# fir_tap_feeder

### Met3 routing, fir_tap_feeder

Drawn at 1 px/µm.
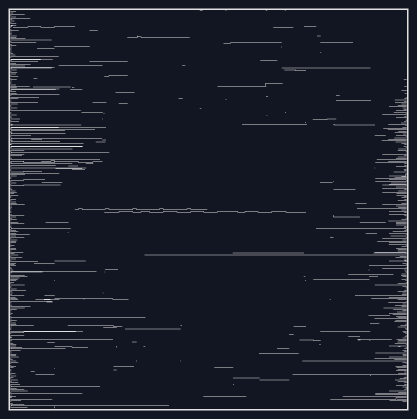

**config.mk**
```make
export PLATFORM = sky130hd
export DESIGN_NAME = fir_tap_feeder
export DESIGN_NICKNAME = d
export VERILOG_FILES = /design/src/rtl/fir_pkg.sv /design/src/rtl/fir_coeff_bank.sv /design/src/rtl/fir_tap_feeder.sv
export SDC_FILE = /design/constraint.sdc
export NUM_CORES = 1
export LEC_CHECK = 0
export ABC_CLOCK_PERIOD_IN_PS = 2800
export CAP_MARGIN = 20
export CORE_AREA = 2 2 395 397
export DETAILED_ROUTE_END_ITERATION = 12
export DIE_AREA = 0 0 397 399
export PLACE_DENSITY = 0.42
export SLEW_MARGIN = 5
export SYNTH_ARGS = -nofsm -noshare
export SYNTH_HDL_FRONTEND = slang
export SYNTH_SLANG_ARGS = --single-unit
```
**constraint.sdc**
```tcl
create_clock -name CLK -period 2.8 [get_ports CLK]
set_input_delay 0.7 -clock CLK [delete_from_list [all_inputs] [get_ports CLK]]
set_output_delay 0.7 -clock CLK [all_outputs]
set_load 0.01 [all_outputs]
```
**src/rtl/fir_pkg.sv**
```systemverilog
// ---------------------------------------------------------------------------
// fir_pkg
// Shared constants, types and helpers for the fir tap-window producer.
//   DWIDTH : input sample width (signed)
//   CWIDTH : coefficient width (signed)
//   NTAPS  : window length (odd)
//   NUNIQ  : number of unique (symmetric) coefficients = (NTAPS+1)/2
//   tap_t  : one window element, sample sign-extended by one bit so the
//            symmetric fir can pre-add mirrored taps without overflow
//   coeff_t: one coefficient
//   state_t: feeder state machine encoding
// ---------------------------------------------------------------------------
package fir_pkg;

    localparam int DWIDTH = 14;
    localparam int CWIDTH = 11;
    localparam int NTAPS  = 37;
    localparam int NUNIQ  = (NTAPS + 1) / 2;
    localparam int AWIDTH = 5;   // coefficient address width
    localparam int FWIDTH = 6;   // fill counter width, holds 0..NTAPS

    typedef logic signed [DWIDTH:0]   tap_t;
    typedef logic signed [CWIDTH-1:0] coeff_t;

    typedef enum logic [1:0] {
        S_LOAD = 2'd0,
        S_FILL = 2'd1,
        S_RUN  = 2'd2
    } state_t;

    // Window position k uses the unique coefficient min(k, NTAPS-1-k).
    function automatic int mirror_index(input int k);
        return (k < NUNIQ) ? k : (NTAPS - 1 - k);
    endfunction

endpackage

```
**src/rtl/fir_coeff_bank.sv**
```systemverilog
// ---------------------------------------------------------------------------
// fir_coeff_bank
// Holds the NUNIQ unique coefficients, tracks which have been written and
// expands them into the full mirrored NTAPS-entry coefficient vector.
// Ports:
//   clk, rst_n : clock, asynchronous active-low reset
//   wr         : write strobe
//   ready      : write permission (high only while the feeder is loading)
//   addr       : unique coefficient index, values >= NUNIQ are ignored
//   data       : coefficient value
//   coeff      : mirrored coefficient vector, coeff[k] = reg[min(k,NTAPS-1-k)]
//   coeff_ok   : every unique coefficient has been written at least once
// ---------------------------------------------------------------------------
module fir_coeff_bank
    import fir_pkg::*;
(
    input  logic              clk,
    input  logic              rst_n,
    input  logic              wr,
    input  logic              ready,
    input  logic [AWIDTH-1:0] addr,
    input  coeff_t            data,
    output coeff_t            coeff [NTAPS],
    output logic              coeff_ok
);

    coeff_t           coeff_reg [NUNIQ];
    logic [NUNIQ-1:0] mask_reg;
    logic             wr_hit;

    // Out-of-range addresses are dropped entirely: no data, no mask bit.
    assign wr_hit = wr && ready && (addr < AWIDTH'(NUNIQ));

    always_ff @(posedge clk or negedge rst_n) begin
        if (!rst_n) begin
            for (int i = 0; i < NUNIQ; i++) begin
                coeff_reg[i] <= '0;
            end
            mask_reg <= '0;
        end else if (wr_hit) begin
            coeff_reg[addr] <= data;
            mask_reg[addr]  <= 1'b1;
        end
    end

    genvar gi;
    generate
        for (gi = 0; gi < NTAPS; gi++) begin : g_mirror
            localparam int MI = mirror_index(gi);
            assign coeff[gi] = coeff_reg[MI];
        end
    endgenerate

    assign coeff_ok = &mask_reg;

endmodule

```
**src/rtl/fir_tap_feeder.sv**
```systemverilog
// ---------------------------------------------------------------------------
// fir_tap_feeder
// Producer side of the fir tap-window interface: shifts a serial sample
// stream into an NTAPS-deep parallel window and presents the mirrored
// coefficient vector alongside it. WIN_VALID pulses for one cycle after each
// accepted sample that leaves the window fully populated with fresh data.
// Optional feature macro: FIR_FEED_FLUSH_EN (adds the FLUSH input).
// Ports:
//   CLK, RST_N : clock, asynchronous active-low reset
//   FLUSH      : (FIR_FEED_FLUSH_EN only) clear window, restart fill
//   EN         : run enable, low forces the load state and clears the window
//   S_DATA     : signed input sample
//   S_VALID    : sample valid
//   S_READY    : sample accept (combinational)
//   C_WR       : coefficient write strobe
//   C_ADDR     : unique coefficient index
//   C_DATA     : coefficient value
//   C_READY    : coefficient writes allowed (load state only)
//   TAP        : sample window, TAP[0] newest
//   COEFF      : mirrored coefficient vector
//   WIN_VALID  : one-cycle pulse per fresh full window
//   COEFF_OK   : all unique coefficients written
// ---------------------------------------------------------------------------
module fir_tap_feeder
    import fir_pkg::*;
(
    input  logic                     CLK,
    input  logic                     RST_N,
`ifdef FIR_FEED_FLUSH_EN
    input  logic                     FLUSH,
`endif
    input  logic                     EN,
    input  logic signed [DWIDTH-1:0] S_DATA,
    input  logic                     S_VALID,
    output logic                     S_READY,
    input  logic                     C_WR,
    input  logic [AWIDTH-1:0]        C_ADDR,
    input  coeff_t                   C_DATA,
    output logic                     C_READY,
    output tap_t                     TAP [NTAPS],
    output coeff_t                   COEFF [NTAPS],
    output logic                     WIN_VALID,
    output logic                     COEFF_OK
);

    state_t            state_reg;
    state_t            state_next;
    tap_t              tap_reg [NTAPS];
    logic [FWIDTH-1:0] fill_reg;
    logic              win_valid_reg;
    logic              s_ready;
    logic              c_ready;
    logic              accept;
    logic              flush;
    logic              last_fill;
    logic              clear_window;
    logic              coeff_ok;

`ifdef FIR_FEED_FLUSH_EN
    assign flush = FLUSH;
`else
    assign flush = 1'b0;
`endif

    assign accept    = S_VALID && s_ready;
    // This accept completes the first full window after a (re)fill.
    assign last_fill = (state_reg == S_FILL) && (fill_reg == FWIDTH'(NTAPS - 1));

    // The window is held at zero while loading and wiped whenever the run is
    // interrupted; only the coefficients survive.
    assign clear_window = !EN || (state_reg == S_LOAD) ||
                          (flush && (state_reg != S_LOAD));

    fir_coeff_bank u_coeff_bank (
        .clk      (CLK),
        .rst_n    (RST_N),
        .wr       (C_WR),
        .ready    (c_ready),
        .addr     (C_ADDR),
        .data     (C_DATA),
        .coeff    (COEFF),
        .coeff_ok (coeff_ok)
    );

    // State register
    always_ff @(posedge CLK or negedge RST_N) begin
        if (!RST_N) begin
            state_reg <= S_LOAD;
        end else begin
            state_reg <= state_next;
        end
    end

    // Next-state logic
    always_comb begin
        state_next = state_reg;
        if (!EN) begin
            state_next = S_LOAD;
        end else if (flush && (state_reg != S_LOAD)) begin
            state_next = S_FILL;
        end else begin
            case (state_reg)
                S_LOAD: if (coeff_ok) state_next = S_FILL;
                S_FILL: if (accept && last_fill) state_next = S_RUN;
                S_RUN:  state_next = S_RUN;
                default: state_next = S_LOAD;
            endcase
        end
    end

    // Output logic; a flushing cycle refuses the concurrent sample.
    always_comb begin
        s_ready = EN && (state_reg != S_LOAD) && !flush;
        c_ready = (state_reg == S_LOAD);
    end

    // Window shift register, fill counter and window-valid pulse
    always_ff @(posedge CLK or negedge RST_N) begin
        if (!RST_N) begin
            for (int i = 0; i < NTAPS; i++) begin
                tap_reg[i] <= '0;
            end
            fill_reg      <= '0;
            win_valid_reg <= 1'b0;
        end else begin
            win_valid_reg <= accept && (last_fill || (state_reg == S_RUN));
            if (clear_window) begin
                for (int i = 0; i < NTAPS; i++) begin
                    tap_reg[i] <= '0;
                end
                fill_reg <= '0;
            end else if (accept) begin
                tap_reg[0] <= {S_DATA[DWIDTH-1], S_DATA};
                for (int i = 1; i < NTAPS; i++) begin
                    tap_reg[i] <= tap_reg[i-1];
                end
                if (fill_reg < FWIDTH'(NTAPS)) begin
                    fill_reg <= fill_reg + 1'b1;
                end
            end
        end
    end

    genvar gi;
    generate
        for (gi = 0; gi < NTAPS; gi++) begin : g_tap_out
            assign TAP[gi] = tap_reg[gi];
        end
    endgenerate

    assign S_READY   = s_ready;
    assign C_READY   = c_ready;
    assign WIN_VALID = win_valid_reg;
    assign COEFF_OK  = coeff_ok;

endmodule

```
# acquisition_sequencer

[src/rtl/acquisition_sequencer.sv]
// Acquisition sequencer: runs START/STOP/SET_FRAMES host commands through an
// IDLE -> ARM -> ACQUIRE -> UPLOAD frame loop with an upload watchdog.
module acquisition_sequencer #(
  parameter int DEFAULT_INTG   = 5000,
  parameter int INTG_SHIFT     = 2,
  parameter int UPLOAD_TIMEOUT = 1000000
) (
  input  logic        clk_in,
  input  logic        reset_n,
  input  logic [15:0] cmd_word,
  input  logic        cmd_valid,
  input  logic        frame_done,
  input  logic        upload_done,
  output logic        running,
  output logic        frame_start,
  output logic [31:0] integration_clock_count,
  output logic [15:0] frame_count,
  output logic        run_done,
  output logic        cmd_error,
  output logic        upload_timeout
);

  typedef enum logic [1:0] {
    IDLE    = 2'd0,
    ARM     = 2'd1,
    ACQUIRE = 2'd2,
    UPLOAD  = 2'd3
  } state_t;

  localparam logic [1:0] OP_START = 2'b01;
  localparam logic [1:0] OP_STOP  = 2'b10;
  localparam logic [1:0] OP_SETF  = 2'b11;
  localparam int         WD_W     = $clog2(UPLOAD_TIMEOUT + 1);
  localparam logic [WD_W-1:0] WD_LAST = WD_W'(UPLOAD_TIMEOUT - 1);

  state_t           state, state_n;
  logic             frame_start_n, run_done_n;
  logic [15:0]      frame_count_n;
  logic [13:0]      frame_limit, frame_limit_n;
  logic             stop_pending, stop_pending_n;
  logic             cmd_error_n, upload_timeout_n;
  logic [31:0]      intg_n;
  logic [WD_W-1:0]  wd, wd_n;

  logic [1:0]  op;
  logic [13:0] val;
  logic        is_start, is_stop, is_setf;

  assign op       = cmd_word[15:14];
  assign val      = cmd_word[13:0];
  assign is_start = cmd_valid && (op == OP_START);
  assign is_stop  = cmd_valid && (op == OP_STOP);
  assign is_setf  = cmd_valid && (op == OP_SETF);
  assign running  = (state != IDLE);

  always_ff @(posedge clk_in or negedge reset_n) begin
    if (!reset_n) begin
      state                   <= IDLE;
      frame_start             <= 1'b0;
      run_done                <= 1'b0;
      frame_count             <= '0;
      frame_limit             <= '0;
      stop_pending            <= 1'b0;
      cmd_error               <= 1'b0;
      upload_timeout          <= 1'b0;
      integration_clock_count <= 32'(DEFAULT_INTG);
      wd                      <= '0;
    end else begin
      state                   <= state_n;
      frame_start             <= frame_start_n;
      run_done                <= run_done_n;
      frame_count             <= frame_count_n;
      frame_limit             <= frame_limit_n;
      stop_pending            <= stop_pending_n;
      cmd_error               <= cmd_error_n;
      upload_timeout          <= upload_timeout_n;
      integration_clock_count <= intg_n;
      wd                      <= wd_n;
    end
  end

  always_comb begin
    state_n          = state;
    frame_start_n    = 1'b0;
    run_done_n       = 1'b0;
    frame_count_n    = frame_count;
    frame_limit_n    = frame_limit;
    stop_pending_n   = stop_pending;
    cmd_error_n      = cmd_error;
    upload_timeout_n = upload_timeout;
    intg_n           = integration_clock_count;
    wd_n             = wd;

    // Commands that are illegal mid-run only flag an error; STOP is deferred
    if (state != IDLE) begin
      if (is_start || is_setf) cmd_error_n = 1'b1;
      if (is_stop) stop_pending_n = 1'b1;
    end

    case (state)
      IDLE: begin
        if (is_start) begin
          if (val != 14'd0) begin
            intg_n           = 32'(val) << INTG_SHIFT;
            frame_count_n    = '0;
            stop_pending_n   = 1'b0;
            cmd_error_n      = 1'b0;
            upload_timeout_n = 1'b0;
            state_n          = ARM;
          end else begin
            cmd_error_n = 1'b1;
          end
        end
        if (is_setf) frame_limit_n = val;
      end
      ARM: begin
        frame_start_n = 1'b1;
        state_n       = ACQUIRE;
      end
      ACQUIRE: begin
        if (frame_done) begin
          frame_count_n = frame_count + 16'd1;
          wd_n          = '0;
          state_n       = UPLOAD;
        end
      end
      UPLOAD: begin
        // A STOP arriving with upload_done still ends the run on this edge
        if (upload_done) begin
          if (stop_pending || is_stop ||
              ((frame_limit != 14'd0) && (frame_count == {2'b00, frame_limit}))) begin
            state_n        = IDLE;
            run_done_n     = 1'b1;
            stop_pending_n = 1'b0;
          end else begin
            state_n = ARM;
          end
        end else if (wd == WD_LAST) begin
          upload_timeout_n = 1'b1;
          run_done_n       = 1'b1;
          stop_pending_n   = 1'b0;
          state_n          = IDLE;
        end else begin
          wd_n = wd + WD_W'(1);
        end
      end
      default: state_n = IDLE;
    endcase
  end

endmodule

[config.mk]
export PLATFORM = sky130hd
export DESIGN_NAME = acquisition_sequencer
export DESIGN_NICKNAME = d
export VERILOG_FILES = /design/src/rtl/acquisition_sequencer.sv
export SDC_FILE = /design/constraint.sdc
export NUM_CORES = 1
export LEC_CHECK = 0
export CORE_MARGIN = 2
export CORE_UTILIZATION = 30
export DETAILED_ROUTE_END_ITERATION = 8
export PLACE_DENSITY = 0.49
export SYNTH_ARGS = -nofsm -noshare
export SYNTH_HDL_FRONTEND = slang
export SYNTH_SLANG_ARGS = --single-unit
[constraint.sdc]
create_clock -name clk_in -period 2.8 [get_ports clk_in]
set_input_delay 0.42 -clock clk_in [delete_from_list [all_inputs] [get_ports clk_in]]
set_output_delay 0.42 -clock clk_in [all_outputs]
set_load 0.1 [all_outputs]
# ahb_interconnect_n

===== src/rtl/ahb_interconnect_n.sv =====
// ahb_interconnect_n: single-master AHB address decode and response mux with a
// default ERROR slave and a data-phase timeout watchdog.
module ahb_interconnect_n #(
    parameter int                     NSLV     = 8,
    parameter logic [32*NSLV-1:0]     SLV_BASE = {NSLV{32'h0}},
    parameter logic [32*NSLV-1:0]     SLV_MASK = {NSLV{32'hF0000000}},
    parameter int                     TO_CYC   = 255
) (
    input  logic                 HCLK,
    input  logic                 SysRST,
    input  logic [31:0]          HADDR,
    input  logic [1:0]           HTRANS,
    output logic [NSLV-1:0]      HSEL_S,
    input  logic [32*NSLV-1:0]   HRDATA_S,
    input  logic [NSLV-1:0]      HREADYOUT_S,
    input  logic [2*NSLV-1:0]    HRESP_S,
    output logic                 HREADY,
    output logic [1:0]           HRESP,
    output logic [31:0]          HRDATA,
    input  logic                 TIMEOUT_CLR,
    output logic                 TIMEOUT_IRQ,
    output logic [3:0]           TO_SLV
);
    typedef enum logic [1:0] {IDLE, SLAVE, ERR1, ERR2} state_t;
    localparam logic [7:0] TO_LIM = 8'(TO_CYC);
    state_t      state_q, state_d;
    logic [3:0]  dsel_q, dsel_d, to_slv_q, to_slv_d, hit_idx;
    logic [7:0]  cnt_q, cnt_d;
    logic        irq_q, irq_d, hit, s_rdy, ready;
    logic [1:0]  s_resp, resp;
    logic [31:0] s_data, data;
    logic        unused_htrans0;
    assign unused_htrans0 = HTRANS[0];
    // First match wins, so overlapping regions resolve to the lowest index.
    always_comb begin
        HSEL_S = '0;
        hit = 1'b0;
        hit_idx = '0;
        for (int i = 0; i < NSLV; i++)
            if (!hit && (HADDR & SLV_MASK[32*i +: 32]) == SLV_BASE[32*i +: 32]) begin
                HSEL_S[i] = 1'b1;
                hit_idx = 4'(i);
                hit = 1'b1;
            end
    end
    always_comb begin
        s_rdy = 1'b1;
        s_resp = '0;
        s_data = '0;
        for (int i = 0; i < NSLV; i++)
            if (dsel_q == 4'(i)) begin
                s_rdy = HREADYOUT_S[i];
                s_resp = HRESP_S[2*i +: 2];
                s_data = HRDATA_S[32*i +: 32];
            end
    end
    always_comb begin
        state_d = state_q;
        dsel_d = dsel_q;
        cnt_d = cnt_q;
        irq_d = TIMEOUT_CLR ? 1'b0 : irq_q;
        to_slv_d = to_slv_q;
        ready = 1'b1;
        resp = 2'b00;
        data = '0;
        case (state_q)
            SLAVE: begin
                ready = s_rdy;
                resp = s_resp;
                data = s_data;
                if (!s_rdy) begin
                    cnt_d = (cnt_q == 8'hFF) ? cnt_q : cnt_q + 8'd1;
                    if (TO_LIM != 8'd0 && cnt_d == TO_LIM) begin
                        state_d = ERR1;
                        irq_d = 1'b1;
                        to_slv_d = dsel_q;
                    end
                end
            end
            ERR1: begin
                ready = 1'b0;
                resp = 2'b01;
                state_d = ERR2;
            end
            ERR2: resp = 2'b01;
            default: ;
        endcase
        // Any completing data phase doubles as the next address phase.
        if (ready) begin
            state_d = !HTRANS[1] ? IDLE : hit ? SLAVE : ERR1;
            if (HTRANS[1] && hit) begin
                dsel_d = hit_idx;
                cnt_d = '0;
            end
        end
    end
    always_ff @(posedge HCLK or posedge SysRST) begin
        if (SysRST) begin
            state_q <= IDLE;
            dsel_q <= '0;
            cnt_q <= '0;
            irq_q <= 1'b0;
            to_slv_q <= '0;
        end else begin
            state_q <= state_d;
            dsel_q <= dsel_d;
            cnt_q <= cnt_d;
            irq_q <= irq_d;
            to_slv_q <= to_slv_d;
        end
    end
    assign HREADY = ready;
    assign HRESP = resp;
    assign HRDATA = data;
    assign TIMEOUT_IRQ = irq_q;
    assign TO_SLV = to_slv_q;
endmodule


===== config.mk =====
export PLATFORM = sky130hd
export DESIGN_NAME = ahb_interconnect_n
export DESIGN_NICKNAME = d
export VERILOG_FILES = /design/src/rtl/ahb_interconnect_n.sv
export SDC_FILE = /design/constraint.sdc
export NUM_CORES = 1
export LEC_CHECK = 0
export ABC_AREA = 1
export CORE_AREA = 8 8 134 136
export DETAILED_ROUTE_END_ITERATION = 8
export DIE_AREA = 0 0 142 144
export HOLD_SLACK_MARGIN = 0.15
export SETUP_SLACK_MARGIN = 0.1
export SLEW_MARGIN = 20
export SYNTH_ARGS = -nofsm -noshare
export SYNTH_HDL_FRONTEND = slang
export SYNTH_SLANG_ARGS = --single-unit

===== constraint.sdc =====
create_clock -name HCLK -period 1.7 [get_ports HCLK]
set_input_delay 0.34 -clock HCLK [delete_from_list [all_inputs] [get_ports HCLK]]
set_output_delay 0.34 -clock HCLK [all_outputs]
set_load 0.01 [all_outputs]

### Clock wires, drivers and flops, acquisition_sequencer

Drawn at 4 px/µm.
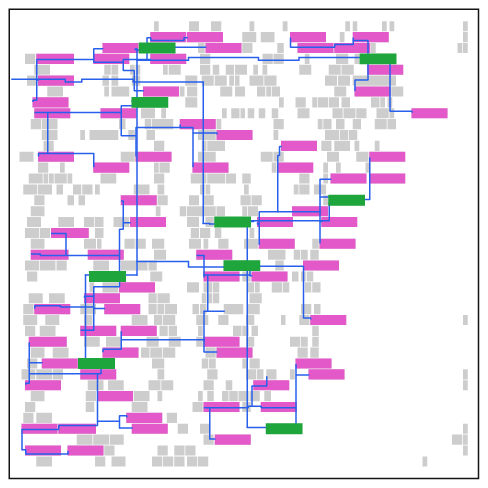
[magenta] flip-flops | count: 71
[green] clock drivers | count: 9
[blue] clock wires | length: 1,070 µm
flops lie: spread over the die
routed clock nets: 10

### Metal layers overlaid, acquisition_sequencer

Drawn at 2 px/µm.
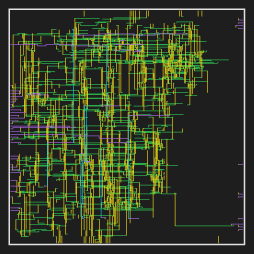
[yellow] metal 2 | wire length: 4,360 µm
[purple] metal 3 | wire length: 478 µm
[green] metal 1 | wire length: 4,510 µm
[cyan] metal 4 | wire length: 311 µm

==> flow_metrics.env, acquisition_sequencer <==
# implementation run metrics
export IMPL_status="finished, final reports clean"
export IMPL_core_area_um2=12520
export IMPL_synth_top_cell_area_share_pct=43.17
export IMPL_logic_gates=279
export IMPL_clock_path_buffers=2
export IMPL_syn_avg_cell_area_um2=10.37
export IMPL_synth_seq_share_pct=46.60
export IMPL_drt_first_pass_iters=4
export IMPL_cts_made_buffers=9
export IMPL_gr_usage_met2_pct=23.66
export IMPL_grtUsageTotal_pct=15.80
export IMPL_crit_type="reg -> reg"
export IMPL_ys_top_cells_by_count="dfrtp_1, mux2_2, nor2_1, xor2_1, nand2_1"
export IMPL_worst_clock_skew_ns=0.006938
export IMPL_wl_met1_um=4506
export IMPL_r2r_start="wd[8]"
export IMPL_cap_violations=0
export IMPL_stdcell_area_um2=4773
[acquisition_sequencer: final timing paths]
check | slack (ns) | cells after the start | end
worst max-delay path | 0.41 | 5 | state[1]
worst min register to register | 0.50 | 2 | stop_pending
worst max register to register | 0.41 | 5 | state[1]
max in group asynchronous | 1.97 | 1 | wd[2]
min in group clk_in | 0.50 | 2 | stop_pending
worst min-delay path | 0.23 | 1 | frame_count[9]
[acquisition_sequencer: worst register-to-register path: cells and delay by family, from the launching register on]
kind / cells / cell delay [ns]
multiplexers: 1 / 0.33
AND-OR/OR-AND: 1 / 0.26
flip-flops: 1 / 0.42
AND/OR/NAND/NOR: 3 / 1.27
[acquisition_sequencer: cells by family after synthesis]
| kind of cell | count (synthesis) | synth area share (%) |
|---|---|---|
| compound gates | 64 | 11.48 |
| simple gates | 132 | 18.90 |
| flops | 71 | 46.60 |
| xor+xnor | 29 | 6.638 |
| other cells | 1 | 0.09801 |
| fa+ha+maj | 6 | 1.962 |
| buf+inv | 36 | 5.526 |
| mux | 30 | 8.797 |
[acquisition_sequencer: state kept, by name, indices dropped and copies added, names as in the netlist, 2 cells and up]
register / cells
frame_limit: 14
wd: 20
integration_clock_count: 14
state: 2
frame_count: 16
### Clock wires, drivers and flops, fir_tap_feeder

Drawn at 1 px/µm.
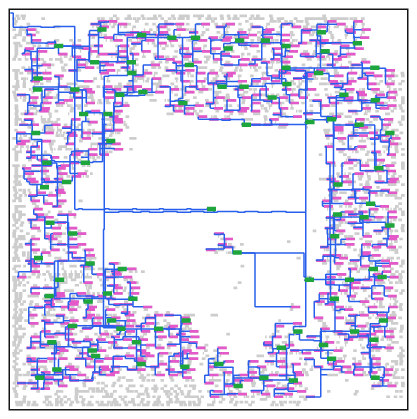
[magenta] flip-flops | count: 755
[blue] clock wires | length: 12,100 µm
[green] clock drivers | count: 93
flops lie: spread over the die

About 'Met3 routing' of fir_tap_feeder:
nets with wire on the layer: 558
share of all routed wire: 7.0%
wire length on this layer: 9,540 µm

==> flow_metrics.env, fir_tap_feeder <==
# implementation run metrics
export IMPL_status="finished, final reports clean"
export IMPL_fp_dieH_um=399
export IMPL_worst_slew_pin_slew_ns=1.150
export IMPL_synth_seq_share_pct=59.93
export IMPL_cpPeakStageDelay_ns=0.39
export IMPL_cts_setup_buffers=3
export IMPL_reg2reg_setup_slack_ns=0.51
export IMPL_end_kind="output pin"
export IMPL_lay_top_cells="clkdlybuf4s50_1, dfrtp_1, nor2_1, mux2i_1, mux2_2"
export IMPL_warnings=35
export IMPL_crit_type="reg -> out"
export IMPL_seq_area_um2=18900
export IMPL_buffers=1113
export IMPL_crit_fanout=3
export IMPL_post_place_ws_ns=0.05030
export IMPL_diodes=3
export IMPL_setup_ws_ns=0.1260
export IMPL_slew_headroom_pct=23.35
export IMPL_clock_path_buffers=3
export IMPL_max_vdd_ir_drop_uv=420.9
export IMPL_cap_violations=0
export IMPL_io_pin_count=1001
export IMPL_gr_total_overflow=0
export IMPL_seq_share_pct=40.95
export IMPL_fp_nets=2541
export IMPL_routed_wirelength_um=136400
export IMPL_logic_gates=1344
export IMPL_postCtsHoldBufs=1
export IMPL_slowest_stage="dfrtp_1"
## fir_tap_feeder: synth_stat cells (all sizes together)
| cell | n | area, µm² |
|---|---|---|
| nand4 | 6 | 37.54 |
| nor4 | 1 | 6.260 |
| dfrtp | 755 | 18890 |
| nand3 | 7 | 35.03 |
| nand3b | 1 | 7.510 |
| nor3b | 3 | 22.52 |
| clkbuf | 66 | 247.7 |
| o211a | 1 | 10.01 |
| ha | 6 | 75.07 |
| o31ai | 1 | 7.510 |
| and4 | 1 | 8.760 |
| buf | 329 | 2245 |
| a31oi | 1 | 6.260 |
| mux2i | 520 | 5205 |
| and3b | 1 | 8.760 |
| nor4b | 1 | 23.77 |
| inv | 6 | 22.52 |
| a21oi | 1 | 5.000 |
| xnor2 | 1 | 8.760 |
| or2 | 7 | 43.79 |
| nor2 | 527 | 1978 |
| mux2 | 209 | 2354 |
| xor2 | 3 | 26.28 |
| nand2 | 20 | 75.07 |
| or3 | 1 | 6.260 |
| a2bb2oi | 1 | 8.760 |
| and3 | 2 | 12.51 |
| nor3 | 5 | 35.03 |
| and2 | 2 | 12.51 |
| nand2b | 12 | 75.07 |
| and2b | 2 | 15.01 |
| nor2b | 1 | 6.260 |
### Gate families picked out, ahb_interconnect_n

Drawn at 2 px/µm.
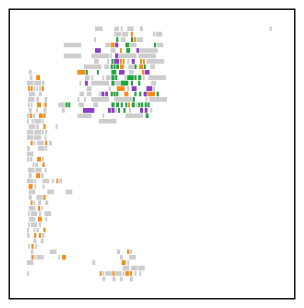
[purple] aoi and oai cells | cells: 19
[orange] nor cells | cells: 49 | most used: nor2_1
[green] nand cells | cells: 44 | most used: nand2_1 | where: top centre

==> flow_metrics.env, ahb_interconnect_n <==
# implementation run metrics
export IMPL_status="finished, final reports clean"
export IMPL_post_place_ws_ns=-0.3456
export IMPL_cp_top_family="flip-flops"
export IMPL_clk_latency_ns=0.24
export IMPL_use_met3_pct=2.707
export IMPL_synthAdderAreaFrac_pct=1.119
export IMPL_hold_violations=0
export IMPL_power_leader="combinational logic"
export IMPL_xor_share_pct=0.7830
export IMPL_power_share_clock_pct=16.1
export IMPL_critical_path_depth=7
export IMPL_synth_seq_share_pct=24.61
export IMPL_cts_made_buffers=3
export IMPL_drc=0
export IMPL_antenna_left=0
export IMPL_worst_clock_skew_ns=0.0006271
export IMPL_startpoint_type="flop"
export IMPL_pwr_share_seq_pct=18.8
==> ahb_interconnect_n: cell type report <==
type / count / area share (%)
Clock buffer: 4 / 3.512
Multi-Input combinational cell: 126 / 28.87
Sequential cell: 11 / 12.26
Timing Repair Buffer: 96 / 33.72
Inverter: 56 / 9.365
Tap cell: 220 / 12.26
==> ahb_interconnect_n: synthesized netlist by cell type <==
cell / number / area [µm²]
nand3b_1: 1 / 7.510
buf_4: 12 / 90.09
dfrtp_1: 11 / 275.3
o21ai_0: 3 / 15.01
or2_1: 1 / 6.260
nand3_1: 9 / 45.04
o21ai_1: 5 / 25.02
a211oi_1: 1 / 7.510
nand2_2: 1 / 6.260
ha_1: 1 / 12.51
o21ai_2: 1 / 8.760
conb_1: 1 / 3.750
buf_6: 2 / 22.52
nor2_1: 47 / 176.4
clkbuf_1: 3 / 11.26
inv_2: 2 / 7.510
nand2_1: 33 / 123.9
xor2_1: 1 / 8.760
o211ai_1: 1 / 7.510
o21bai_1: 1 / 7.510
a21oi_1: 7 / 35.03
nor2_2: 2 / 12.51
inv_1: 54 / 202.7
==> ahb_interconnect_n: sequential cells by signal, summed over array words and instances, names as in the netlist <==
name,cells
TIMEOUT_IRQ,1
cnt_q,8
state_q,2

# card_blitter

### Met3 routing, card_blitter

Drawn at 4 px/µm.
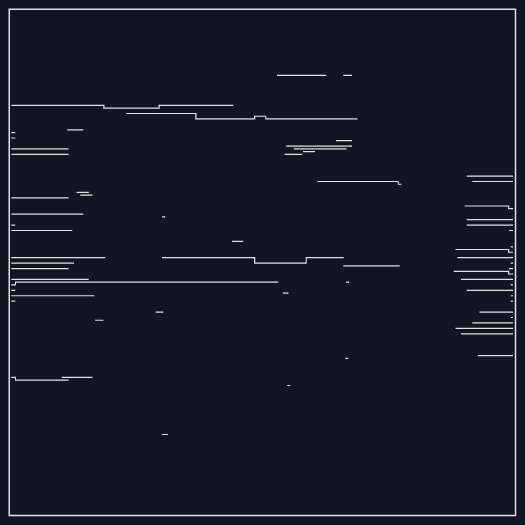

$ cat config.mk
export PLATFORM = sky130hd
export DESIGN_NAME = card_blitter
export DESIGN_NICKNAME = d
export VERILOG_FILES = /design/src/rtl/card_blitter.sv
export SDC_FILE = /design/constraint.sdc
export NUM_CORES = 1
export LEC_CHECK = 0
export CORE_MARGIN = 8
export CORE_UTILIZATION = 35
export CTS_BUF_LIST = sky130_fd_sc_hd__clkbuf_8 sky130_fd_sc_hd__clkbuf_16
export CTS_CLUSTER_SIZE = 24
export DETAILED_ROUTE_END_ITERATION = 6
export PLACE_DENSITY = 0.55
export SLEW_MARGIN = 10
export SYNTH_ARGS = -nofsm -noshare
export SYNTH_HDL_FRONTEND = slang
export SYNTH_SLANG_ARGS = --single-unit
$ cat constraint.sdc
create_clock -name clock -period 3.55 [get_ports clock]
set_input_delay 0.71 -clock clock [delete_from_list [all_inputs] [get_ports clock]]
set_output_delay 0.71 -clock clock [all_outputs]
set_load 0.01 [all_outputs]
$ cat src/rtl/card_blitter.sv
// ---------------------------------------------------------------------------
// card_blitter
//
// Copies a CARD_W x CARD_H sprite from a card memory into a 256x240 frame
// buffer at a chosen destination, with clipping on the right and bottom edges
// and optional transparency for pixel value 3'b000.
//
// Ports
//   clock     : system clock, all logic on the rising edge
//   reset     : synchronous active-high reset
//   start     : one-cycle copy request, honoured only while idle
//   cardX     : destination column of the sprite's top-left pixel
//   cardY     : destination row of the sprite's top-left pixel
//   transpEn  : when set, card pixels equal to 3'b000 are skipped
//   cardRE    : card memory read enable
//   cardAddr  : card memory read address (row*CARD_W + col)
//   cardData  : card memory read data, valid one cycle after cardAddr
//   fbWE      : frame buffer write enable
//   fbAddr    : frame buffer write address {y, x}
//   fbData    : frame buffer write pixel
//   busy      : high while a copy is in progress
//   done      : one-cycle pulse when a copy completes
// ---------------------------------------------------------------------------
module card_blitter #(
    parameter int CARD_W = 16,
    parameter int CARD_H = 32
) (
    input  logic        clock,
    input  logic        reset,
    input  logic        start,
    input  logic [7:0]  cardX,
    input  logic [7:0]  cardY,
    input  logic        transpEn,
    output logic        cardRE,
    output logic [8:0]  cardAddr,
    input  logic [2:0]  cardData,
    output logic        fbWE,
    output logic [15:0] fbAddr,
    output logic [2:0]  fbData,
    output logic        busy,
    output logic        done
);

    localparam logic [8:0] LAST_ADDR = 9'(CARD_W * CARD_H - 1);
    localparam logic [8:0] LAST_COL  = 9'(CARD_W - 1);

    typedef enum logic [1:0] {
        IDLE,
        RUN,
        FLUSH,
        DONE
    } state_t;

    state_t      state_q;

    // Copy parameters captured at start, so input changes mid-copy are harmless
    logic [7:0]  cardX_q;
    logic [7:0]  cardY_q;
    logic        transpEn_q;

    // Read stage: address plus the raster position it corresponds to
    logic        cardRE_q;
    logic [8:0]  addr_q;
    logic [8:0]  col_q;
    logic [8:0]  row_q;

    // Data stage: position of the pixel whose data is on cardData this cycle
    logic        rdValid_q;
    logic [8:0]  colRd_q;
    logic [8:0]  rowRd_q;

    logic        flushCnt_q;

    logic        fbWE_q;
    logic [15:0] fbAddr_q;
    logic [2:0]  fbData_q;
    logic        busy_q;
    logic        done_q;

    logic [8:0]  xSum;
    logic [8:0]  ySum;
    logic        fbWE_d;

    // Destination sums are 9 bits wide so an overflow past column 255 is
    // seen as off-screen instead of wrapping back to the left edge.
    always_comb begin
        xSum   = {1'b0, cardX_q} + colRd_q;
        ySum   = {1'b0, cardY_q} + rowRd_q;
        fbWE_d = rdValid_q
               & ~xSum[8]
               & (ySum <= 9'd239)
               & ~(transpEn_q & (cardData == 3'b000));
    end

    always_ff @(posedge clock) begin
        if (reset) begin
            state_q    <= IDLE;
            cardX_q    <= '0;
            cardY_q    <= '0;
            transpEn_q <= 1'b0;
            cardRE_q   <= 1'b0;
            addr_q     <= '0;
            col_q      <= '0;
            row_q      <= '0;
            rdValid_q  <= 1'b0;
            colRd_q    <= '0;
            rowRd_q    <= '0;
            flushCnt_q <= 1'b0;
            fbWE_q     <= 1'b0;
            fbAddr_q   <= '0;
            fbData_q   <= '0;
            busy_q     <= 1'b0;
            done_q     <= 1'b0;
        end else begin
            // Pipeline runs every cycle; rdValid_q gates whether it writes
            rdValid_q <= cardRE_q;
            colRd_q   <= col_q;
            rowRd_q   <= row_q;
            fbWE_q    <= fbWE_d;
            if (fbWE_d) begin
                fbAddr_q <= {ySum[7:0], xSum[7:0]};
                fbData_q <= cardData;
            end
            done_q <= 1'b0;

            case (state_q)
                IDLE: begin
                    if (start) begin
                        cardX_q    <= cardX;
                        cardY_q    <= cardY;
                        transpEn_q <= transpEn;
                        cardRE_q   <= 1'b1;
                        addr_q     <= '0;
                        col_q      <= '0;
                        row_q      <= '0;
                        busy_q     <= 1'b1;
                        state_q    <= RUN;
                    end
                end
                RUN: begin
                    if (addr_q == LAST_ADDR) begin
                        cardRE_q   <= 1'b0;
                        flushCnt_q <= 1'b0;
                        state_q    <= FLUSH;
                    end else begin
                        addr_q <= addr_q + 9'd1;
                        if (col_q == LAST_COL) begin
                            col_q <= '0;
                            row_q <= row_q + 9'd1;
                        end else begin
                            col_q <= col_q + 9'd1;
                        end
                    end
                end
                // Two cycles let the last read drain through the data and
                // write stages before completion is signalled.
                FLUSH: begin
                    flushCnt_q <= 1'b1;
                    if (flushCnt_q) begin
                        done_q  <= 1'b1;
                        state_q <= DONE;
                    end
                end
                DONE: begin
                    busy_q  <= 1'b0;
                    state_q <= IDLE;
                end
                default: state_q <= IDLE;
            endcase
        end
    end

    assign cardRE   = cardRE_q;
    assign cardAddr = addr_q;
    assign fbWE     = fbWE_q;
    assign fbAddr   = fbAddr_q;
    assign fbData   = fbData_q;
    assign busy     = busy_q;
    assign done     = done_q;

endmodule

# led_ctrl_slave

===== config.mk =====
export PLATFORM = sky130hd
export DESIGN_NAME = led_ctrl_slave
export DESIGN_NICKNAME = d
export VERILOG_FILES = /design/src/rtl/led_ctrl_slave.sv
export SDC_FILE = /design/constraint.sdc
export NUM_CORES = 1
export LEC_CHECK = 0
export ABC_CLOCK_PERIOD_IN_PS = 2300
export CAP_MARGIN = 20
export CORE_UTILIZATION = 50
export CTS_CLUSTER_SIZE = 25
export DETAILED_ROUTE_END_ITERATION = 6
export GPL_TIMING_DRIVEN = 0
export HOLD_SLACK_MARGIN = 0.08
export PLACE_DENSITY = 0.74
export SKIP_CTS_REPAIR_TIMING = 1
export SYNTH_ARGS = -nofsm -noshare
export SYNTH_HDL_FRONTEND = slang
export SYNTH_SLANG_ARGS = --single-unit

===== constraint.sdc =====
create_clock -name clk_clk -period 2.3 [get_ports clk_clk]
set_input_delay 0.345 -clock clk_clk [delete_from_list [all_inputs] [get_ports clk_clk]]
set_output_delay 0.345 -clock clk_clk [all_outputs]
set_load 0.01 [all_outputs]

===== src/rtl/led_ctrl_slave.sv =====
// LED controller behind an Avalon-MM slave: byte-wise command parser,
// prescaled step timing, and static/blink/rotate LED pattern modes.
module led_ctrl_slave #(
    parameter int unsigned PRESCALE = 50000
) (
    input  logic       clk_clk,
    input  logic       reset_sink_reset,
    input  logic       avalon_slave_read,
    input  logic       avalon_slave_write,
    input  logic [7:0] avalon_slave_writedata,
    output logic [7:0] avalon_slave_readdata,
    output logic [7:0] leds
);

    typedef enum logic {
        P_IDLE,
        P_ARG
    } parser_t;

    typedef enum logic [1:0] {
        MODE_STATIC,
        MODE_BLINK,
        MODE_ROTL,
        MODE_ROTR
    } mode_t;

    localparam logic [15:0] PRESCALE_MAX = 16'(PRESCALE - 1);
    localparam logic [5:0]  CMD_PREFIX   = 6'b101000;

    parser_t     parser_q, parser_d;
    logic [1:0]  opcode_q, opcode_d;
    logic [7:0]  pattern_q, pattern_d;
    mode_t       mode_q, mode_d;
    logic [7:0]  rate_q, rate_d;
    logic        phase_q, phase_d;
    logic [15:0] presc_q, presc_d;
    logic [7:0]  step_cnt_q, step_cnt_d;
    logic [7:0]  leds_q, leds_d;
    logic [7:0]  readdata_q, readdata_d;

    logic        apply;
    logic        cmd_valid;
    logic        tick;
    logic        step;

    // Classify the written byte: argument for a pending command, or a new command.
    always_comb begin
        apply     = avalon_slave_write && (parser_q == P_ARG);
        cmd_valid = avalon_slave_write && (parser_q == P_IDLE)
                    && (avalon_slave_writedata[7:2] == CMD_PREFIX);
    end

    // Prescaler and step counter; an applied argument restarts timing from zero.
    always_comb begin
        tick       = (presc_q == PRESCALE_MAX);
        step       = tick && ((step_cnt_q + 8'd1) >= rate_q);
        presc_d    = tick ? 16'd0 : presc_q + 16'd1;
        step_cnt_d = step_cnt_q;
        if (step) begin
            step_cnt_d = 8'd0;
        end else if (tick) begin
            step_cnt_d = step_cnt_q + 8'd1;
        end
        if (apply) begin
            presc_d    = 16'd0;
            step_cnt_d = 8'd0;
        end
    end

    // Command parser: a valid command waits in ARG for exactly one argument byte.
    always_comb begin
        parser_d = parser_q;
        opcode_d = opcode_q;
        if (cmd_valid) begin
            parser_d = P_ARG;
            opcode_d = avalon_slave_writedata[1:0];
        end else if (apply) begin
            parser_d = P_IDLE;
        end
    end

    // Display state: an applied argument takes priority over a coincident step.
    always_comb begin
        pattern_d = pattern_q;
        mode_d    = mode_q;
        rate_d    = rate_q;
        phase_d   = phase_q;
        if (apply) begin
            phase_d = 1'b0;
            case (opcode_q)
                2'd0: pattern_d = avalon_slave_writedata;
                2'd1: mode_d    = mode_t'(avalon_slave_writedata[1:0]);
                2'd2: rate_d    = (avalon_slave_writedata == 8'd0) ? 8'd1
                                                                   : avalon_slave_writedata;
                default: begin
                    pattern_d = 8'h00;
                    mode_d    = MODE_STATIC;
                end
            endcase
        end else if (step) begin
            case (mode_q)
                MODE_BLINK: phase_d   = ~phase_q;
                MODE_ROTL:  pattern_d = {pattern_q[6:0], pattern_q[7]};
                MODE_ROTR:  pattern_d = {pattern_q[0], pattern_q[7:1]};
                default:    pattern_d = pattern_q;
            endcase
        end
    end

    // Registered outputs: LED drive and read-back snapshot of pre-write state.
    always_comb begin
        leds_d     = ((mode_q == MODE_BLINK) && phase_q) ? 8'h00 : pattern_q;
        readdata_d = readdata_q;
        if (avalon_slave_read) begin
            readdata_d = (parser_q == P_ARG) ? {CMD_PREFIX, opcode_q} : leds_q;
        end
    end

    // State register with synchronous reset; strobes are ignored during reset.
    always_ff @(posedge clk_clk) begin
        if (reset_sink_reset) begin
            parser_q   <= P_IDLE;
            opcode_q   <= 2'd0;
            pattern_q  <= 8'h00;
            mode_q     <= MODE_STATIC;
            rate_q     <= 8'd1;
            phase_q    <= 1'b0;
            presc_q    <= 16'd0;
            step_cnt_q <= 8'd0;
            leds_q     <= 8'h00;
            readdata_q <= 8'h00;
        end else begin
            parser_q   <= parser_d;
            opcode_q   <= opcode_d;
            pattern_q  <= pattern_d;
            mode_q     <= mode_d;
            rate_q     <= rate_d;
            phase_q    <= phase_d;
            presc_q    <= presc_d;
            step_cnt_q <= step_cnt_d;
            leds_q     <= leds_d;
            readdata_q <= readdata_d;
        end
    end

    assign leds                  = leds_q;
    assign avalon_slave_readdata = readdata_q;

endmodule


# adder_scheduler_flat

==> src/rtl/adder_scheduler_if.sv <==
// adder_scheduler_if: request and result handshake bundle for adder_scheduler.
interface adder_scheduler_if #(
    parameter int N    = 24,
    parameter int REQS = 4
);
    localparam int IW = $clog2(REQS);
    logic [REQS-1:0]   req_valid;
    logic [REQS-1:0]   req_ready;
    logic [REQS*N-1:0] req_a;
    logic [REQS*N-1:0] req_b;
    logic [REQS-1:0]   req_sub;
    logic              res_valid;
    logic              res_ready;
    logic [IW-1:0]     res_id;
    logic [N-1:0]      res_r;
    logic [3:0]        res_flags;
    modport master (
        output req_valid, req_a, req_b, req_sub, res_ready,
        input  req_ready, res_valid, res_id, res_r, res_flags
    );
    modport slave (
        input  req_valid, req_a, req_b, req_sub, res_ready,
        output req_ready, res_valid, res_id, res_r, res_flags
    );
endinterface

==> src/rtl/adder_scheduler.sv <==
// adder_scheduler: round-robin arbiter sharing one ripple adder/subtractor
// among REQS requesters, one operation in flight at a time.
module adder_scheduler #(
    parameter int N    = 24,
    parameter int REQS = 4
) (
    input  logic          clk,
    input  logic          rst_n,
    adder_scheduler_if.slave bus,
    output logic          busy_o
);
    localparam int IW = $clog2(REQS);
    typedef enum logic [1:0] {IDLE, EXEC, DONE} state_t;
    state_t        state_q, state_d;
    logic [IW-1:0] ptr_q, gnt, id_q, res_id_q;
    logic [N-1:0]  a_q, b_q, bo, sum, res_r_q;
    logic [N:0]    c;
    logic [3:0]    flags, flags_q;
    logic          sub_q, any, take;
    // The lowest offset from the pointer is written last, so it wins.
    always_comb begin
        any = 1'b0;
        gnt = '0;
        for (int i = REQS - 1; i >= 0; i--) begin
            if (bus.req_valid[(int'(ptr_q) + i) % REQS]) begin
                any = 1'b1;
                gnt = IW'((int'(ptr_q) + i) % REQS);
            end
        end
    end
    assign take = (state_q == IDLE) && any;
    assign bus.req_ready = (rst_n && take) ? (REQS'(1) << gnt) : '0;
    assign bo = sub_q ? ~b_q : b_q;
    assign c[0] = sub_q;
    for (genvar k = 0; k < N; k++) begin : g_rca
        assign sum[k]   = a_q[k] ^ bo[k] ^ c[k];
        assign c[k+1]   = (a_q[k] & bo[k]) | (c[k] & (a_q[k] ^ bo[k]));
    end
    // Comparing against the inverted B makes one overflow rule cover add and sub.
    assign flags = {~|sum, sum[N-1], c[N], (a_q[N-1] == bo[N-1]) && (sum[N-1] != a_q[N-1])};
    always_comb begin
        state_d = (state_q == IDLE) ? (any ? EXEC : IDLE) :
                  (state_q == EXEC) ? DONE :
                  (state_q == DONE && !bus.res_ready) ? DONE : IDLE;
    end
    always_ff @(posedge clk or negedge rst_n) begin
        if (!rst_n) begin
            state_q  <= IDLE;
            ptr_q    <= '0;
            a_q      <= '0;
            b_q      <= '0;
            sub_q    <= 1'b0;
            id_q     <= '0;
            res_r_q  <= '0;
            flags_q  <= '0;
            res_id_q <= '0;
        end else begin
            state_q <= state_d;
            if (take) begin
                a_q   <= bus.req_a[int'(gnt)*N +: N];
                b_q   <= bus.req_b[int'(gnt)*N +: N];
                sub_q <= bus.req_sub[gnt];
                id_q  <= gnt;
                ptr_q <= (gnt == IW'(REQS - 1)) ? '0 : gnt + 1'b1;
            end
            if (state_q == EXEC) begin
                res_r_q  <= sum;
                flags_q  <= flags;
                res_id_q <= id_q;
            end
        end
    end
    assign bus.res_valid = (state_q == DONE);
    assign bus.res_r     = res_r_q;
    assign bus.res_flags = flags_q;
    assign bus.res_id    = res_id_q;
    assign busy_o        = (state_q != IDLE);
endmodule

==> src/flat_wrapper.sv <==
// flat-port wrapper written by rule: the top's interface ports become plain ports
module adder_scheduler_flat 
#(
    parameter int N    = 24,
    parameter int REQS = 4
)
  (clk, rst_n, busy_o, bus_req_valid, bus_req_a, bus_req_b, bus_req_sub, bus_res_ready, bus_req_ready, bus_res_valid, bus_res_id, bus_res_r, bus_res_flags);
  adder_scheduler_if #(.N(N), .REQS(REQS)) bus_i ();
  input  logic clk;
  input  logic rst_n;
  output logic busy_o;
  input wire logic [$bits(bus_i.req_valid)-1:0] bus_req_valid;
  input wire logic [$bits(bus_i.req_a)-1:0] bus_req_a;
  input wire logic [$bits(bus_i.req_b)-1:0] bus_req_b;
  input wire logic [$bits(bus_i.req_sub)-1:0] bus_req_sub;
  input wire logic [$bits(bus_i.res_ready)-1:0] bus_res_ready;
  output wire logic [$bits(bus_i.req_ready)-1:0] bus_req_ready;
  output wire logic [$bits(bus_i.res_valid)-1:0] bus_res_valid;
  output wire logic [$bits(bus_i.res_id)-1:0] bus_res_id;
  output wire logic [$bits(bus_i.res_r)-1:0] bus_res_r;
  output wire logic [$bits(bus_i.res_flags)-1:0] bus_res_flags;
  assign bus_i.req_valid = bus_req_valid;
  assign bus_i.req_a = bus_req_a;
  assign bus_i.req_b = bus_req_b;
  assign bus_i.req_sub = bus_req_sub;
  assign bus_i.res_ready = bus_res_ready;
  assign bus_req_ready = bus_i.req_ready;
  assign bus_res_valid = bus_i.res_valid;
  assign bus_res_id = bus_i.res_id;
  assign bus_res_r = bus_i.res_r;
  assign bus_res_flags = bus_i.res_flags;
  adder_scheduler #(.N(N), .REQS(REQS)) u_core (.clk(clk), .rst_n(rst_n), .bus(bus_i), .busy_o(busy_o));
endmodule
==> config.mk <==
export PLATFORM = sky130hd
export DESIGN_NAME = adder_scheduler_flat
export DESIGN_NICKNAME = d
export VERILOG_FILES = /design/src/rtl/adder_scheduler_if.sv /design/src/rtl/adder_scheduler.sv /design/src/flat_wrapper.sv
export SDC_FILE = /design/constraint.sdc
export NUM_CORES = 1
export LEC_CHECK = 0
export CORE_MARGIN = 2
export CORE_UTILIZATION = 35
export CTS_CLUSTER_DIAMETER = 100
export CTS_CLUSTER_SIZE = 12
export DETAILED_ROUTE_END_ITERATION = 10
export PLACE_DENSITY = 0.76
export SLEW_MARGIN = 10
export SYNTH_ARGS = -nofsm -noshare
export SYNTH_HDL_FRONTEND = slang
export SYNTH_SLANG_ARGS = --single-unit
==> constraint.sdc <==
create_clock -name clk -period 15 [get_ports clk]
set_input_delay 3 -clock clk [delete_from_list [all_inputs] [get_ports clk]]
set_output_delay 3 -clock clk [all_outputs]
set_load 0.03 [all_outputs]
# param_mem_init

--- config.mk ---
export PLATFORM = sky130hd
export DESIGN_NAME = param_mem_init
export DESIGN_NICKNAME = d
export VERILOG_FILES = /design/src/rtl/param_mem_init.sv
export SDC_FILE = /design/constraint.sdc
export NUM_CORES = 1
export LEC_CHECK = 0
export CORE_MARGIN = 1
export CORE_UTILIZATION = 35
export DETAILED_ROUTE_END_ITERATION = 16
export DONT_BUFFER_PORTS = 1
export HOLD_SLACK_MARGIN = 0.15
export PLACE_DENSITY = 0.57
export SYNTH_ARGS = -nofsm -noshare
export SYNTH_HDL_FRONTEND = slang
export SYNTH_SLANG_ARGS = --single-unit
--- constraint.sdc ---
create_clock -name clk -period 4.8 [get_ports clk]
set_input_delay 0.48 -clock clk [delete_from_list [all_inputs] [get_ports clk]]
set_output_delay 0.48 -clock clk [all_outputs]
set_load 0.01 [all_outputs]
--- src/rtl/param_mem_init.sv ---
// param_mem_init
//   Simple dual-port RAM (one synchronous write port, one registered read
//   port) with a hardware clear sequencer. After reset, or when clr is
//   requested, the sequencer writes INIT_VALUE to every word, one word per
//   clock. User reads and writes are accepted only once the sweep finishes
//   (init_done=1). A read and a write to the same address in the same cycle
//   return the newly written data (write-first).
//
//   Optional feature macro: MEM_PARITY_EN
//     defined   : each word carries an even-parity bit; inj_par flips it on a
//                 user write; parity_err flags a mismatch on the read data.
//     undefined : no parity storage, inj_par unused, parity_err tied to 0.
//
// Parameters
//   DATA_WIDTH  word width in bits
//   ADDR_WIDTH  address width, DEPTH = 2**ADDR_WIDTH
//   INIT_VALUE  value written by the clear sweep (truncated to DATA_WIDTH)
//
// Ports
//   clk            clock, all logic on rising edge
//   rst            synchronous active-high reset
//   clr            request a clear sweep
//   we             write enable
//   write_address  write address
//   data_in        write data
//   inj_par        invert stored parity bit on this write (parity build only)
//   re             read enable
//   read_address   read address
//   data_out       registered read data
//   rd_valid       data_out holds the result of the previous-edge read
//   init_done      1 when the sweep is complete and ports are live
//   parity_err     parity mismatch on current data_out
module param_mem_init #(
  parameter int DATA_WIDTH = 8,
  parameter int ADDR_WIDTH = 4,
  parameter int INIT_VALUE = 0
) (
  input  logic                  clk,
  input  logic                  rst,
  input  logic                  clr,
  input  logic                  we,
  input  logic [ADDR_WIDTH-1:0] write_address,
  input  logic [DATA_WIDTH-1:0] data_in,
  input  logic                  inj_par,
  input  logic                  re,
  input  logic [ADDR_WIDTH-1:0] read_address,
  output logic [DATA_WIDTH-1:0] data_out,
  output logic                  rd_valid,
  output logic                  init_done,
  output logic                  parity_err
);

  localparam int DEPTH = 2 ** ADDR_WIDTH;
  localparam logic [DATA_WIDTH-1:0] INIT_WORD = DATA_WIDTH'(INIT_VALUE);

`ifdef MEM_PARITY_EN
  localparam int WORD_W = DATA_WIDTH + 1;
`else
  localparam int WORD_W = DATA_WIDTH;
`endif

  typedef enum logic {
    ST_INIT  = 1'b0,
    ST_READY = 1'b1
  } state_t;

  state_t                  state_reg;
  logic [ADDR_WIDTH-1:0]   init_ptr_reg;
  logic [WORD_W-1:0]       mem [DEPTH];

  logic                    mem_we;
  logic [ADDR_WIDTH-1:0]   mem_waddr;
  logic [WORD_W-1:0]       mem_wword;
  logic [WORD_W-1:0]       user_word;
  logic                    user_wr;
  logic [WORD_W-1:0]       read_word;

  // Stored word for a user write: data plus (optionally) its parity bit.
`ifdef MEM_PARITY_EN
  assign user_word = {(^data_in) ^ inj_par, data_in};
`else
  logic unused_inj_par;
  assign unused_inj_par = inj_par;
  assign user_word      = data_in;
`endif

  // clr in READY drops any same-cycle user access.
  assign user_wr = (state_reg == ST_READY) && we && !clr;

  always_comb begin
    mem_we    = 1'b0;
    mem_waddr = write_address;
    mem_wword = user_word;
    if (!rst) begin
      if (state_reg == ST_INIT) begin
        // Sweep writes continue even on a clr edge; the sweep restarts anyway.
        mem_we    = 1'b1;
        mem_waddr = init_ptr_reg;
`ifdef MEM_PARITY_EN
        mem_wword = {^INIT_WORD, INIT_WORD};
`else
        mem_wword = INIT_WORD;
`endif
      end else begin
        mem_we = user_wr;
      end
    end
  end

  // Storage array: no reset, single write port.
  always_ff @(posedge clk) begin
    if (mem_we) begin
      mem[mem_waddr] <= mem_wword;
    end
  end

  // Write-first bypass for a same-address read in the same cycle.
  assign read_word = (user_wr && (write_address == read_address)) ? user_word
                                                                  : mem[read_address];

`ifndef MEM_PARITY_EN
  assign parity_err = 1'b0;
`endif

  always_ff @(posedge clk) begin
    if (rst) begin
      state_reg    <= ST_INIT;
      init_ptr_reg <= '0;
      init_done    <= 1'b0;
      data_out     <= '0;
      rd_valid     <= 1'b0;
`ifdef MEM_PARITY_EN
      parity_err   <= 1'b0;
`endif
    end else begin
      case (state_reg)
        ST_INIT: begin
          rd_valid <= 1'b0;
`ifdef MEM_PARITY_EN
          parity_err <= 1'b0;
`endif
          if (clr) begin
            init_ptr_reg <= '0;
          end else if (init_ptr_reg == ADDR_WIDTH'(DEPTH - 1)) begin
            init_ptr_reg <= '0;
            state_reg    <= ST_READY;
            init_done    <= 1'b1;
          end else begin
            init_ptr_reg <= init_ptr_reg + 1'b1;
          end
        end
        default: begin
          if (clr) begin
            state_reg    <= ST_INIT;
            init_ptr_reg <= '0;
            init_done    <= 1'b0;
            rd_valid     <= 1'b0;
`ifdef MEM_PARITY_EN
            parity_err   <= 1'b0;
`endif
          end else if (re) begin
            data_out <= read_word[DATA_WIDTH-1:0];
            rd_valid <= 1'b1;
`ifdef MEM_PARITY_EN
            parity_err <= (^read_word[DATA_WIDTH-1:0]) != read_word[DATA_WIDTH];
`endif
          end else begin
            rd_valid <= 1'b0;
`ifdef MEM_PARITY_EN
            parity_err <= 1'b0;
`endif
          end
        end
      endcase
    end
  end

endmodule


==> notes/layouts.md <==
Pictures saved along the way, in no particular order.

Gate families picked out.
(a)
Drawn at 2 px/µm.
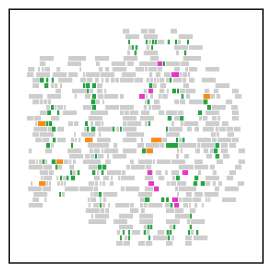
(b)
Drawn at 3 px/µm.
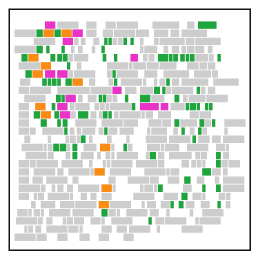
(c)
Drawn at 2 px/µm.
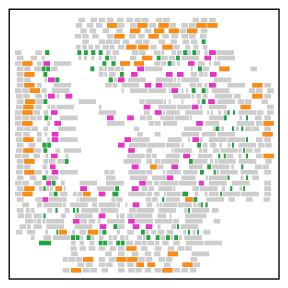
(d)
Drawn at 2 px/µm.
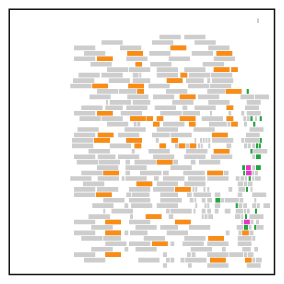
(a) -> card_blitter
(c) -> adder_scheduler_flat
(d) -> param_mem_init
(b) -> led_ctrl_slave

### Clock routing, led_ctrl_slave

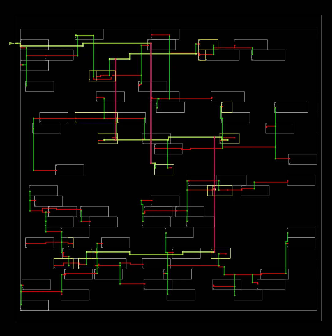
TritonCTS Buffers: 9
Clock Skews: 0.003201 ns
CTS Sinks: 62
clk latency late pin: 0.34 ns

==> flow_metrics.env, led_ctrl_slave <==
# implementation run metrics
export IMPL_grt_pass1_wl_um=11100
export IMPL_flops=62
export IMPL_cap_violations=0
export IMPL_end_kind="flop"
export IMPL_setup_viol=1
export IMPL_status="finished with violations"
export IMPL_netlist_area_um2=3028
export IMPL_async_flop_share_pct=0
export IMPL_worst_slew_pin_slew_ns=0.5015
export IMPL_seq_share_pct=33.30
export IMPL_clock_buffers=12
export IMPL_fp_dieH_um=79.82
export IMPL_drtIter0Drc=115
export IMPL_r2r_cells=9
export IMPL_violations="setup timing"
export IMPL_grt_pass1_vias=2367
export IMPL_fp_dieW_um=79.82
export IMPL_synth_top_cell_by_area="dfxtp_1"
export IMPL_routed_wirelength_um=6776
export IMPL_synth_seq_share_pct=40.99
export IMPL_setup_ws_ns=-0.04328
export IMPL_powerComb_mw=0.0895
[led_ctrl_slave: logic make-up (layout without fill, tap and decap cells)]
group           Yosys count  count (layout)  share of synthesized area [%]
fa+ha+maj                13              13                          5.372
buf+inv                  29              80                          4.752
compound gates           61              61                          12.73
simple gates            157             157                          27.27
flops                    62              62                          40.99
xor+xnor                 17              17                          4.917
mux                      12              12                          3.967
[led_ctrl_slave: layer usage]
metal | global-route usage [%] | vias up | routed length, µm
met3 | 6.857 | 13 | 296
met4 | 7.679 | 0 | 102
met1 | 28.29 | 1204 | 3030
li1 | - | 1311 | -
met2 | 38.55 | 65 | 3347
met5 | 0 | - | 0
[led_ctrl_slave: stage by stage]
step | utilization [%] | instances | setup slack, ns | hold WS, ns
floorplan | - | 351 | 0.001397 | 0.4127
global placement | 59.70 | 450 | -0.2000 | 0.4287
detailed placement | 59.70 | 450 | -0.2457 | 0.4342
CTS | 62.92 | 466 | -0.2777 | 0.4430
global route | 66.67 | 474 | -0.1150 | 0.4645
finish | 66.67 | 474 | -0.04328 | 0.4473
### Clock wires, drivers and flops, card_blitter

Drawn at 4 px/µm.
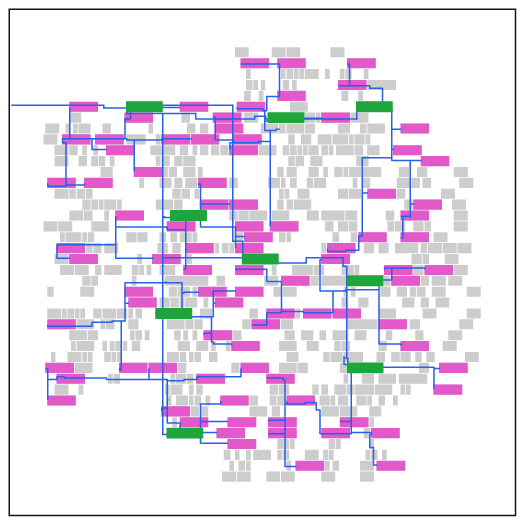
[magenta] flip-flops | count: 89
[green] clock drivers | count: 9
[blue] clock wires | length: 1,210 µm
routed clock nets: 10

About 'Met3 routing' of card_blitter:
nets with wire on the layer: 57
wire length on this layer: 711 µm
longest straight run: 65.6 µm

==> flow_metrics.env, card_blitter <==
# implementation run metrics
export IMPL_ys_flop_type="dfxtp_1"
export IMPL_ys_top_cells_by_count="dfxtp_1, nand2_1, a21oi_1, nor2_1, ha_1"
export IMPL_cp_arrival_ns=3.06
export IMPL_period_minus_slack_ns=2.825
export IMPL_internal_power_mw=2.009
export IMPL_drv_slew=0
export IMPL_hold_class="reg -> reg"
export IMPL_status="finished, final reports clean"
export IMPL_async_flop_share_pct=0
export IMPL_final_common_cell="dfxtp_1"
export IMPL_comb_share_pct=44.39
export IMPL_largest_reg_flops=16
export IMPL_grtUsageTotal_pct=12.85
export IMPL_simple_gate_area_share_pct=22.41
export IMPL_synthCells=479
export IMPL_fin_nets=578
export IMPL_synthAdderAreaFrac_pct=8.009
export IMPL_rsz0062_at_grt="no"
export IMPL_setup_ws_ns=0.7248
export IMPL_layout_drive_gt1_share_pct=7.303
export IMPL_synth_cell_types=59
export IMPL_flops=89
export IMPL_r2r_cells=9
export IMPL_clk_share_pct=5.911
export IMPL_synth_seq_share_pct=41.93
export IMPL_cts_sinks=89
export IMPL_inv_count=12
-- card_blitter: per-stage QoR --
step,total power [mW],hold slack [ns]
6_report,2.894,0.4598
5_1_grt,3.090,0.4815
4_1_cts,2.939,0.4621
3_5_place_dp,1.942,0.4505
3_3_place_gp,1.928,0.4494
2_1_floorplan,1.701,0.4224
-- card_blitter: worst max-delay path, stage by stage, from the launching register on --
cell and delay [ns]:
dfxtp_1 0.32, ha_1 0.21, inv_1 0.07, fa_1 0.25, nor2b_4 0.05, o31a_1 0.27, or4_4 0.54, a31oi_4 0.51
nand3_4 0.16, mux2_4 0.32
-- card_blitter: worst max-delay path by stage --
stage	to	slack, ns
finish	fbAddr[7]	0.72
global route	fbAddr[7]	0.59
CTS	fbAddr[7]	0.71
detailed placement	fbAddr[7]	0.73
global placement	fbAddr[7]	0.81
floorplan	fbAddr[7]	1.08
-- card_blitter: per-layer routing --
metal  up-vias  part of all wire [%]  track usage (%)
li1       1796                     -                -
met1      1627                    49            16.33
met2        82                    42            19.00
met3        12                   7.3            5.148
met4         0                   1.7            5.025
met5         -                     0                0
### Clock routing, param_mem_init

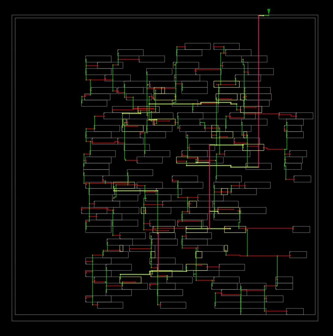
TritonCTS Buffers: 17
CTS Sinks: 143

### Clock wires, drivers and flops, param_mem_init

Drawn at 4 px/µm.
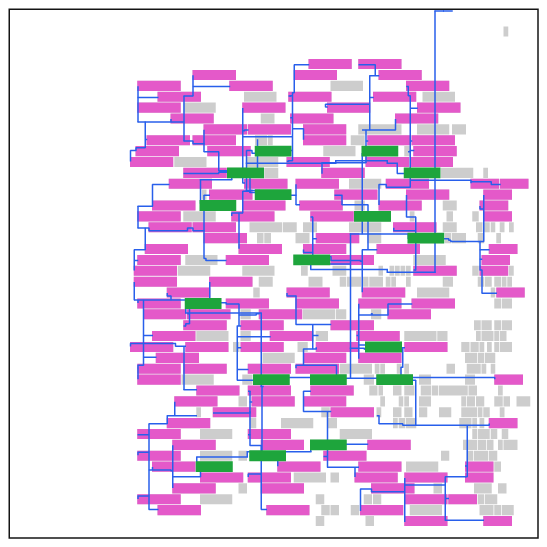
[blue] clock wires | length: 1,590 µm
[magenta] flip-flops | count: 143
[green] clock drivers | count: 17
routed clock nets: 18

==> flow_metrics.env, param_mem_init <==
# implementation run metrics
export IMPL_end_kind="flop"
export IMPL_crit_type="reg -> reg"
export IMPL_rsz0062_at_grt="no"
export IMPL_hold_class="in -> reg"
export IMPL_core_area_um2=16520
export IMPL_postCtsHoldBufs=3
export IMPL_buffers=3
export IMPL_fp_dieW_um=131.8
export IMPL_fin_nets=372
export IMPL_synth_top_cell_area_share_pct=65.14
export IMPL_leakagePower_nw=2.063
export IMPL_xor_share_pct=0.7422
export IMPL_chipArea_um2=17380
export IMPL_routed_wirelength_um=11760
export IMPL_status="finished, final reports clean"
export IMPL_use_met3_pct=4.152
export IMPL_dp_cells=547
export IMPL_flops=143
export IMPL_syn_avg_cell_area_um2=17.05
export IMPL_yosys_area_um2=5901
export IMPL_edf_count=128
export IMPL_stdcell_area_um2=6646
export IMPL_grt_max_degree=38
export IMPL_fp_dieH_um=131.8
export IMPL_combGateArea_um2=1653
export IMPL_clock_path_buffers=2
export IMPL_worst_clock_skew_ns=0.009018
export IMPL_globalplace_congestion=0.7679
export IMPL_startpoint_type="flop"
export IMPL_hold_ws_ns=0.2794
## param_mem_init: worst paths after layout
check | start | to | slack [ns] | cells after the start
worst max register to register | state_reg | mem[15][2] | 2.28 | 4
worst min-delay path | clr | init_done | 0.28 | 3
worst min register to register | data_out[1] | data_out[1] | 0.50 | 2
worst max-delay path | state_reg | mem[15][2] | 2.28 | 4
## param_mem_init: where the power goes
group          internal, mW  total [mW]  switching, mW
Combinational        0.0511       0.109         0.0576
Clock                 0.699        1.17          0.476
Sequential             1.37        1.37        0.00375
## param_mem_init: synthesized netlist by cell type, types with 2 or more instances
master	n
nand3b_1	3
a211oi_1	8
o21ai_1	8
xor2_1	2
buf_2	5
a21oi_1	12
o21ai_0	2
a31oi_1	5
nor3_1	9
dfxtp_1	15
nor2b_1	14
mux2i_1	18
nor3b_1	2
nand2_1	15
clkbuf_1	10
and2_1	8
inv_1	4
mux4_2	32
edfxtp_1	128
buf_1	2
xnor2_1	3
nor2_1	22
## param_mem_init: layer usage
metal  part of all wire (%)  wire [µm]
met1                     42       4996
met2                     52       6094
met3                    4.4        523
met4                    1.2        144
met5                      0          0
### Clock routing, adder_scheduler_flat

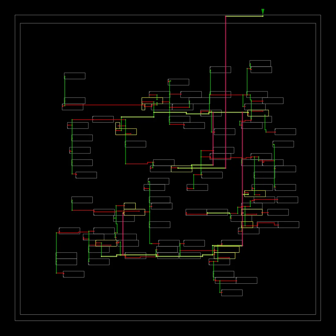
flip-flops: 84
# clk buffers: 12
CTS Sinks: 84

==> flow_metrics.env, adder_scheduler_flat <==
# implementation run metrics
export IMPL_ys_flop_type="dfrtp_1"
export IMPL_cp_arrival_ns=11.87
export IMPL_postCtsHoldBufs=0
export IMPL_synthCells=575
export IMPL_drt_first_pass_iters=6
export IMPL_io_pin_count=239
export IMPL_final_common_cell="clkdlybuf4s50_1"
export IMPL_powerComb_mw=1.18
export IMPL_r2r_cells=30
export IMPL_power_leader="combinational logic"
export IMPL_buffers=244
export IMPL_rsz0062_at_grt="no"
export IMPL_ys_top_cells_by_count="dfrtp_1, nand4_1, a21oi_1, o31ai_1, clkbuf_1"
export IMPL_synth_seq_share_pct=35.44
export IMPL_place_hpwl_um=14800
export IMPL_grtUsageTotal_pct=21.93
export IMPL_worstPathRequired_ns=15.29
export IMPL_clock_path_buffers=2
export IMPL_status="finished, final reports clean"
export IMPL_comb_share_pct=40.01
## adder_scheduler_flat: stage by stage
step	utilization (%)	cells	worst slack, ns	cell area (µm²)
after floorplan	-	575	3.542	5932
after global placement	50.60	974	3.547	8391
after detailed placement	50.60	974	3.422	8391
after CTS	52.35	988	3.386	8682
after global routing	52.35	988	2.972	8682
final	52.35	988	3.423	8682
## adder_scheduler_flat: flip-flops by register name (all words and copies together) (netlist names)
name / flops
u_core.bus.res_r: 23
u_core.state_q: 2
u_core.bus.res_id: 2
u_core.b_q: 24
u_core.id_q: 2
u_core.bus.res_flags: 4
u_core.a_q: 24
u_core.ptr_q: 2
u_core.sub_q: 1
## adder_scheduler_flat: logic make-up (layout without fill, tap and decap cells)
kind of cell,after synthesis,after routing,share of synthesized area (%)
buf+inv,95,288,6.939
fa+ha+maj,28,28,8.817
flops,84,84,35.44
simple gates,105,105,9.871
compound gates,184,184,22.06
xor+xnor,25,25,3.691
mux,54,54,13.18
## adder_scheduler_flat: routing by layer
layer | vias up | part of all wire [%] | track usage (%)
li1 | 2549 | - | -
met1 | 2605 | 43 | 28.40
met2 | 238 | 50 | 38.21
met3 | 18 | 5.7 | 4.157
met4 | 0 | 1.5 | 4.737
met5 | - | 0 | 0

# mem_port_arbiter

### Gate families picked out, mem_port_arbiter

Drawn at 2 px/µm.
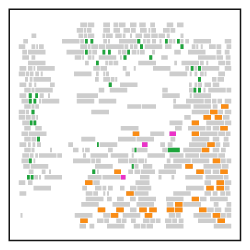

File: config.mk
export PLATFORM = sky130hd
export DESIGN_NAME = mem_port_arbiter
export DESIGN_NICKNAME = d
export VERILOG_FILES = /design/src/rtl/cpu_mem_pkg.sv /design/src/rtl/mem_arb_timeout_cnt.sv /design/src/rtl/mem_port_arbiter.sv
export SDC_FILE = /design/constraint.sdc
export NUM_CORES = 1
export LEC_CHECK = 0
export CAP_MARGIN = 20
export CORE_MARGIN = 4
export CORE_UTILIZATION = 31
export CTS_BUF_LIST = sky130_fd_sc_hd__clkbuf_4 sky130_fd_sc_hd__clkbuf_8 sky130_fd_sc_hd__clkbuf_16
export DETAILED_ROUTE_END_ITERATION = 12
export PLACE_DENSITY = 0.78
export SLEW_MARGIN = 40
export SYNTH_ARGS = -nofsm -noshare
export SYNTH_HDL_FRONTEND = slang
export SYNTH_SLANG_ARGS = --single-unit
File: constraint.sdc
create_clock -name clk -period 1.6 [get_ports clk]
set_input_delay 0.16 -clock clk [delete_from_list [all_inputs] [get_ports clk]]
set_output_delay 0.16 -clock clk [all_outputs]
set_load 0.05 [all_outputs]
File: src/rtl/cpu_mem_pkg.sv
// Shared definitions for the unified memory-port arbiter: FSM encoding,
// grant identifiers and the default bus timeout.
package cpu_mem_pkg;

   typedef enum logic [1:0] {
      IDLE     = 2'd0,
      IF_BUSY  = 2'd1,
      MEM_BUSY = 2'd2
   } arb_state_e;

   localparam logic GNT_IF  = 1'b0;
   localparam logic GNT_MEM = 1'b1;

   localparam int unsigned DEFAULT_TIMEOUT = 15;

   function automatic int unsigned cnt_width(input int unsigned limit);
      return $clog2(limit + 1);
   endfunction

endpackage

File: src/rtl/mem_arb_timeout_cnt.sv
// Counts BUSY cycles without bus_ack; o_term flags the cycle that reaches TIMEOUT.
// Only instantiated when MEM_ARB_TIMEOUT_EN is defined.
module mem_arb_timeout_cnt
   import cpu_mem_pkg::*;
#(
   parameter int unsigned TIMEOUT = DEFAULT_TIMEOUT
) (
   input  logic clk,
   input  logic clrn,
   input  logic i_busy,
   input  logic i_ack,
   output logic o_term
);

   localparam int unsigned CNT_W = cnt_width(TIMEOUT);

   logic [CNT_W-1:0] r_cnt;
   logic             w_term;

   // The TIMEOUT-th unacknowledged BUSY cycle is the terminal one.
   assign w_term = i_busy & ~i_ack & (r_cnt == CNT_W'(TIMEOUT - 1));
   assign o_term = w_term;

   always_ff @(posedge clk or negedge clrn) begin
      if (!clrn) begin
         r_cnt <= '0;
      end else if (!i_busy || i_ack || w_term) begin
         r_cnt <= '0;
      end else begin
         r_cnt <= r_cnt + 1'b1;
      end
   end

endmodule

File: src/rtl/mem_port_arbiter.sv
// Arbitrates the single memory port between instruction fetch and the MEM stage.
// Optional bus timeout enabled by defining MEM_ARB_TIMEOUT_EN.
module mem_port_arbiter
   import cpu_mem_pkg::*;
#(
   parameter int ADDR_W = 32,
   parameter int DATA_W = 32
`ifdef MEM_ARB_TIMEOUT_EN
   ,
   parameter int unsigned TIMEOUT = DEFAULT_TIMEOUT
`endif
) (
   input  logic              clk,
   input  logic              clrn,
   input  logic              if_req,
   input  logic [ADDR_W-1:0] if_addr,
   output logic [DATA_W-1:0] if_rdata,
   output logic              if_valid,
   output logic              stall_if,
   input  logic              mem_req,
   input  logic              mem_we,
   input  logic [ADDR_W-1:0] mem_addr,
   input  logic [DATA_W-1:0] mem_wdata,
   output logic [DATA_W-1:0] mem_rdata,
   output logic              mem_valid,
   output logic              stall_mem,
   output logic              bus_req,
   output logic              bus_we,
   output logic [ADDR_W-1:0] bus_addr,
   output logic [DATA_W-1:0] bus_wdata,
   input  logic [DATA_W-1:0] bus_rdata,
   input  logic              bus_ack,
   output logic              bus_err
);

   arb_state_e        r_state;
   arb_state_e        w_state_nxt;
   logic              r_last_grant;
   logic              r_bus_req;
   logic              r_bus_we;
   logic [ADDR_W-1:0] r_bus_addr;
   logic [DATA_W-1:0] r_bus_wdata;

   logic              w_grant_valid;
   logic              w_grant;
   logic              w_busy;
   logic              w_tmo;
   logic              w_done;
   logic [DATA_W-1:0] w_rdata;

   assign w_busy = (r_state == IF_BUSY) || (r_state == MEM_BUSY);

`ifdef MEM_ARB_TIMEOUT_EN
   mem_arb_timeout_cnt #(
      .TIMEOUT (TIMEOUT)
   ) u_timeout_cnt (
      .clk    (clk),
      .clrn   (clrn),
      .i_busy (w_busy),
      .i_ack  (bus_ack),
      .o_term (w_tmo)
   );
`else
   assign w_tmo = 1'b0;
`endif

   assign w_done = w_busy & (bus_ack | w_tmo);

   // NOTE: every always_comb output gets a default first so no path infers a latch.
   always_comb begin
      w_state_nxt   = r_state;
      w_grant_valid = 1'b0;
      w_grant       = GNT_IF;
      case (r_state)
         IDLE: begin
            if (if_req && mem_req) begin
               w_grant_valid = 1'b1;
               w_grant       = (r_last_grant == GNT_MEM) ? GNT_IF : GNT_MEM;
            end else if (mem_req) begin
               w_grant_valid = 1'b1;
               w_grant       = GNT_MEM;
            end else if (if_req) begin
               w_grant_valid = 1'b1;
               w_grant       = GNT_IF;
            end
            if (w_grant_valid) begin
               w_state_nxt = (w_grant == GNT_MEM) ? MEM_BUSY : IF_BUSY;
            end
         end
         IF_BUSY, MEM_BUSY: begin
            if (bus_ack || w_tmo) begin
               w_state_nxt = IDLE;
            end
         end
         default: w_state_nxt = IDLE;
      endcase
   end

   // NOTE: sequential state uses non-blocking assignments so all registers update together.
   always_ff @(posedge clk or negedge clrn) begin
      if (!clrn) begin
         r_state      <= IDLE;
         r_last_grant <= GNT_IF;
         r_bus_req    <= 1'b0;
         r_bus_we     <= 1'b0;
         r_bus_addr   <= '0;
         r_bus_wdata  <= '0;
      end else begin
         r_state <= w_state_nxt;
         if (w_grant_valid) begin
            r_last_grant <= w_grant;
            r_bus_req    <= 1'b1;
            if (w_grant == GNT_MEM) begin
               r_bus_addr  <= mem_addr;
               r_bus_we    <= mem_we;
               r_bus_wdata <= mem_wdata;
            end else begin
               r_bus_addr <= if_addr;
               r_bus_we   <= 1'b0;
            end
         end else if (w_done) begin
            r_bus_req <= 1'b0;
         end
      end
   end

   // A timed-out access still completes towards its owner, but with zeroed data.
   assign w_rdata   = w_tmo ? '0 : bus_rdata;
   assign if_rdata  = w_rdata;
   assign mem_rdata = w_rdata;
   assign if_valid  = (r_state == IF_BUSY) & (bus_ack | w_tmo);
   assign mem_valid = (r_state == MEM_BUSY) & (bus_ack | w_tmo);
   assign stall_if  = if_req & ~if_valid;
   assign stall_mem = mem_req & ~mem_valid;

   assign bus_req   = r_bus_req;
   assign bus_we    = r_bus_we;
   assign bus_addr  = r_bus_addr;
   assign bus_wdata = r_bus_wdata;
   assign bus_err   = w_tmo;

endmodule

# gpio_wb_arbiter

[config.mk]
export PLATFORM = sky130hd
export DESIGN_NAME = gpio_wb_arbiter
export DESIGN_NICKNAME = d
export VERILOG_FILES = /design/src/rtl/gpio_arb_pkg.sv /design/src/rtl/gpio_rr_pick.sv /design/src/rtl/gpio_wb_arbiter.sv
export SDC_FILE = /design/constraint.sdc
export NUM_CORES = 1
export LEC_CHECK = 0
export CAP_MARGIN = 10
export CORE_UTILIZATION = 38
export DETAILED_ROUTE_END_ITERATION = 6
export GPL_TIMING_DRIVEN = 1
export HOLD_SLACK_MARGIN = 0.12
export PLACE_DENSITY = 0.93
export SLEW_MARGIN = 20
export SYNTH_ARGS = -nofsm -noshare
export SYNTH_HDL_FRONTEND = slang
export SYNTH_HIERARCHICAL = 1
export SYNTH_SLANG_ARGS = --single-unit
[constraint.sdc]
create_clock -name wb_clk_i -period 4.05 [get_ports wb_clk_i]
set_clock_uncertainty 0.05 [all_clocks]
set_input_delay 0.81 -clock wb_clk_i [delete_from_list [all_inputs] [get_ports wb_clk_i]]
set_output_delay 0.81 -clock wb_clk_i [all_outputs]
set_load 0.1 [all_outputs]
[src/rtl/gpio_arb_pkg.sv]
// Shared types and constants for the GPIO Wishbone arbiter.
// Latency: none (declarations only).
// Backpressure: n/a.
package gpio_arb_pkg;

    localparam int GPIO_AW = 3;
    localparam int GPIO_DW = 32;
    localparam int GPIO_SW = 4;

    localparam logic [GPIO_DW-1:0] TMO_PATTERN = 32'hDEAD_0000;

    typedef enum logic [1:0] {
        IDLE = 2'd0,
        BUS  = 2'd1,
        DONE = 2'd2
    } arb_state_e;

    // Read data reported for an access abandoned by the ack watchdog.
    function automatic logic [GPIO_DW-1:0] tmo_rdata(input logic [GPIO_AW-1:0] addr);
        return TMO_PATTERN | {{(GPIO_DW-GPIO_AW){1'b0}}, addr};
    endfunction

endpackage

[src/rtl/gpio_rr_pick.sv]
// Round-robin picker: first set request at or after ptr, wrapping modulo N.
// Latency: combinational.
// Backpressure: none; grant is all-zero when no request is set.
module gpio_rr_pick #(
    parameter int N = 4
) (
    input  logic [N-1:0]         req,
    input  logic [$clog2(N)-1:0] ptr,
    output logic [N-1:0]         gnt,
    output logic [$clog2(N)-1:0] idx
);

    localparam int IW = $clog2(N);

    int            cand;
    logic [IW-1:0] cidx;
    logic          found;

    always_comb begin
        gnt   = '0;
        idx   = '0;
        found = 1'b0;
        cand  = 0;
        cidx  = '0;
        for (int k = 0; k < N; k++) begin
            cand = int'(ptr) + k;
            if (cand >= N) begin
                cand = cand - N;
            end
            cidx = IW'(cand);
            if (!found && req[cidx]) begin
                found     = 1'b1;
                gnt[cidx] = 1'b1;
                idx       = cidx;
            end
        end
    end

endmodule

[src/rtl/gpio_wb_arbiter.sv]
// Round-robin arbiter sharing one classic Wishbone slave among N_REQ requesters; GPIO_WB_ARB_TIMEOUT_EN adds an ack watchdog.
// Latency: bus cycle starts one cycle after the request is seen; done pulses one cycle after ack.
// Backpressure: requesters hold req_i until their done_o bit; one access in flight, IDLE/BUS/DONE minimum 3 cycles.
module gpio_wb_arbiter
    import gpio_arb_pkg::*;
#(
    parameter int N_REQ   = 4,
    parameter int TIMEOUT = 255
) (
    input  logic                       wb_clk_i,
    input  logic                       rst_n_i,
    input  logic [N_REQ-1:0]           req_i,
    input  logic [N_REQ-1:0]           we_i,
    input  logic [N_REQ*GPIO_AW-1:0]   addr_i,
    input  logic [N_REQ*GPIO_DW-1:0]   data_i,
    input  logic [N_REQ*GPIO_SW-1:0]   sel_i,
    output logic [N_REQ-1:0]           done_o,
    output logic                       err_o,
    output logic [GPIO_DW-1:0]         rdata_o,
    output logic [N_REQ-1:0]           gnt_o,
    output logic [GPIO_AW-1:0]         wb_addr_o,
    output logic [GPIO_DW-1:0]         wb_data_o,
    output logic [GPIO_SW-1:0]         wb_sel_o,
    output logic                       wb_we_o,
    output logic                       wb_cyc_o,
    output logic                       wb_stb_o,
    input  logic [GPIO_DW-1:0]         wb_data_i,
    input  logic                       wb_ack_i
);

    localparam int IW = $clog2(N_REQ);

    if (N_REQ < 2 || N_REQ > 8 || TIMEOUT < 1 || TIMEOUT > 255) begin : g_bad_cfg
        $error("gpio_wb_arbiter: N_REQ must be 2..8 and TIMEOUT 1..255");
    end

    arb_state_e         state_q, state_d;
    logic [N_REQ-1:0]   gnt_q, gnt_d;
    logic [IW-1:0]      idx_q, idx_d;
    logic [IW-1:0]      ptr_q, ptr_d;
    logic               we_q, we_d;
    logic [GPIO_AW-1:0] addr_q, addr_d;
    logic [GPIO_DW-1:0] data_q, data_d;
    logic [GPIO_SW-1:0] sel_q, sel_d;
    logic [GPIO_DW-1:0] rdata_q, rdata_d;
`ifdef GPIO_WB_ARB_TIMEOUT_EN
    logic [7:0]         cnt_q, cnt_d;
    logic               err_q, err_d;
`endif

    logic [N_REQ-1:0]   pick_gnt;
    logic [IW-1:0]      pick_idx;

    gpio_rr_pick #(.N(N_REQ)) u_pick (
        .req (req_i),
        .ptr (ptr_q),
        .gnt (pick_gnt),
        .idx (pick_idx)
    );

    always_comb begin
        state_d = state_q;
        gnt_d   = gnt_q;
        idx_d   = idx_q;
        ptr_d   = ptr_q;
        we_d    = we_q;
        addr_d  = addr_q;
        data_d  = data_q;
        sel_d   = sel_q;
        rdata_d = rdata_q;
`ifdef GPIO_WB_ARB_TIMEOUT_EN
        cnt_d   = cnt_q;
        err_d   = err_q;
`endif
        case (state_q)
            IDLE: begin
                if (|req_i) begin
                    gnt_d   = pick_gnt;
                    idx_d   = pick_idx;
                    we_d    = we_i[pick_idx];
                    addr_d  = addr_i[int'(pick_idx)*GPIO_AW +: GPIO_AW];
                    data_d  = data_i[int'(pick_idx)*GPIO_DW +: GPIO_DW];
                    sel_d   = sel_i[int'(pick_idx)*GPIO_SW +: GPIO_SW];
                    state_d = BUS;
`ifdef GPIO_WB_ARB_TIMEOUT_EN
                    cnt_d   = '0;
`endif
                end
            end
            BUS: begin
                if (wb_ack_i) begin
                    if (!we_q) begin
                        rdata_d = wb_data_i;
                    end
                    state_d = DONE;
`ifdef GPIO_WB_ARB_TIMEOUT_EN
                    err_d   = 1'b0;
                end else if (cnt_q == 8'(TIMEOUT - 1)) begin
                    // Slave is unresponsive: finish the access locally with a tagged error word.
                    rdata_d = tmo_rdata(addr_q);
                    err_d   = 1'b1;
                    state_d = DONE;
                end else begin
                    cnt_d   = cnt_q + 8'd1;
`endif
                end
            end
            DONE: begin
                gnt_d   = '0;
                ptr_d   = (idx_q == IW'(N_REQ - 1)) ? '0 : idx_q + 1'b1;
                state_d = IDLE;
            end
            default: state_d = IDLE;
        endcase
    end

    always_ff @(posedge wb_clk_i or negedge rst_n_i) begin
        if (!rst_n_i) begin
            state_q <= IDLE;
            gnt_q   <= '0;
            idx_q   <= '0;
            ptr_q   <= '0;
            we_q    <= 1'b0;
            addr_q  <= '0;
            data_q  <= '0;
            sel_q   <= '0;
            rdata_q <= '0;
`ifdef GPIO_WB_ARB_TIMEOUT_EN
            cnt_q   <= '0;
            err_q   <= 1'b0;
`endif
        end else begin
            state_q <= state_d;
            gnt_q   <= gnt_d;
            idx_q   <= idx_d;
            ptr_q   <= ptr_d;
            we_q    <= we_d;
            addr_q  <= addr_d;
            data_q  <= data_d;
            sel_q   <= sel_d;
            rdata_q <= rdata_d;
`ifdef GPIO_WB_ARB_TIMEOUT_EN
            cnt_q   <= cnt_d;
            err_q   <= err_d;
`endif
        end
    end

    // Wishbone strobes decode from the state flop only, so reset drops them asynchronously.
    assign wb_cyc_o  = (state_q == BUS);
    assign wb_stb_o  = (state_q == BUS);
    assign wb_we_o   = we_q;
    assign wb_addr_o = addr_q;
    assign wb_data_o = data_q;
    assign wb_sel_o  = sel_q;
    assign gnt_o     = gnt_q;
    assign done_o    = (state_q == DONE) ? gnt_q : '0;
    assign rdata_o   = rdata_q;
`ifdef GPIO_WB_ARB_TIMEOUT_EN
    assign err_o     = (state_q == DONE) && err_q;
`else
    assign err_o     = 1'b0;
`endif

endmodule

# inst_fetch

**src/rtl/inst_fetch_pkg.sv**
```systemverilog
// Shared types and constants for the instruction fetch unit.
package inst_fetch_pkg;

    localparam int INST_WIDTH      = 32;
    localparam int INST_ADDR_WIDTH = 32;

    // addi x0, x0, 0: what decode sees while nothing valid is presented
    localparam logic [INST_WIDTH-1:0]      INST_NOP           = 32'h0000_0013;
    localparam logic [INST_ADDR_WIDTH-1:0] RESET_ADDR_DEFAULT = 32'h0000_0000;

    // IF_DONE is the non-requesting wait after a response landed in the skid
    typedef enum logic [1:0] {
        IF_IDLE = 2'd0,
        IF_REQ  = 2'd1,
        IF_WAIT = 2'd2,
        IF_DONE = 2'd3
    } if_state_e;

    // Fetches are always word aligned; low address bits are simply dropped.
    function automatic logic [INST_ADDR_WIDTH-1:0] word_align(
        input logic [INST_ADDR_WIDTH-1:0] addr
    );
        return {addr[INST_ADDR_WIDTH-1:2], 2'b00};
    endfunction

endpackage

```
**src/rtl/inst_fetch_skid.sv**
```systemverilog
// One-entry holding buffer for a fetched word that arrives while decode is stalled.
module inst_fetch_skid
    import inst_fetch_pkg::*;
(
    input  logic                       clk,
    input  logic                       rst,
    input  logic                       clear_i,
    input  logic                       load_i,
    input  logic                       drain_i,
    input  logic [INST_WIDTH-1:0]      inst_i,
    input  logic [INST_ADDR_WIDTH-1:0] addr_i,
    output logic                       valid_o,
    output logic [INST_WIDTH-1:0]      inst_o,
    output logic [INST_ADDR_WIDTH-1:0] addr_o
);

    logic                       valid_q, valid_d;
    logic [INST_WIDTH-1:0]      inst_q, inst_d;
    logic [INST_ADDR_WIDTH-1:0] addr_q, addr_d;

    // Clear (redirect) beats load, load beats drain.
    always_comb begin
        valid_d = valid_q;
        inst_d  = inst_q;
        addr_d  = addr_q;
        if (clear_i) begin
            valid_d = 1'b0;
        end else if (load_i) begin
            valid_d = 1'b1;
            inst_d  = inst_i;
            addr_d  = addr_i;
        end else if (drain_i) begin
            valid_d = 1'b0;
        end
    end

    // Buffer storage.
    always_ff @(posedge clk or posedge rst) begin
        if (rst) begin
            valid_q <= 1'b0;
            inst_q  <= INST_NOP;
            addr_q  <= '0;
        end else begin
            valid_q <= valid_d;
            inst_q  <= inst_d;
            addr_q  <= addr_d;
        end
    end

    assign valid_o = valid_q;
    assign inst_o  = inst_q;
    assign addr_o  = addr_q;

endmodule

```
**src/rtl/inst_fetch.sv**
```systemverilog
// Instruction fetch: PC, single-outstanding imem handshake, fetch/decode register.
//
// state   | meaning
// --------+-----------------------------------------------------------
// IF_IDLE | first cycle after reset release, no request
// IF_REQ  | request asserted at PC, waiting for grant
// IF_WAIT | granted, waiting for the response (dropped if drop_q set)
// IF_DONE | response parked in skid; no request until skid drains
module inst_fetch
    import inst_fetch_pkg::*;
#(
    parameter logic [INST_ADDR_WIDTH-1:0] RESET_ADDR = RESET_ADDR_DEFAULT
) (
    input  logic                       clk,
    input  logic                       rst,
    input  logic                       jump_en_i,
    input  logic [INST_ADDR_WIDTH-1:0] jump_addr_i,
    input  logic                       hold_i,
    output logic                       imem_req_o,
    output logic [INST_ADDR_WIDTH-1:0] imem_addr_o,
    input  logic                       imem_gnt_i,
    input  logic                       imem_rvalid_i,
    input  logic [INST_WIDTH-1:0]      imem_rdata_i,
    output logic [INST_WIDTH-1:0]      inst_o,
    output logic [INST_ADDR_WIDTH-1:0] inst_addr_o,
    output logic                       inst_valid_o
);

    if_state_e                  state_q, state_d;
    logic [INST_ADDR_WIDTH-1:0] pc_q, pc_d;
    logic [INST_ADDR_WIDTH-1:0] pend_addr_q, pend_addr_d;
    logic                       drop_q, drop_d;
    logic [INST_WIDTH-1:0]      inst_q, inst_d;
    logic [INST_ADDR_WIDTH-1:0] inst_addr_q, inst_addr_d;
    logic                       valid_q, valid_d;

    logic                       accept;
    logic                       skid_load;
    logic                       skid_drain;
    logic                       skid_valid;
    logic [INST_WIDTH-1:0]      skid_inst;
    logic [INST_ADDR_WIDTH-1:0] skid_addr;
    logic [INST_ADDR_WIDTH-1:0] jump_target;

    assign jump_target = word_align(jump_addr_i);

    // A response is kept only when it answers a live grant and no redirect is in progress.
    assign accept    = (state_q == IF_WAIT) && imem_rvalid_i && !drop_q && !jump_en_i;
    assign skid_load = accept && hold_i && valid_q;

    // Next state, PC and drop tracking; redirect overrides the normal flow.
    always_comb begin
        state_d     = state_q;
        pc_d        = pc_q;
        pend_addr_d = pend_addr_q;
        drop_d      = drop_q;
        case (state_q)
            IF_IDLE: state_d = IF_REQ;
            IF_REQ: begin
                if (imem_gnt_i) begin
                    state_d     = IF_WAIT;
                    pc_d        = pc_q + INST_ADDR_WIDTH'(4);
                    pend_addr_d = pc_q;
                end
            end
            IF_WAIT: begin
                if (imem_rvalid_i) begin
                    drop_d  = 1'b0;
                    state_d = skid_load ? IF_DONE : IF_REQ;
                end
            end
            IF_DONE: begin
                if (!skid_valid) begin
                    state_d = IF_REQ;
                end
            end
            default: state_d = IF_IDLE;
        endcase
        if (jump_en_i) begin
            pc_d = jump_target;
            case (state_q)
                // a grant in this same cycle leaves a response in flight
                IF_REQ: drop_d = imem_gnt_i;
                IF_WAIT: begin
                    if (imem_rvalid_i) begin
                        state_d = IF_REQ;
                        drop_d  = 1'b0;
                    end else begin
                        drop_d = 1'b1;
                    end
                end
                default: state_d = IF_REQ;
            endcase
        end
    end

    // Output register: load, hold, refill from skid, or fall back to NOP.
    always_comb begin
        inst_d      = inst_q;
        inst_addr_d = inst_addr_q;
        valid_d     = valid_q;
        skid_drain  = 1'b0;
        if (jump_en_i) begin
            inst_d  = INST_NOP;
            valid_d = 1'b0;
        end else if (accept && (!hold_i || !valid_q)) begin
            inst_d      = imem_rdata_i;
            inst_addr_d = pend_addr_q;
            valid_d     = 1'b1;
        end else if (!hold_i) begin
            if (skid_valid) begin
                inst_d      = skid_inst;
                inst_addr_d = skid_addr;
                valid_d     = 1'b1;
                skid_drain  = 1'b1;
            end else begin
                inst_d  = INST_NOP;
                valid_d = 1'b0;
            end
        end
    end

    // State, PC and output registers.
    always_ff @(posedge clk or posedge rst) begin
        if (rst) begin
            state_q     <= IF_IDLE;
            pc_q        <= RESET_ADDR;
            pend_addr_q <= RESET_ADDR;
            drop_q      <= 1'b0;
            inst_q      <= INST_NOP;
            inst_addr_q <= RESET_ADDR;
            valid_q     <= 1'b0;
        end else begin
            state_q     <= state_d;
            pc_q        <= pc_d;
            pend_addr_q <= pend_addr_d;
            drop_q      <= drop_d;
            inst_q      <= inst_d;
            inst_addr_q <= inst_addr_d;
            valid_q     <= valid_d;
        end
    end

    inst_fetch_skid u_if_skid (
        .clk     (clk),
        .rst     (rst),
        .clear_i (jump_en_i),
        .load_i  (skid_load),
        .drain_i (skid_drain),
        .inst_i  (imem_rdata_i),
        .addr_i  (pend_addr_q),
        .valid_o (skid_valid),
        .inst_o  (skid_inst),
        .addr_o  (skid_addr)
    );

    assign imem_req_o   = (state_q == IF_REQ);
    assign imem_addr_o  = pc_q;
    assign inst_o       = inst_q;
    assign inst_addr_o  = inst_addr_q;
    assign inst_valid_o = valid_q;

endmodule
```
**config.mk**
```make
export PLATFORM = sky130hd
export DESIGN_NAME = inst_fetch
export DESIGN_NICKNAME = d
export VERILOG_FILES = /design/src/rtl/inst_fetch_pkg.sv /design/src/rtl/inst_fetch_skid.sv /design/src/rtl/inst_fetch.sv
export SDC_FILE = /design/constraint.sdc
export NUM_CORES = 1
export LEC_CHECK = 0
export CAP_MARGIN = 30
export CORE_MARGIN = 4
export CORE_UTILIZATION = 54
export CTS_BUF_LIST = sky130_fd_sc_hd__clkbuf_4
export DETAILED_ROUTE_END_ITERATION = 10
export PLACE_DENSITY = 0.79
export SLEW_MARGIN = 10
export SYNTH_ARGS = -nofsm -noshare
export SYNTH_HDL_FRONTEND = slang
export SYNTH_SLANG_ARGS = --single-unit
```
**constraint.sdc**
```tcl
create_clock -name clk -period 9.6 [get_ports clk]
set_clock_uncertainty 0.15 [all_clocks]
set_input_delay 2.4 -clock clk [delete_from_list [all_inputs] [get_ports clk]]
set_output_delay 2.4 -clock clk [all_outputs]
set_load 0.02 [all_outputs]
```
# alu_cmd_engine

<file path="config.mk">
export PLATFORM = sky130hd
export DESIGN_NAME = alu_cmd_engine
export DESIGN_NICKNAME = d
export VERILOG_FILES = /design/src/rtl/alu_cmd_engine.sv
export SDC_FILE = /design/constraint.sdc
export NUM_CORES = 1
export LEC_CHECK = 0
export ABC_AREA = 1
export ABC_CLOCK_PERIOD_IN_PS = 1800
export CORE_UTILIZATION = 50
export CTS_CLUSTER_SIZE = 20
export DETAILED_ROUTE_END_ITERATION = 12
export MAX_ROUTING_LAYER = met4
export PLACE_DENSITY = 0.73
export SLEW_MARGIN = 20
export SYNTH_ARGS = -nofsm -noshare
export SYNTH_HDL_FRONTEND = slang
export SYNTH_SLANG_ARGS = --single-unit
</file>
<file path="constraint.sdc">
create_clock -name clk -period 1.8 [get_ports clk]
set_input_delay 0.27 -clock clk [delete_from_list [all_inputs] [get_ports clk]]
set_output_delay 0.27 -clock clk [all_outputs]
set_load 0.01 [all_outputs]
</file>
<file path="src/rtl/alu_cmd_engine.sv">
// Command/response front end for the 4-bit ALU datapath: single-cycle
// arithmetic/logic ops, shift-add multiply and restoring divide.
module alu_cmd_engine #(
   parameter int unsigned W = 4
) (
   input  logic              clk,
   input  logic              rst_n,
   input  logic              cmd_valid,
   output logic              cmd_ready,
   input  logic [3:0]        cmd_op,
   input  logic [W-1:0]      cmd_a,
   input  logic [W-1:0]      cmd_b,
   output logic              rsp_valid,
   input  logic              rsp_ready,
   output logic [2*W-1:0]    rsp_data,
   output logic [W-1:0]      rsp_rem,
   output logic              rsp_err,
   output logic              busy
);

   localparam int unsigned RW = 2 * W;
   localparam int unsigned CW = (W > 1) ? $clog2(W) : 1;

   localparam logic [3:0] OP_ADD  = 4'd0;
   localparam logic [3:0] OP_SUB  = 4'd1;
   localparam logic [3:0] OP_MUL  = 4'd2;
   localparam logic [3:0] OP_DIV  = 4'd3;
   localparam logic [3:0] OP_AND  = 4'd4;
   localparam logic [3:0] OP_OR   = 4'd5;
   localparam logic [3:0] OP_XOR  = 4'd6;
   localparam logic [3:0] OP_NOTA = 4'd7;
   localparam logic [3:0] OP_NOTB = 4'd8;

   typedef enum logic [1:0] {S_IDLE, S_MUL, S_DIV, S_RESP} state_t;

   state_t         state, state_n;
   logic           accept;
   logic           last_iter;

   logic [RW-1:0]  acc, acc_n;
   logic [RW-1:0]  mcand, mcand_n;
   logic [W-1:0]   mul_b, mul_b_n;
   logic [W-1:0]   div_a, div_a_n;
   logic [W-1:0]   div_b, div_b_n;
   logic [W-1:0]   rem, rem_n;
   logic [W-1:0]   quo, quo_n;
   logic [CW-1:0]  cnt, cnt_n;
   logic [W:0]     trial;
   logic           q_bit;

   logic [RW-1:0]  rsp_data_n;
   logic [W-1:0]   rsp_rem_n;
   logic           rsp_err_n;

   logic [RW-1:0]  one_data;
   logic [W-1:0]   one_rem;
   logic           one_err;
   logic [W-1:0]   and_ab, or_ab, xor_ab, not_a, not_b;

   assign accept    = cmd_valid && cmd_ready;
   assign last_iter = (cnt == CW'(W - 1));

   // State register
   always_ff @(posedge clk) begin
      if (!rst_n) state <= S_IDLE;
      else        state <= state_n;
   end

   // Next-state logic
   always_comb begin
      state_n = state;
      case (state)
         S_IDLE: begin
            if (accept) begin
               if (cmd_op == OP_MUL)                          state_n = S_MUL;
               else if (cmd_op == OP_DIV && cmd_b != '0)      state_n = S_DIV;
               else                                           state_n = S_RESP;
            end
         end
         S_MUL, S_DIV: if (last_iter) state_n = S_RESP;
         S_RESP:       if (rsp_ready) state_n = S_IDLE;
         default:      state_n = S_IDLE;
      endcase
   end

   // Single-cycle results straight from the command operands
   always_comb begin
      and_ab   = cmd_a & cmd_b;
      or_ab    = cmd_a | cmd_b;
      xor_ab   = cmd_a ^ cmd_b;
      not_a    = ~cmd_a;
      not_b    = ~cmd_b;
      one_data = '0;
      one_rem  = '0;
      one_err  = 1'b0;
      case (cmd_op)
         OP_ADD:  one_data = RW'(cmd_a) + RW'(cmd_b);
         OP_SUB:  one_data = RW'(cmd_a) - RW'(cmd_b);
         OP_MUL:  one_data = '0;
         OP_DIV: begin
            one_data = RW'({W{1'b1}});
            one_rem  = cmd_a;
            one_err  = 1'b1;
         end
         OP_AND:  one_data = RW'(and_ab);
         OP_OR:   one_data = RW'(or_ab);
         OP_XOR:  one_data = RW'(xor_ab);
         OP_NOTA: one_data = RW'(not_a);
         OP_NOTB: one_data = RW'(not_b);
         default: one_err  = 1'b1;
      endcase
   end

   // Output / datapath next values; rsp_* only change when entering RESP
   always_comb begin
      acc_n      = acc;
      mcand_n    = mcand;
      mul_b_n    = mul_b;
      div_a_n    = div_a;
      div_b_n    = div_b;
      rem_n      = rem;
      quo_n      = quo;
      cnt_n      = cnt;
      rsp_data_n = rsp_data;
      rsp_rem_n  = rsp_rem;
      rsp_err_n  = rsp_err;
      trial      = {rem, div_a[W-1]};
      q_bit      = 1'b0;
      case (state)
         S_IDLE: begin
            if (accept) begin
               acc_n   = '0;
               mcand_n = RW'(cmd_a);
               mul_b_n = cmd_b;
               div_a_n = cmd_a;
               div_b_n = cmd_b;
               rem_n   = '0;
               quo_n   = '0;
               cnt_n   = '0;
               if (state_n == S_RESP) begin
                  rsp_data_n = one_data;
                  rsp_rem_n  = one_rem;
                  rsp_err_n  = one_err;
               end
            end
         end
         S_MUL: begin
            acc_n   = acc + (mul_b[0] ? mcand : '0);
            mcand_n = mcand << 1;
            mul_b_n = mul_b >> 1;
            cnt_n   = cnt + CW'(1);
            if (last_iter) begin
               rsp_data_n = acc_n;
               rsp_rem_n  = '0;
               rsp_err_n  = 1'b0;
            end
         end
         S_DIV: begin
            // Restoring step: bring down the next dividend bit, subtract if it fits
            if (trial >= {1'b0, div_b}) begin
               rem_n = W'(trial - {1'b0, div_b});
               q_bit = 1'b1;
            end else begin
               rem_n = W'(trial);
            end
            quo_n   = {quo[W-2:0], q_bit};
            div_a_n = div_a << 1;
            cnt_n   = cnt + CW'(1);
            if (last_iter) begin
               rsp_data_n = RW'(quo_n);
               rsp_rem_n  = rem_n;
               rsp_err_n  = 1'b0;
            end
         end
         default: ;
      endcase
   end

   // Registered outputs and datapath
   always_ff @(posedge clk) begin
      if (!rst_n) begin
         cmd_ready <= 1'b0;
         rsp_valid <= 1'b0;
         busy      <= 1'b0;
         rsp_data  <= '0;
         rsp_rem   <= '0;
         rsp_err   <= 1'b0;
         acc       <= '0;
         mcand     <= '0;
         mul_b     <= '0;
         div_a     <= '0;
         div_b     <= '0;
         rem       <= '0;
         quo       <= '0;
         cnt       <= '0;
      end else begin
         cmd_ready <= (state_n == S_IDLE);
         rsp_valid <= (state_n == S_RESP);
         busy      <= (state_n != S_IDLE);
         rsp_data  <= rsp_data_n;
         rsp_rem   <= rsp_rem_n;
         rsp_err   <= rsp_err_n;
         acc       <= acc_n;
         mcand     <= mcand_n;
         mul_b     <= mul_b_n;
         div_a     <= div_a_n;
         div_b     <= div_b_n;
         rem       <= rem_n;
         quo       <= quo_n;
         cnt       <= cnt_n;
      end
   end

endmodule

</file>
### Gate families picked out, gpio_wb_arbiter

Drawn at 2 px/µm.
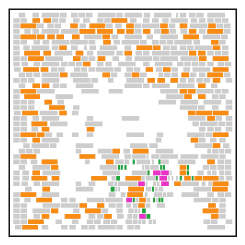
[magenta] non-inverting ao/oa cells | cells: 7 | most used: a221o_2
[orange] mux cells | cells: 123 | most used: mux2_2 | where: spread over the die
[green] nand cells | cells: 22 | most used: nand2_1

==> flow_metrics.env, gpio_wb_arbiter <==
# implementation run metrics
export IMPL_status="finished, final reports clean"
export IMPL_final_common_cell="clkdlybuf4s50_1"
export IMPL_xor_share_pct=0
export IMPL_startpoint_type="input pin"
export IMPL_ys_flops=82
export IMPL_rsz0062_at_grt="no"
export IMPL_wl_met1_um=4993
export IMPL_synth_logic_top_family="multiplexers"
export IMPL_grt_pass1_vias=4345
export IMPL_cpMostUsedCell="mux4_2"
export IMPL_cpPeakStageDelay_ns=0.64
export IMPL_period_minus_slack_ns=3.364
export IMPL_final_util_pct=65.54
export IMPL_gr_total_overflow=0
export IMPL_cts_sinks=82
export IMPL_core_area_um2=11960
export IMPL_buf_share_pct=37.14
export IMPL_layout_drive_gt1_share_pct=25.21
export IMPL_critical_path_depth=8
export IMPL_worstPathRequired_ns=4.23
export IMPL_tns_ns=0
export IMPL_crit_path_end="wb_addr_o[2]"
export IMPL_cts_made_buffers=9
## gpio_wb_arbiter: stage by stage
| stage | instance area (µm²) | hold slack [ns] |
|---|---|---|
| 3_5_place_dp | 7552 | 0.4260 |
| 5_1_grt | 7840 | 0.4655 |
| 6_report | 7840 | 0.4357 |
| 2_1_floorplan | 4656 | 0.4068 |
| 4_1_cts | 7836 | 0.4422 |
| 3_3_place_gp | 7552 | 0.4192 |
## gpio_wb_arbiter: metal layers
metal	track usage, %	vias up
met4	10.49	0
met3	5.678	32
li1	-	1738
met2	44.53	206
met5	0	-
met1	24.74	1922
## gpio_wb_arbiter: cells in the mapped netlist (4+ instances only)
library cell,instances,area [µm²]
and2_1,4,25.02
mux2_2,65,732.0
mux4_2,43,968.4
mux2_1,9,101.4
ha_1,6,75.07
buf_6,13,146.4
nand2_1,18,67.56
nand2b_1,4,25.02
o21ai_0,9,45.04
a221o_2,4,45.04
nor2_1,4,15.01
dfrtp_1,82,2052
inv_1,8,30.03
mux2i_1,6,60.06
buf_2,6,30.03
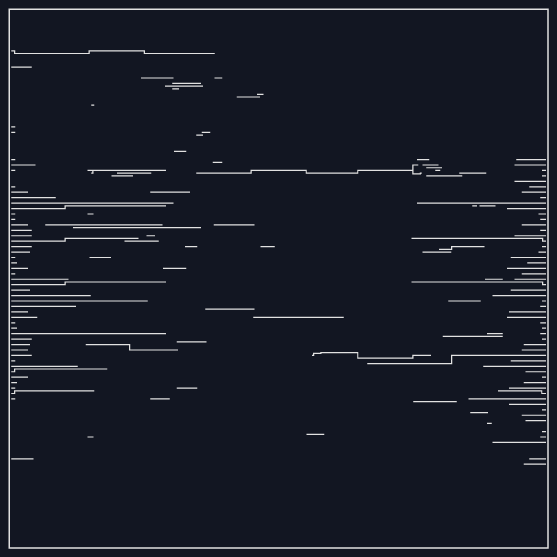
*Met3 routing, inst_fetch*
Drawn at 4 px/µm.
longest straight run: 40.2 µm
nets with wire on the layer: 134
wire length on this layer: 1,370 µm
main direction: horizontal
share of all routed wire: 6.6%

==> flow_metrics.env, inst_fetch <==
# implementation run metrics
export IMPL_warnings=31
export IMPL_core_area_um2=15430
export IMPL_hold_ws_ns=0.3720
export IMPL_synth_logic_top_family="multiplexers"
export IMPL_wire_per_inst_um=17.87
export IMPL_worstPathRequired_ns=7.05
export IMPL_startpoint_type="flop"
export IMPL_largest_class="registers"
export IMPL_ys_top_cells_by_count="dfrtp_1, mux2_2, nor2_1, nand2_1, inv_1"
export IMPL_fp_dieW_um=134.3
export IMPL_diodes=0
export IMPL_status="finished, final reports clean"
export IMPL_yosys_area_um2=8613
export IMPL_place_hpwl_um=13570
export IMPL_period_minus_slack_ns=4.752
export IMPL_netlist_area_um2=8613
export IMPL_inv_count=39
export IMPL_clk_pin_slew_ns=0.15
export IMPL_drt_first_pass_iters=5
export IMPL_globalplace_congestion=0.8248
export IMPL_worst_slew_pin_slew_ns=0.8588
export IMPL_reg2reg_setup_slack_ns=6.50
export IMPL_holdPathEnd="inst_addr_o[22]"
export IMPL_holdPathStages=2
export IMPL_syn_avg_cell_area_um2=10.88
## inst_fetch: registers in the layout (all words and copies together), names as in the netlist
| register | count |
|---|---|
| state_q | 2 |
| imem_addr_o | 30 |
| inst_o | 32 |
| u_if_skid.valid_o | 1 |
| inst_addr_o | 30 |
| inst_valid_o | 1 |
| pend_addr_q | 30 |
| u_if_skid.inst_o | 32 |
| u_if_skid.addr_o | 30 |
| drop_q | 1 |
## inst_fetch: placed cells by master (no fill, tap or decap), drive strengths merged, types with 2 or more instances in the layout
cell / n
ha: 5
a21oi: 7
o211ai: 3
nor4: 3
clkdlybuf4s50: 159
dfrtp: 183
mux2i: 31
xor2: 9
a211oi: 30
clkbuf: 20
nand2b: 3
conb: 4
a31oi: 15
dfstp: 6
or4: 14
o21ai: 26
nand2: 63
xnor2: 4
nor2: 79
nor3: 33
and3: 4
and4: 5
and2: 2
o31ai: 10
or3: 2
nor2b: 3
mux2: 91
inv: 39
nand3: 19
clkinvlp: 2
clkinv: 9
buf: 16
o22ai: 30
nand4: 10
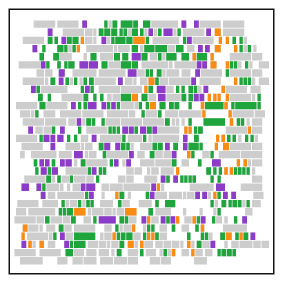
*Gate families picked out, alu_cmd_engine*
Drawn at 3 px/µm.
[orange] nor cells | cells: 64 | most used: nor2_1
[green] nand cells | cells: 235 | most used: nand2_1 | where: spread over the die
[purple] aoi and oai cells | cells: 92 | most used: a21oi_1 | where: spread over the die

==> flow_metrics.env, alu_cmd_engine <==
# implementation run metrics
export IMPL_synth_top_cell_by_area="dfxtp_1"
export IMPL_clk_latency_ns=0.32
export IMPL_layout_drive_gt1_share_pct=26.33
export IMPL_min_delay_start="cmd_a[0]"
export IMPL_path_buffers=2
export IMPL_most_common_cell="nand2_1"
export IMPL_status="finished with violations"
export IMPL_violations="setup timing"
export IMPL_r2r_cells=12
export IMPL_finalCritPeriodShare_pct=105.0
export IMPL_setup_ws_ns=-0.08991
export IMPL_clock_path_buffers=2
export IMPL_worst_slew_pin_slew_ns=0.7113
export IMPL_final_util_pct=73.35
export IMPL_num_fill_cells=551
export IMPL_gr_total_overflow=0
export IMPL_drc=0
export IMPL_warnings=39
export IMPL_setup_viol=1
export IMPL_cts_sinks=55
export IMPL_diodes=0
export IMPL_grtUsageTotal_pct=30.17
export IMPL_antenna_left=0
## alu_cmd_engine: sequential cells by signal, indices dropped and copies added (netlist names), 3 cells and up
register,count
acc,8
mcand,8
rsp_data,8
div_a,4
div_b,4
mul_b,4
rem,4
rsp_rem,4
quo,3
## alu_cmd_engine: area by class of cell
cell class	count	area share, %
Clock buffer	5	1.351
Clock inverter	3	0.4667
Inverter	79	5.895
Multi-Input combinational cell	428	50.43
Sequential cell	55	21.74
Tap cell	96	2.358
Timing Repair Buffer	106	17.76
## alu_cmd_engine: cells by family after synthesis
group	Yosys count	synth area share, %
AOI/OAI and AO/OA	93	13.23
xor gates and xnor gates	2	0.4776
adders and majority gates	32	11.73
buffers and inverters	97	10.20
DFF	55	30.01
and+or+nand+nor	300	34.34
## alu_cmd_engine: per-layer routing
layer | track usage [%] | wire (µm) | vias up | share of wire (%)
met3 | 3.016 | 719 | 15 | 6.2
met2 | 50.07 | 5605 | 177 | 48
li1 | - | - | 2040 | -
met5 | - | 0 | - | 0
met1 | 40.07 | 5212 | 1882 | 45
met4 | 5.961 | 108 | 0 | 0.93
### Clock routing, mem_port_arbiter

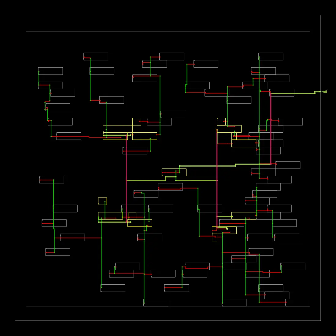
CTS Sinks: 69
Clock Skews: 0.008912 ns
# clk buffers: 9
clk latency late pin: 0.33 ns
flip-flops: 69

Notes on 'Gate families picked out' of mem_port_arbiter above:
[orange] mux cells | cells: 34 | most used: mux2_1
[green] nand cells | cells: 36 | most used: nand3_1
[magenta] non-inverting ao/oa cells | cells: 3

==> flow_metrics.env, mem_port_arbiter <==
# implementation run metrics
export IMPL_hold_class="in -> out"
export IMPL_worstPathRequired_ns=1.44
export IMPL_wl_met1_um=3684
export IMPL_most_common_cell="dfrtp_1"
export IMPL_async_flop_share_pct=100.0
export IMPL_hold_ws_ns=0.3200
export IMPL_startpoint="r_state[1]"
export IMPL_ys_flop_type="dfrtp_1"
export IMPL_yosysCellCount=347
export IMPL_use_met3_pct=5.789
export IMPL_syn_to_final_growth_pct=48.75
export IMPL_r2r_cells=6
export IMPL_tritoncts="yes"
export IMPL_cap_violations=0
export IMPL_grt_max_degree=41
export IMPL_slowest_stage="dfrtp_1"
export IMPL_drv_slew=0
export IMPL_status="finished, final reports clean"
export IMPL_final_common_cell="clkdlybuf4s50_1"
export IMPL_top_usage_layer="met2"
export IMPL_synth_seq_share_pct=48.75
export IMPL_cp_top_family="flip-flops"
export IMPL_startpoint_type="flop"
-- mem_port_arbiter: kinds of logic after synthesis --
kind of cell / count (synthesis) / synth area share [%]
AND-OR/OR-AND: 72 / 12.05
AND/OR/NAND/NOR: 74 / 9.714
flip-flops: 69 / 48.75
other: 1 / 0.1059
buffers and inverters: 93 / 17.24
adder cells (fa/ha/maj): 4 / 1.413
multiplexers: 34 / 10.74
-- mem_port_arbiter: registers in the layout, summed over array words and instances, names as in the netlist --
signal / count
r_state: 2
bus_req: 1
bus_wdata: 32
r_last_grant: 1
bus_we: 1
bus_addr: 32
-- mem_port_arbiter: final cells by class --
class                   count  area [µm²]
fillers                  1014        5762
well taps                 140       175.2
flip-flops and latches     69        1727
inverters                   5       18.77
repair buffers            188        1802
clock buffers               9       225.2
multi-input cells         185        1247
clock inverters             7       73.82

## Gallery

Clock wires, drivers and flops.
image #1
Drawn at 4 px/µm.
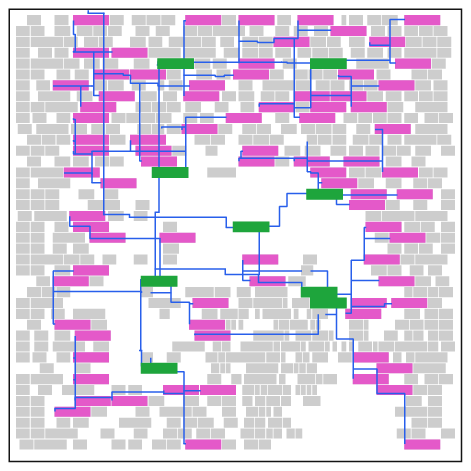
image #2
Drawn at 6 px/µm.
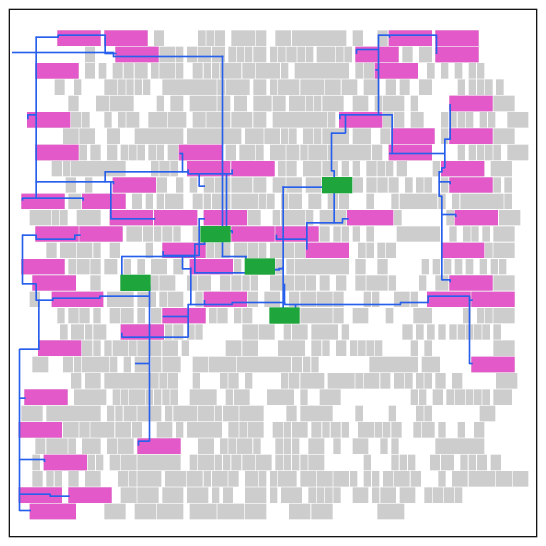
image #3
Drawn at 4 px/µm.
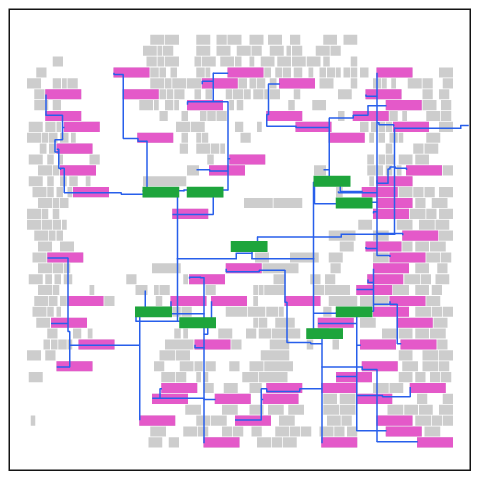
image #4
Drawn at 4 px/µm.
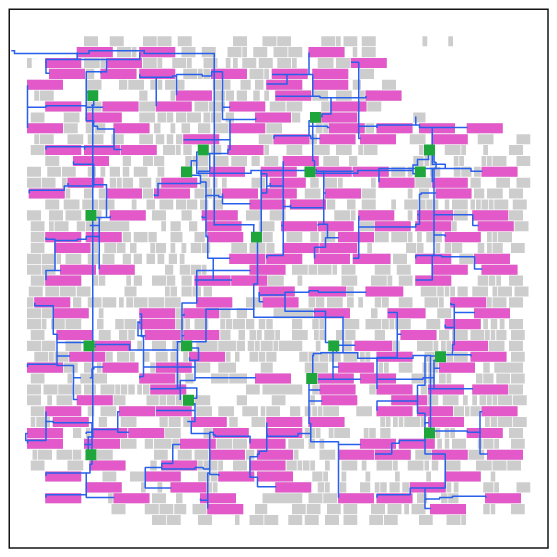
image #3: mem_port_arbiter
image #4: inst_fetch
image #1: gpio_wb_arbiter
image #2: alu_cmd_engine
The one with the smallest die is image #2.
The one with the largest die is image #4.


# dcache_assoc

## src/rtl/dcache_assoc.sv

```systemverilog
// Write-back, write-allocate, set-associative data cache with true LRU.
// Halt flushes every dirty frame, then writes the hit count to memory.
module dcache_assoc #(
    parameter int unsigned SETS         = 8,
    parameter int unsigned WAYS         = 2,
    parameter int unsigned BLOCK_WORDS  = 2,
    parameter logic [31:0] HIT_CNT_ADDR = 32'h3100
) (
    input  logic        CLK,
    input  logic        RST,
    input  logic        halt,
    input  logic        dmemREN,
    input  logic        dmemWEN,
    input  logic [31:0] dmemaddr,
    input  logic [31:0] dmemstore,
    output logic        dhit,
    output logic [31:0] dmemload,
    output logic        flushed,
    output logic        dREN,
    output logic        dWEN,
    output logic [31:0] daddr,
    output logic [31:0] dstore,
    input  logic [31:0] dload,
    input  logic        dwait
);
    localparam int unsigned WO      = $clog2(BLOCK_WORDS);
    localparam int unsigned IX      = $clog2(SETS);
    localparam int unsigned TW      = 30 - WO - IX;
    localparam int unsigned WOW     = (WO > 0) ? WO : 1;
    localparam int unsigned LW      = $clog2(WAYS);
    localparam int unsigned AW      = (LW > 0) ? LW : 1;
    localparam int unsigned NF      = SETS * WAYS;
    localparam int unsigned FW      = $clog2(NF) + 1;
    localparam int unsigned IX_LSB  = 2 + WO;
    localparam int unsigned TAG_LSB = 2 + WO + IX;

    typedef enum logic [2:0] {
        S_IDLE, S_WB, S_LOAD, S_FLUSH_CHK, S_FLUSH_WB, S_CNT, S_HALTED
    } state_e;

    state_e         state_q, state_d;
    logic [WOW-1:0] wc_q, wc_d;
    logic [FW-1:0]  fi_q, fi_d;
    logic [AW-1:0]  vway_q, vway_d;
    logic [TW-1:0]  mtag_q, mtag_d;
    logic [IX-1:0]  midx_q, midx_d;
    logic [31:0]    hits_q;

    logic           valid_q [SETS][WAYS];
    logic           dirty_q [SETS][WAYS];
    logic [AW-1:0]  age_q   [SETS][WAYS];
    logic [TW-1:0]  tag_q   [SETS][WAYS];
    logic [31:0]    data_q  [SETS][WAYS][BLOCK_WORDS];

    logic [TW-1:0]  req_tag;
    logic [IX-1:0]  req_idx;
    logic [WOW-1:0] req_wo;
    logic [IX-1:0]  fset;
    logic [AW-1:0]  fway;
    logic           unused_addr_bits;

    logic           hit_c, inv_found_c, hit_acc_c, fill_done_c, load_xfer_c, flush_clean_c;
    logic           last_wc_c, touch_c;
    logic [AW-1:0]  hit_way_c, vict_c, touch_way_c;
    logic [IX-1:0]  touch_set_c;

    assign req_tag          = dmemaddr[TAG_LSB +: TW];
    assign req_idx          = dmemaddr[IX_LSB +: IX];
    assign req_wo           = (WO > 0) ? dmemaddr[2 +: WOW] : '0;
    assign fset             = fi_q[LW +: IX];
    assign fway             = (LW > 0) ? fi_q[AW-1:0] : '0;
    assign unused_addr_bits = ^dmemaddr[1:0];

    function automatic logic [31:0] mk_addr(logic [TW-1:0] t, logic [IX-1:0] s, logic [WOW-1:0] w);
        return (32'(t) << TAG_LSB) | (32'(s) << IX_LSB) | (32'(w) << 2);
    endfunction

    // Tag match and victim choice: first invalid way, otherwise the oldest way
    always_comb begin
        hit_c       = 1'b0;
        hit_way_c   = '0;
        inv_found_c = 1'b0;
        vict_c      = '0;
        for (int w = 0; w < WAYS; w++) begin
            if (valid_q[req_idx][w] && tag_q[req_idx][w] == req_tag) begin
                hit_c     = 1'b1;
                hit_way_c = AW'(w);
            end
            if (!inv_found_c && age_q[req_idx][w] == AW'(WAYS - 1)) vict_c = AW'(w);
        end
        for (int w = 0; w < WAYS; w++) begin
            if (!inv_found_c && !valid_q[req_idx][w]) begin
                inv_found_c = 1'b1;
                vict_c      = AW'(w);
            end
        end
    end

    // Next state, burst counters and memory-side outputs
    always_comb begin
        state_d  = state_q;
        wc_d     = wc_q;
        fi_d     = fi_q;
        vway_d   = vway_q;
        mtag_d   = mtag_q;
        midx_d   = midx_q;
        dhit     = 1'b0;
        dmemload = '0;
        flushed  = 1'b0;
        dREN     = 1'b0;
        dWEN     = 1'b0;
        daddr    = '0;
        dstore   = '0;

        last_wc_c     = (wc_q == WOW'(BLOCK_WORDS - 1));
        hit_acc_c     = (state_q == S_IDLE) && !halt && (dmemREN || dmemWEN) && hit_c;
        load_xfer_c   = (state_q == S_LOAD) && !dwait;
        fill_done_c   = load_xfer_c && last_wc_c;
        flush_clean_c = (state_q == S_FLUSH_WB) && !dwait && last_wc_c;
        touch_c       = hit_acc_c || fill_done_c;
        touch_set_c   = hit_acc_c ? req_idx : midx_q;
        touch_way_c   = hit_acc_c ? hit_way_c : vway_q;

        case (state_q)
            S_IDLE: begin
                if (halt) begin
                    fi_d    = '0;
                    state_d = S_FLUSH_CHK;
                end else if (dmemREN || dmemWEN) begin
                    if (hit_c) begin
                        dhit     = 1'b1;
                        dmemload = data_q[req_idx][hit_way_c][req_wo];
                    end else begin
                        vway_d  = vict_c;
                        mtag_d  = req_tag;
                        midx_d  = req_idx;
                        wc_d    = '0;
                        state_d = (valid_q[req_idx][vict_c] && dirty_q[req_idx][vict_c]) ? S_WB : S_LOAD;
                    end
                end
            end
            S_WB: begin
                dWEN   = 1'b1;
                daddr  = mk_addr(tag_q[midx_q][vway_q], midx_q, wc_q);
                dstore = data_q[midx_q][vway_q][wc_q];
                if (!dwait) begin
                    wc_d = last_wc_c ? '0 : WOW'(wc_q + 1'b1);
                    if (last_wc_c) state_d = S_LOAD;
                end
            end
            S_LOAD: begin
                dREN  = 1'b1;
                daddr = mk_addr(mtag_q, midx_q, wc_q);
                if (!dwait) begin
                    wc_d = last_wc_c ? '0 : WOW'(wc_q + 1'b1);
                    if (last_wc_c) state_d = S_IDLE;
                end
            end
            S_FLUSH_CHK: begin
                if (fi_q == FW'(NF)) begin
                    state_d = S_CNT;
                end else if (dirty_q[fset][fway]) begin
                    wc_d    = '0;
                    state_d = S_FLUSH_WB;
                end else begin
                    fi_d = FW'(fi_q + 1'b1);
                end
            end
            S_FLUSH_WB: begin
                dWEN   = 1'b1;
                daddr  = mk_addr(tag_q[fset][fway], fset, wc_q);
                dstore = data_q[fset][fway][wc_q];
                if (!dwait) begin
                    wc_d = last_wc_c ? '0 : WOW'(wc_q + 1'b1);
                    if (last_wc_c) begin
                        fi_d    = FW'(fi_q + 1'b1);
                        state_d = S_FLUSH_CHK;
                    end
                end
            end
            S_CNT: begin
                dWEN   = 1'b1;
                daddr  = HIT_CNT_ADDR;
                dstore = hits_q;
                if (!dwait) state_d = S_HALTED;
            end
            S_HALTED: flushed = 1'b1;
            default:  state_d = S_IDLE;
        endcase
    end

    always_ff @(posedge CLK) begin
        if (RST) begin
            state_q <= S_IDLE;
            wc_q    <= '0;
            fi_q    <= '0;
            vway_q  <= '0;
            mtag_q  <= '0;
            midx_q  <= '0;
            hits_q  <= '0;
        end else begin
            state_q <= state_d;
            wc_q    <= wc_d;
            fi_q    <= fi_d;
            vway_q  <= vway_d;
            mtag_q  <= mtag_d;
            midx_q  <= midx_d;
            if (hit_acc_c) hits_q <= hits_q + 32'd1;
        end
    end

    // Valid/dirty/LRU metadata; ages restart at the way index
    always_ff @(posedge CLK) begin
        if (RST) begin
            for (int s = 0; s < SETS; s++) begin
                for (int w = 0; w < WAYS; w++) begin
                    valid_q[s][w] <= 1'b0;
                    dirty_q[s][w] <= 1'b0;
                    age_q[s][w]   <= AW'(w);
                end
            end
        end else begin
            if (hit_acc_c && dmemWEN) dirty_q[req_idx][hit_way_c] <= 1'b1;
            if (fill_done_c) begin
                valid_q[midx_q][vway_q] <= 1'b1;
                dirty_q[midx_q][vway_q] <= 1'b0;
            end
            if (flush_clean_c) dirty_q[fset][fway] <= 1'b0;
            if (touch_c) begin
                for (int w = 0; w < WAYS; w++) begin
                    if (age_q[touch_set_c][w] < age_q[touch_set_c][touch_way_c])
                        age_q[touch_set_c][w] <= AW'(age_q[touch_set_c][w] + 1'b1);
                end
                age_q[touch_set_c][touch_way_c] <= '0;
            end
        end
    end

    always_ff @(posedge CLK) begin
        if (!RST) begin
            if (hit_acc_c && dmemWEN) data_q[req_idx][hit_way_c][req_wo] <= dmemstore;
            if (load_xfer_c) data_q[midx_q][vway_q][wc_q] <= dload;
            if (fill_done_c) tag_q[midx_q][vway_q] <= mtag_q;
        end
    end
endmodule

```

## config.mk

```make
export PLATFORM = sky130hd
export DESIGN_NAME = dcache_assoc
export DESIGN_NICKNAME = d
export VERILOG_FILES = /design/src/rtl/dcache_assoc.sv
export SDC_FILE = /design/constraint.sdc
export NUM_CORES = 2
export LEC_CHECK = 0
export CAP_MARGIN = 10
export CORE_UTILIZATION = 40
export CTS_CLUSTER_SIZE = 14
export DETAILED_ROUTE_END_ITERATION = 6
export GPL_TIMING_DRIVEN = 0
export SYNTH_ARGS = -nofsm -noshare
export SYNTH_HDL_FRONTEND = slang
export SYNTH_SLANG_ARGS = --single-unit
```

## constraint.sdc

```tcl
create_clock -name CLK -period 9.23 [get_ports CLK]
set_input_delay 2.3075 -clock CLK [delete_from_list [all_inputs] [get_ports CLK]]
set_output_delay 2.3075 -clock CLK [all_outputs]
set_load 0.02 [all_outputs]
```

### Metal layers overlaid, dcache_assoc

Drawn at 1 px/µm.
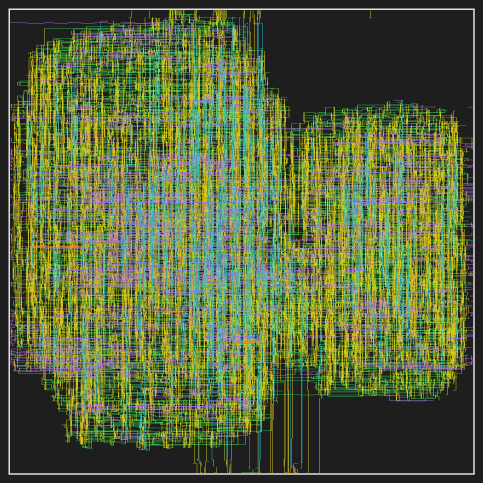
[orange] metal 5 | wire length: 97.5 µm
[cyan] metal 4 | wire length: 28.8 mm
[yellow] metal 2 | wire length: 157 mm
[green] metal 1 | wire length: 119 mm
[purple] metal 3 | wire length: 45.3 mm

### Met3 routing, dcache_assoc

Drawn at 1 px/µm.
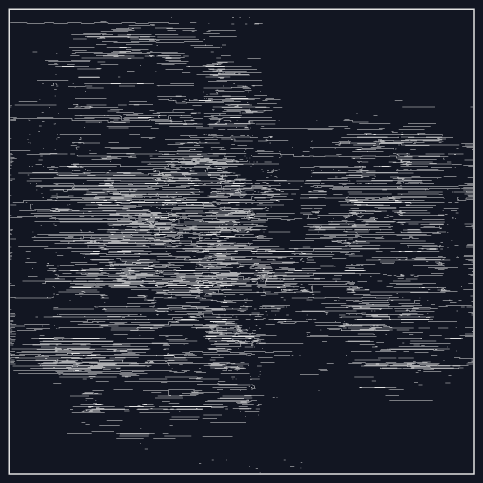
longest straight run: 210 µm
main direction: horizontal

==> flow_metrics.env <==
# implementation run metrics
export IMPL_status="finished with violations"
export IMPL_violations="capacitance limit, setup timing"
export IMPL_max_vdd_ir_drop_uv=221.9
export IMPL_grt_pass1_wl_um=469400
export IMPL_end_kind="output pin"
export IMPL_buffers=769
export IMPL_setup_viol=15
export IMPL_setup_ws_ns=-0.06685
export IMPL_startpoint_type="input pin"
export IMPL_xor_share_pct=0.6795
export IMPL_period_minus_slack_ns=9.297
export IMPL_cap_violations=1
export IMPL_synthAdderAreaFrac_pct=0.04413
export IMPL_routed_wirelength_um=349600
export IMPL_drt_first_pass_iters=6
export IMPL_synth_seq_share_pct=54.14
### Clock routing, dcache_assoc

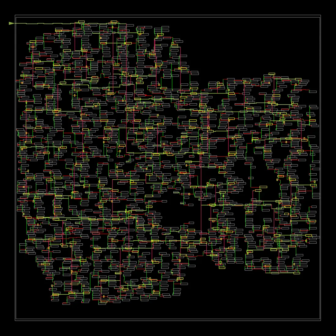
Clock Skews: 0.05322 ns
CTS Sinks: 1,565
Clock group: 7.06 mW
flip-flops: 1,565

[cell families after synthesis]
family | Yosys count
buffers and inverters | 440
AND/OR/NAND/NOR | 662
adder cells (fa/ha/maj) | 3
flip-flops | 1565
other | 1
XOR/XNOR | 66
multiplexers | 1499
AND-OR/OR-AND | 360
[per-layer routing]
metal	wire (µm)	share of wire [%]	GRT usage, %	vias up
met1	118700	34	40.05	30109
met5	97	0.028	0	-
met4	28810	8.2	21.43	10
li1	-	-	-	20998
met3	45290	13	10.19	1356
met2	156700	45	48.61	5042
[Yosys cell counts (4+ instances only)]
cell type,n
mux2_2,13
or3_1,15
dfxtp_1,94
buf_1,99
buf_6,6
and2_1,4
a21o_1,33
and3b_1,4
nor3_1,32
buf_2,30
nand2b_1,13
mux4_2,1306
xnor2_1,44
nor2_1,189
nand4_1,21
a21oi_1,124
xor2_1,22
nor2_2,8
o21a_1,5
clkbuf_1,260
a21boi_0,5
o21ai_0,63
nand2_1,298
a22o_1,12
inv_1,27
nand3b_1,4
o22ai_1,36
mux2i_1,180
nor2b_1,10
nor4_2,5
nand3_1,19
a22oi_1,45
o211ai_1,9
a31oi_1,6
buf_4,14
edfxtp_1,1471
and4_1,4
nor4_1,14


## Gallery

Met3 routing.
shot_01.png
Drawn at 4 px/µm.
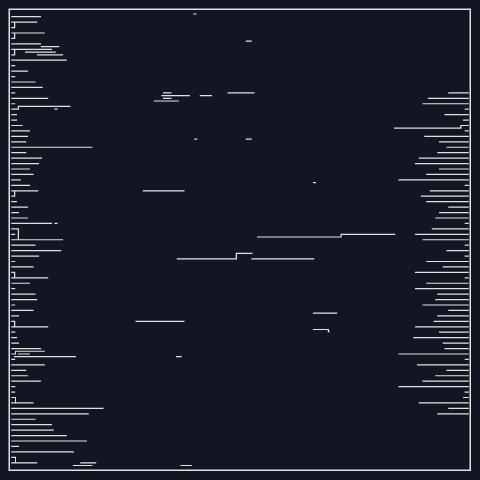
shot_02.png
Drawn at 4 px/µm.
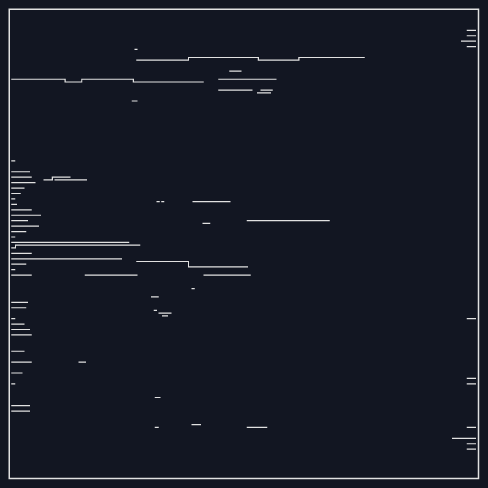
shot_03.png
Drawn at 3 px/µm.
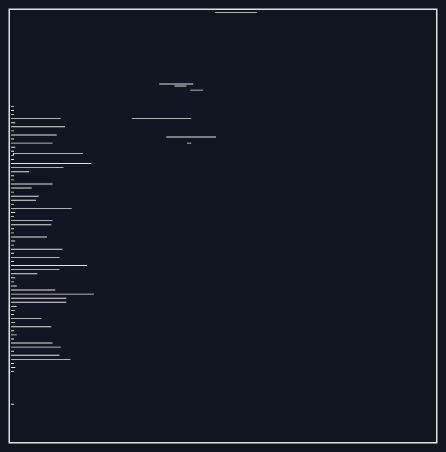
shot_04.png
Drawn at 4 px/µm.
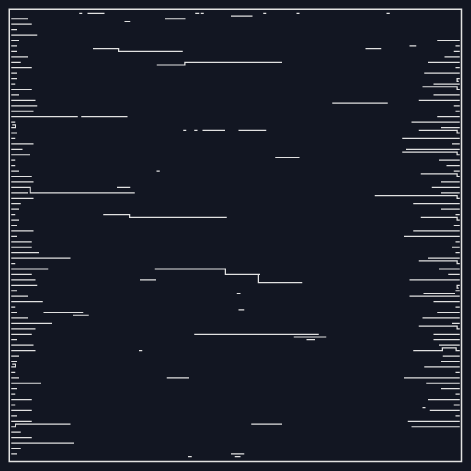
shot_05.png
Drawn at 6 px/µm.
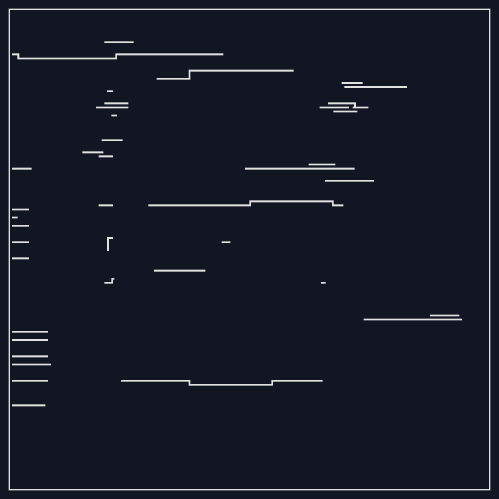
shot_06.png
Drawn at 6 px/µm.
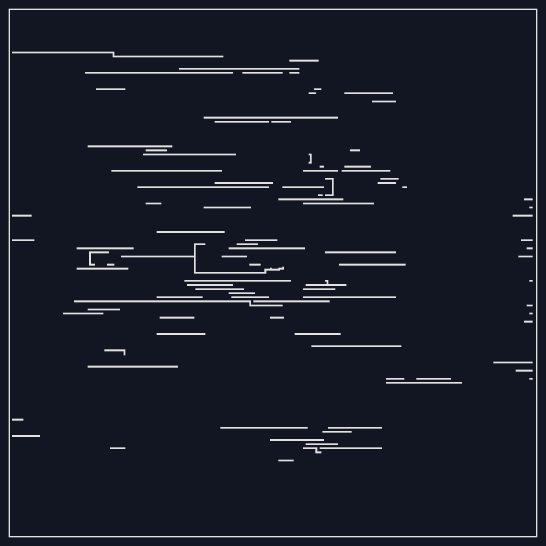
acquisition_sequencer -> shot_02.png
alu_cmd_engine -> shot_06.png
ahb_interconnect_n -> shot_03.png
gpio_wb_arbiter -> shot_04.png
led_ctrl_slave -> shot_05.png
mem_port_arbiter -> shot_01.png
The one with the smallest die is shot_05.png.
The one with the largest die is shot_03.png.


==> layout pictures side by side <==
Clock routing.
panel A
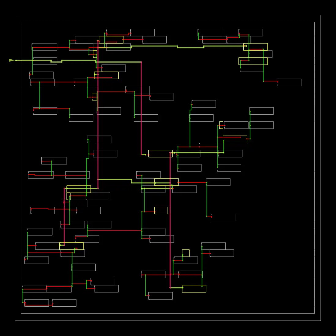
panel B
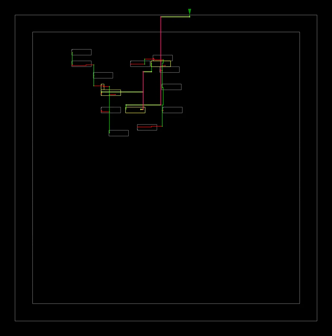
panel C
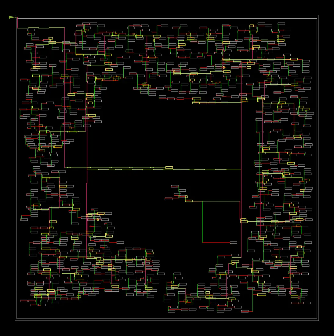
panel D
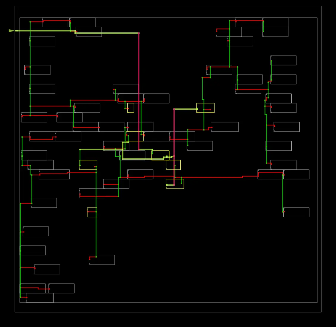
panel E
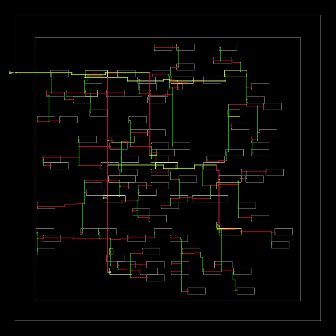
panel F
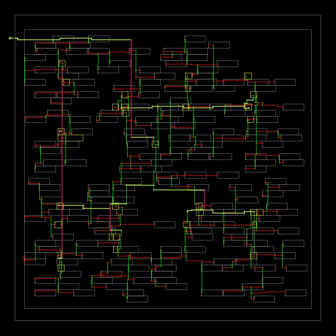
Panel B comes from ahb_interconnect_n.
Panel A comes from acquisition_sequencer.
Panel F comes from inst_fetch.
Panel D comes from alu_cmd_engine.
Panel E comes from card_blitter.
Panel C comes from fir_tap_feeder.

No activity file was given, so power comes from the tool's default toggle rates.
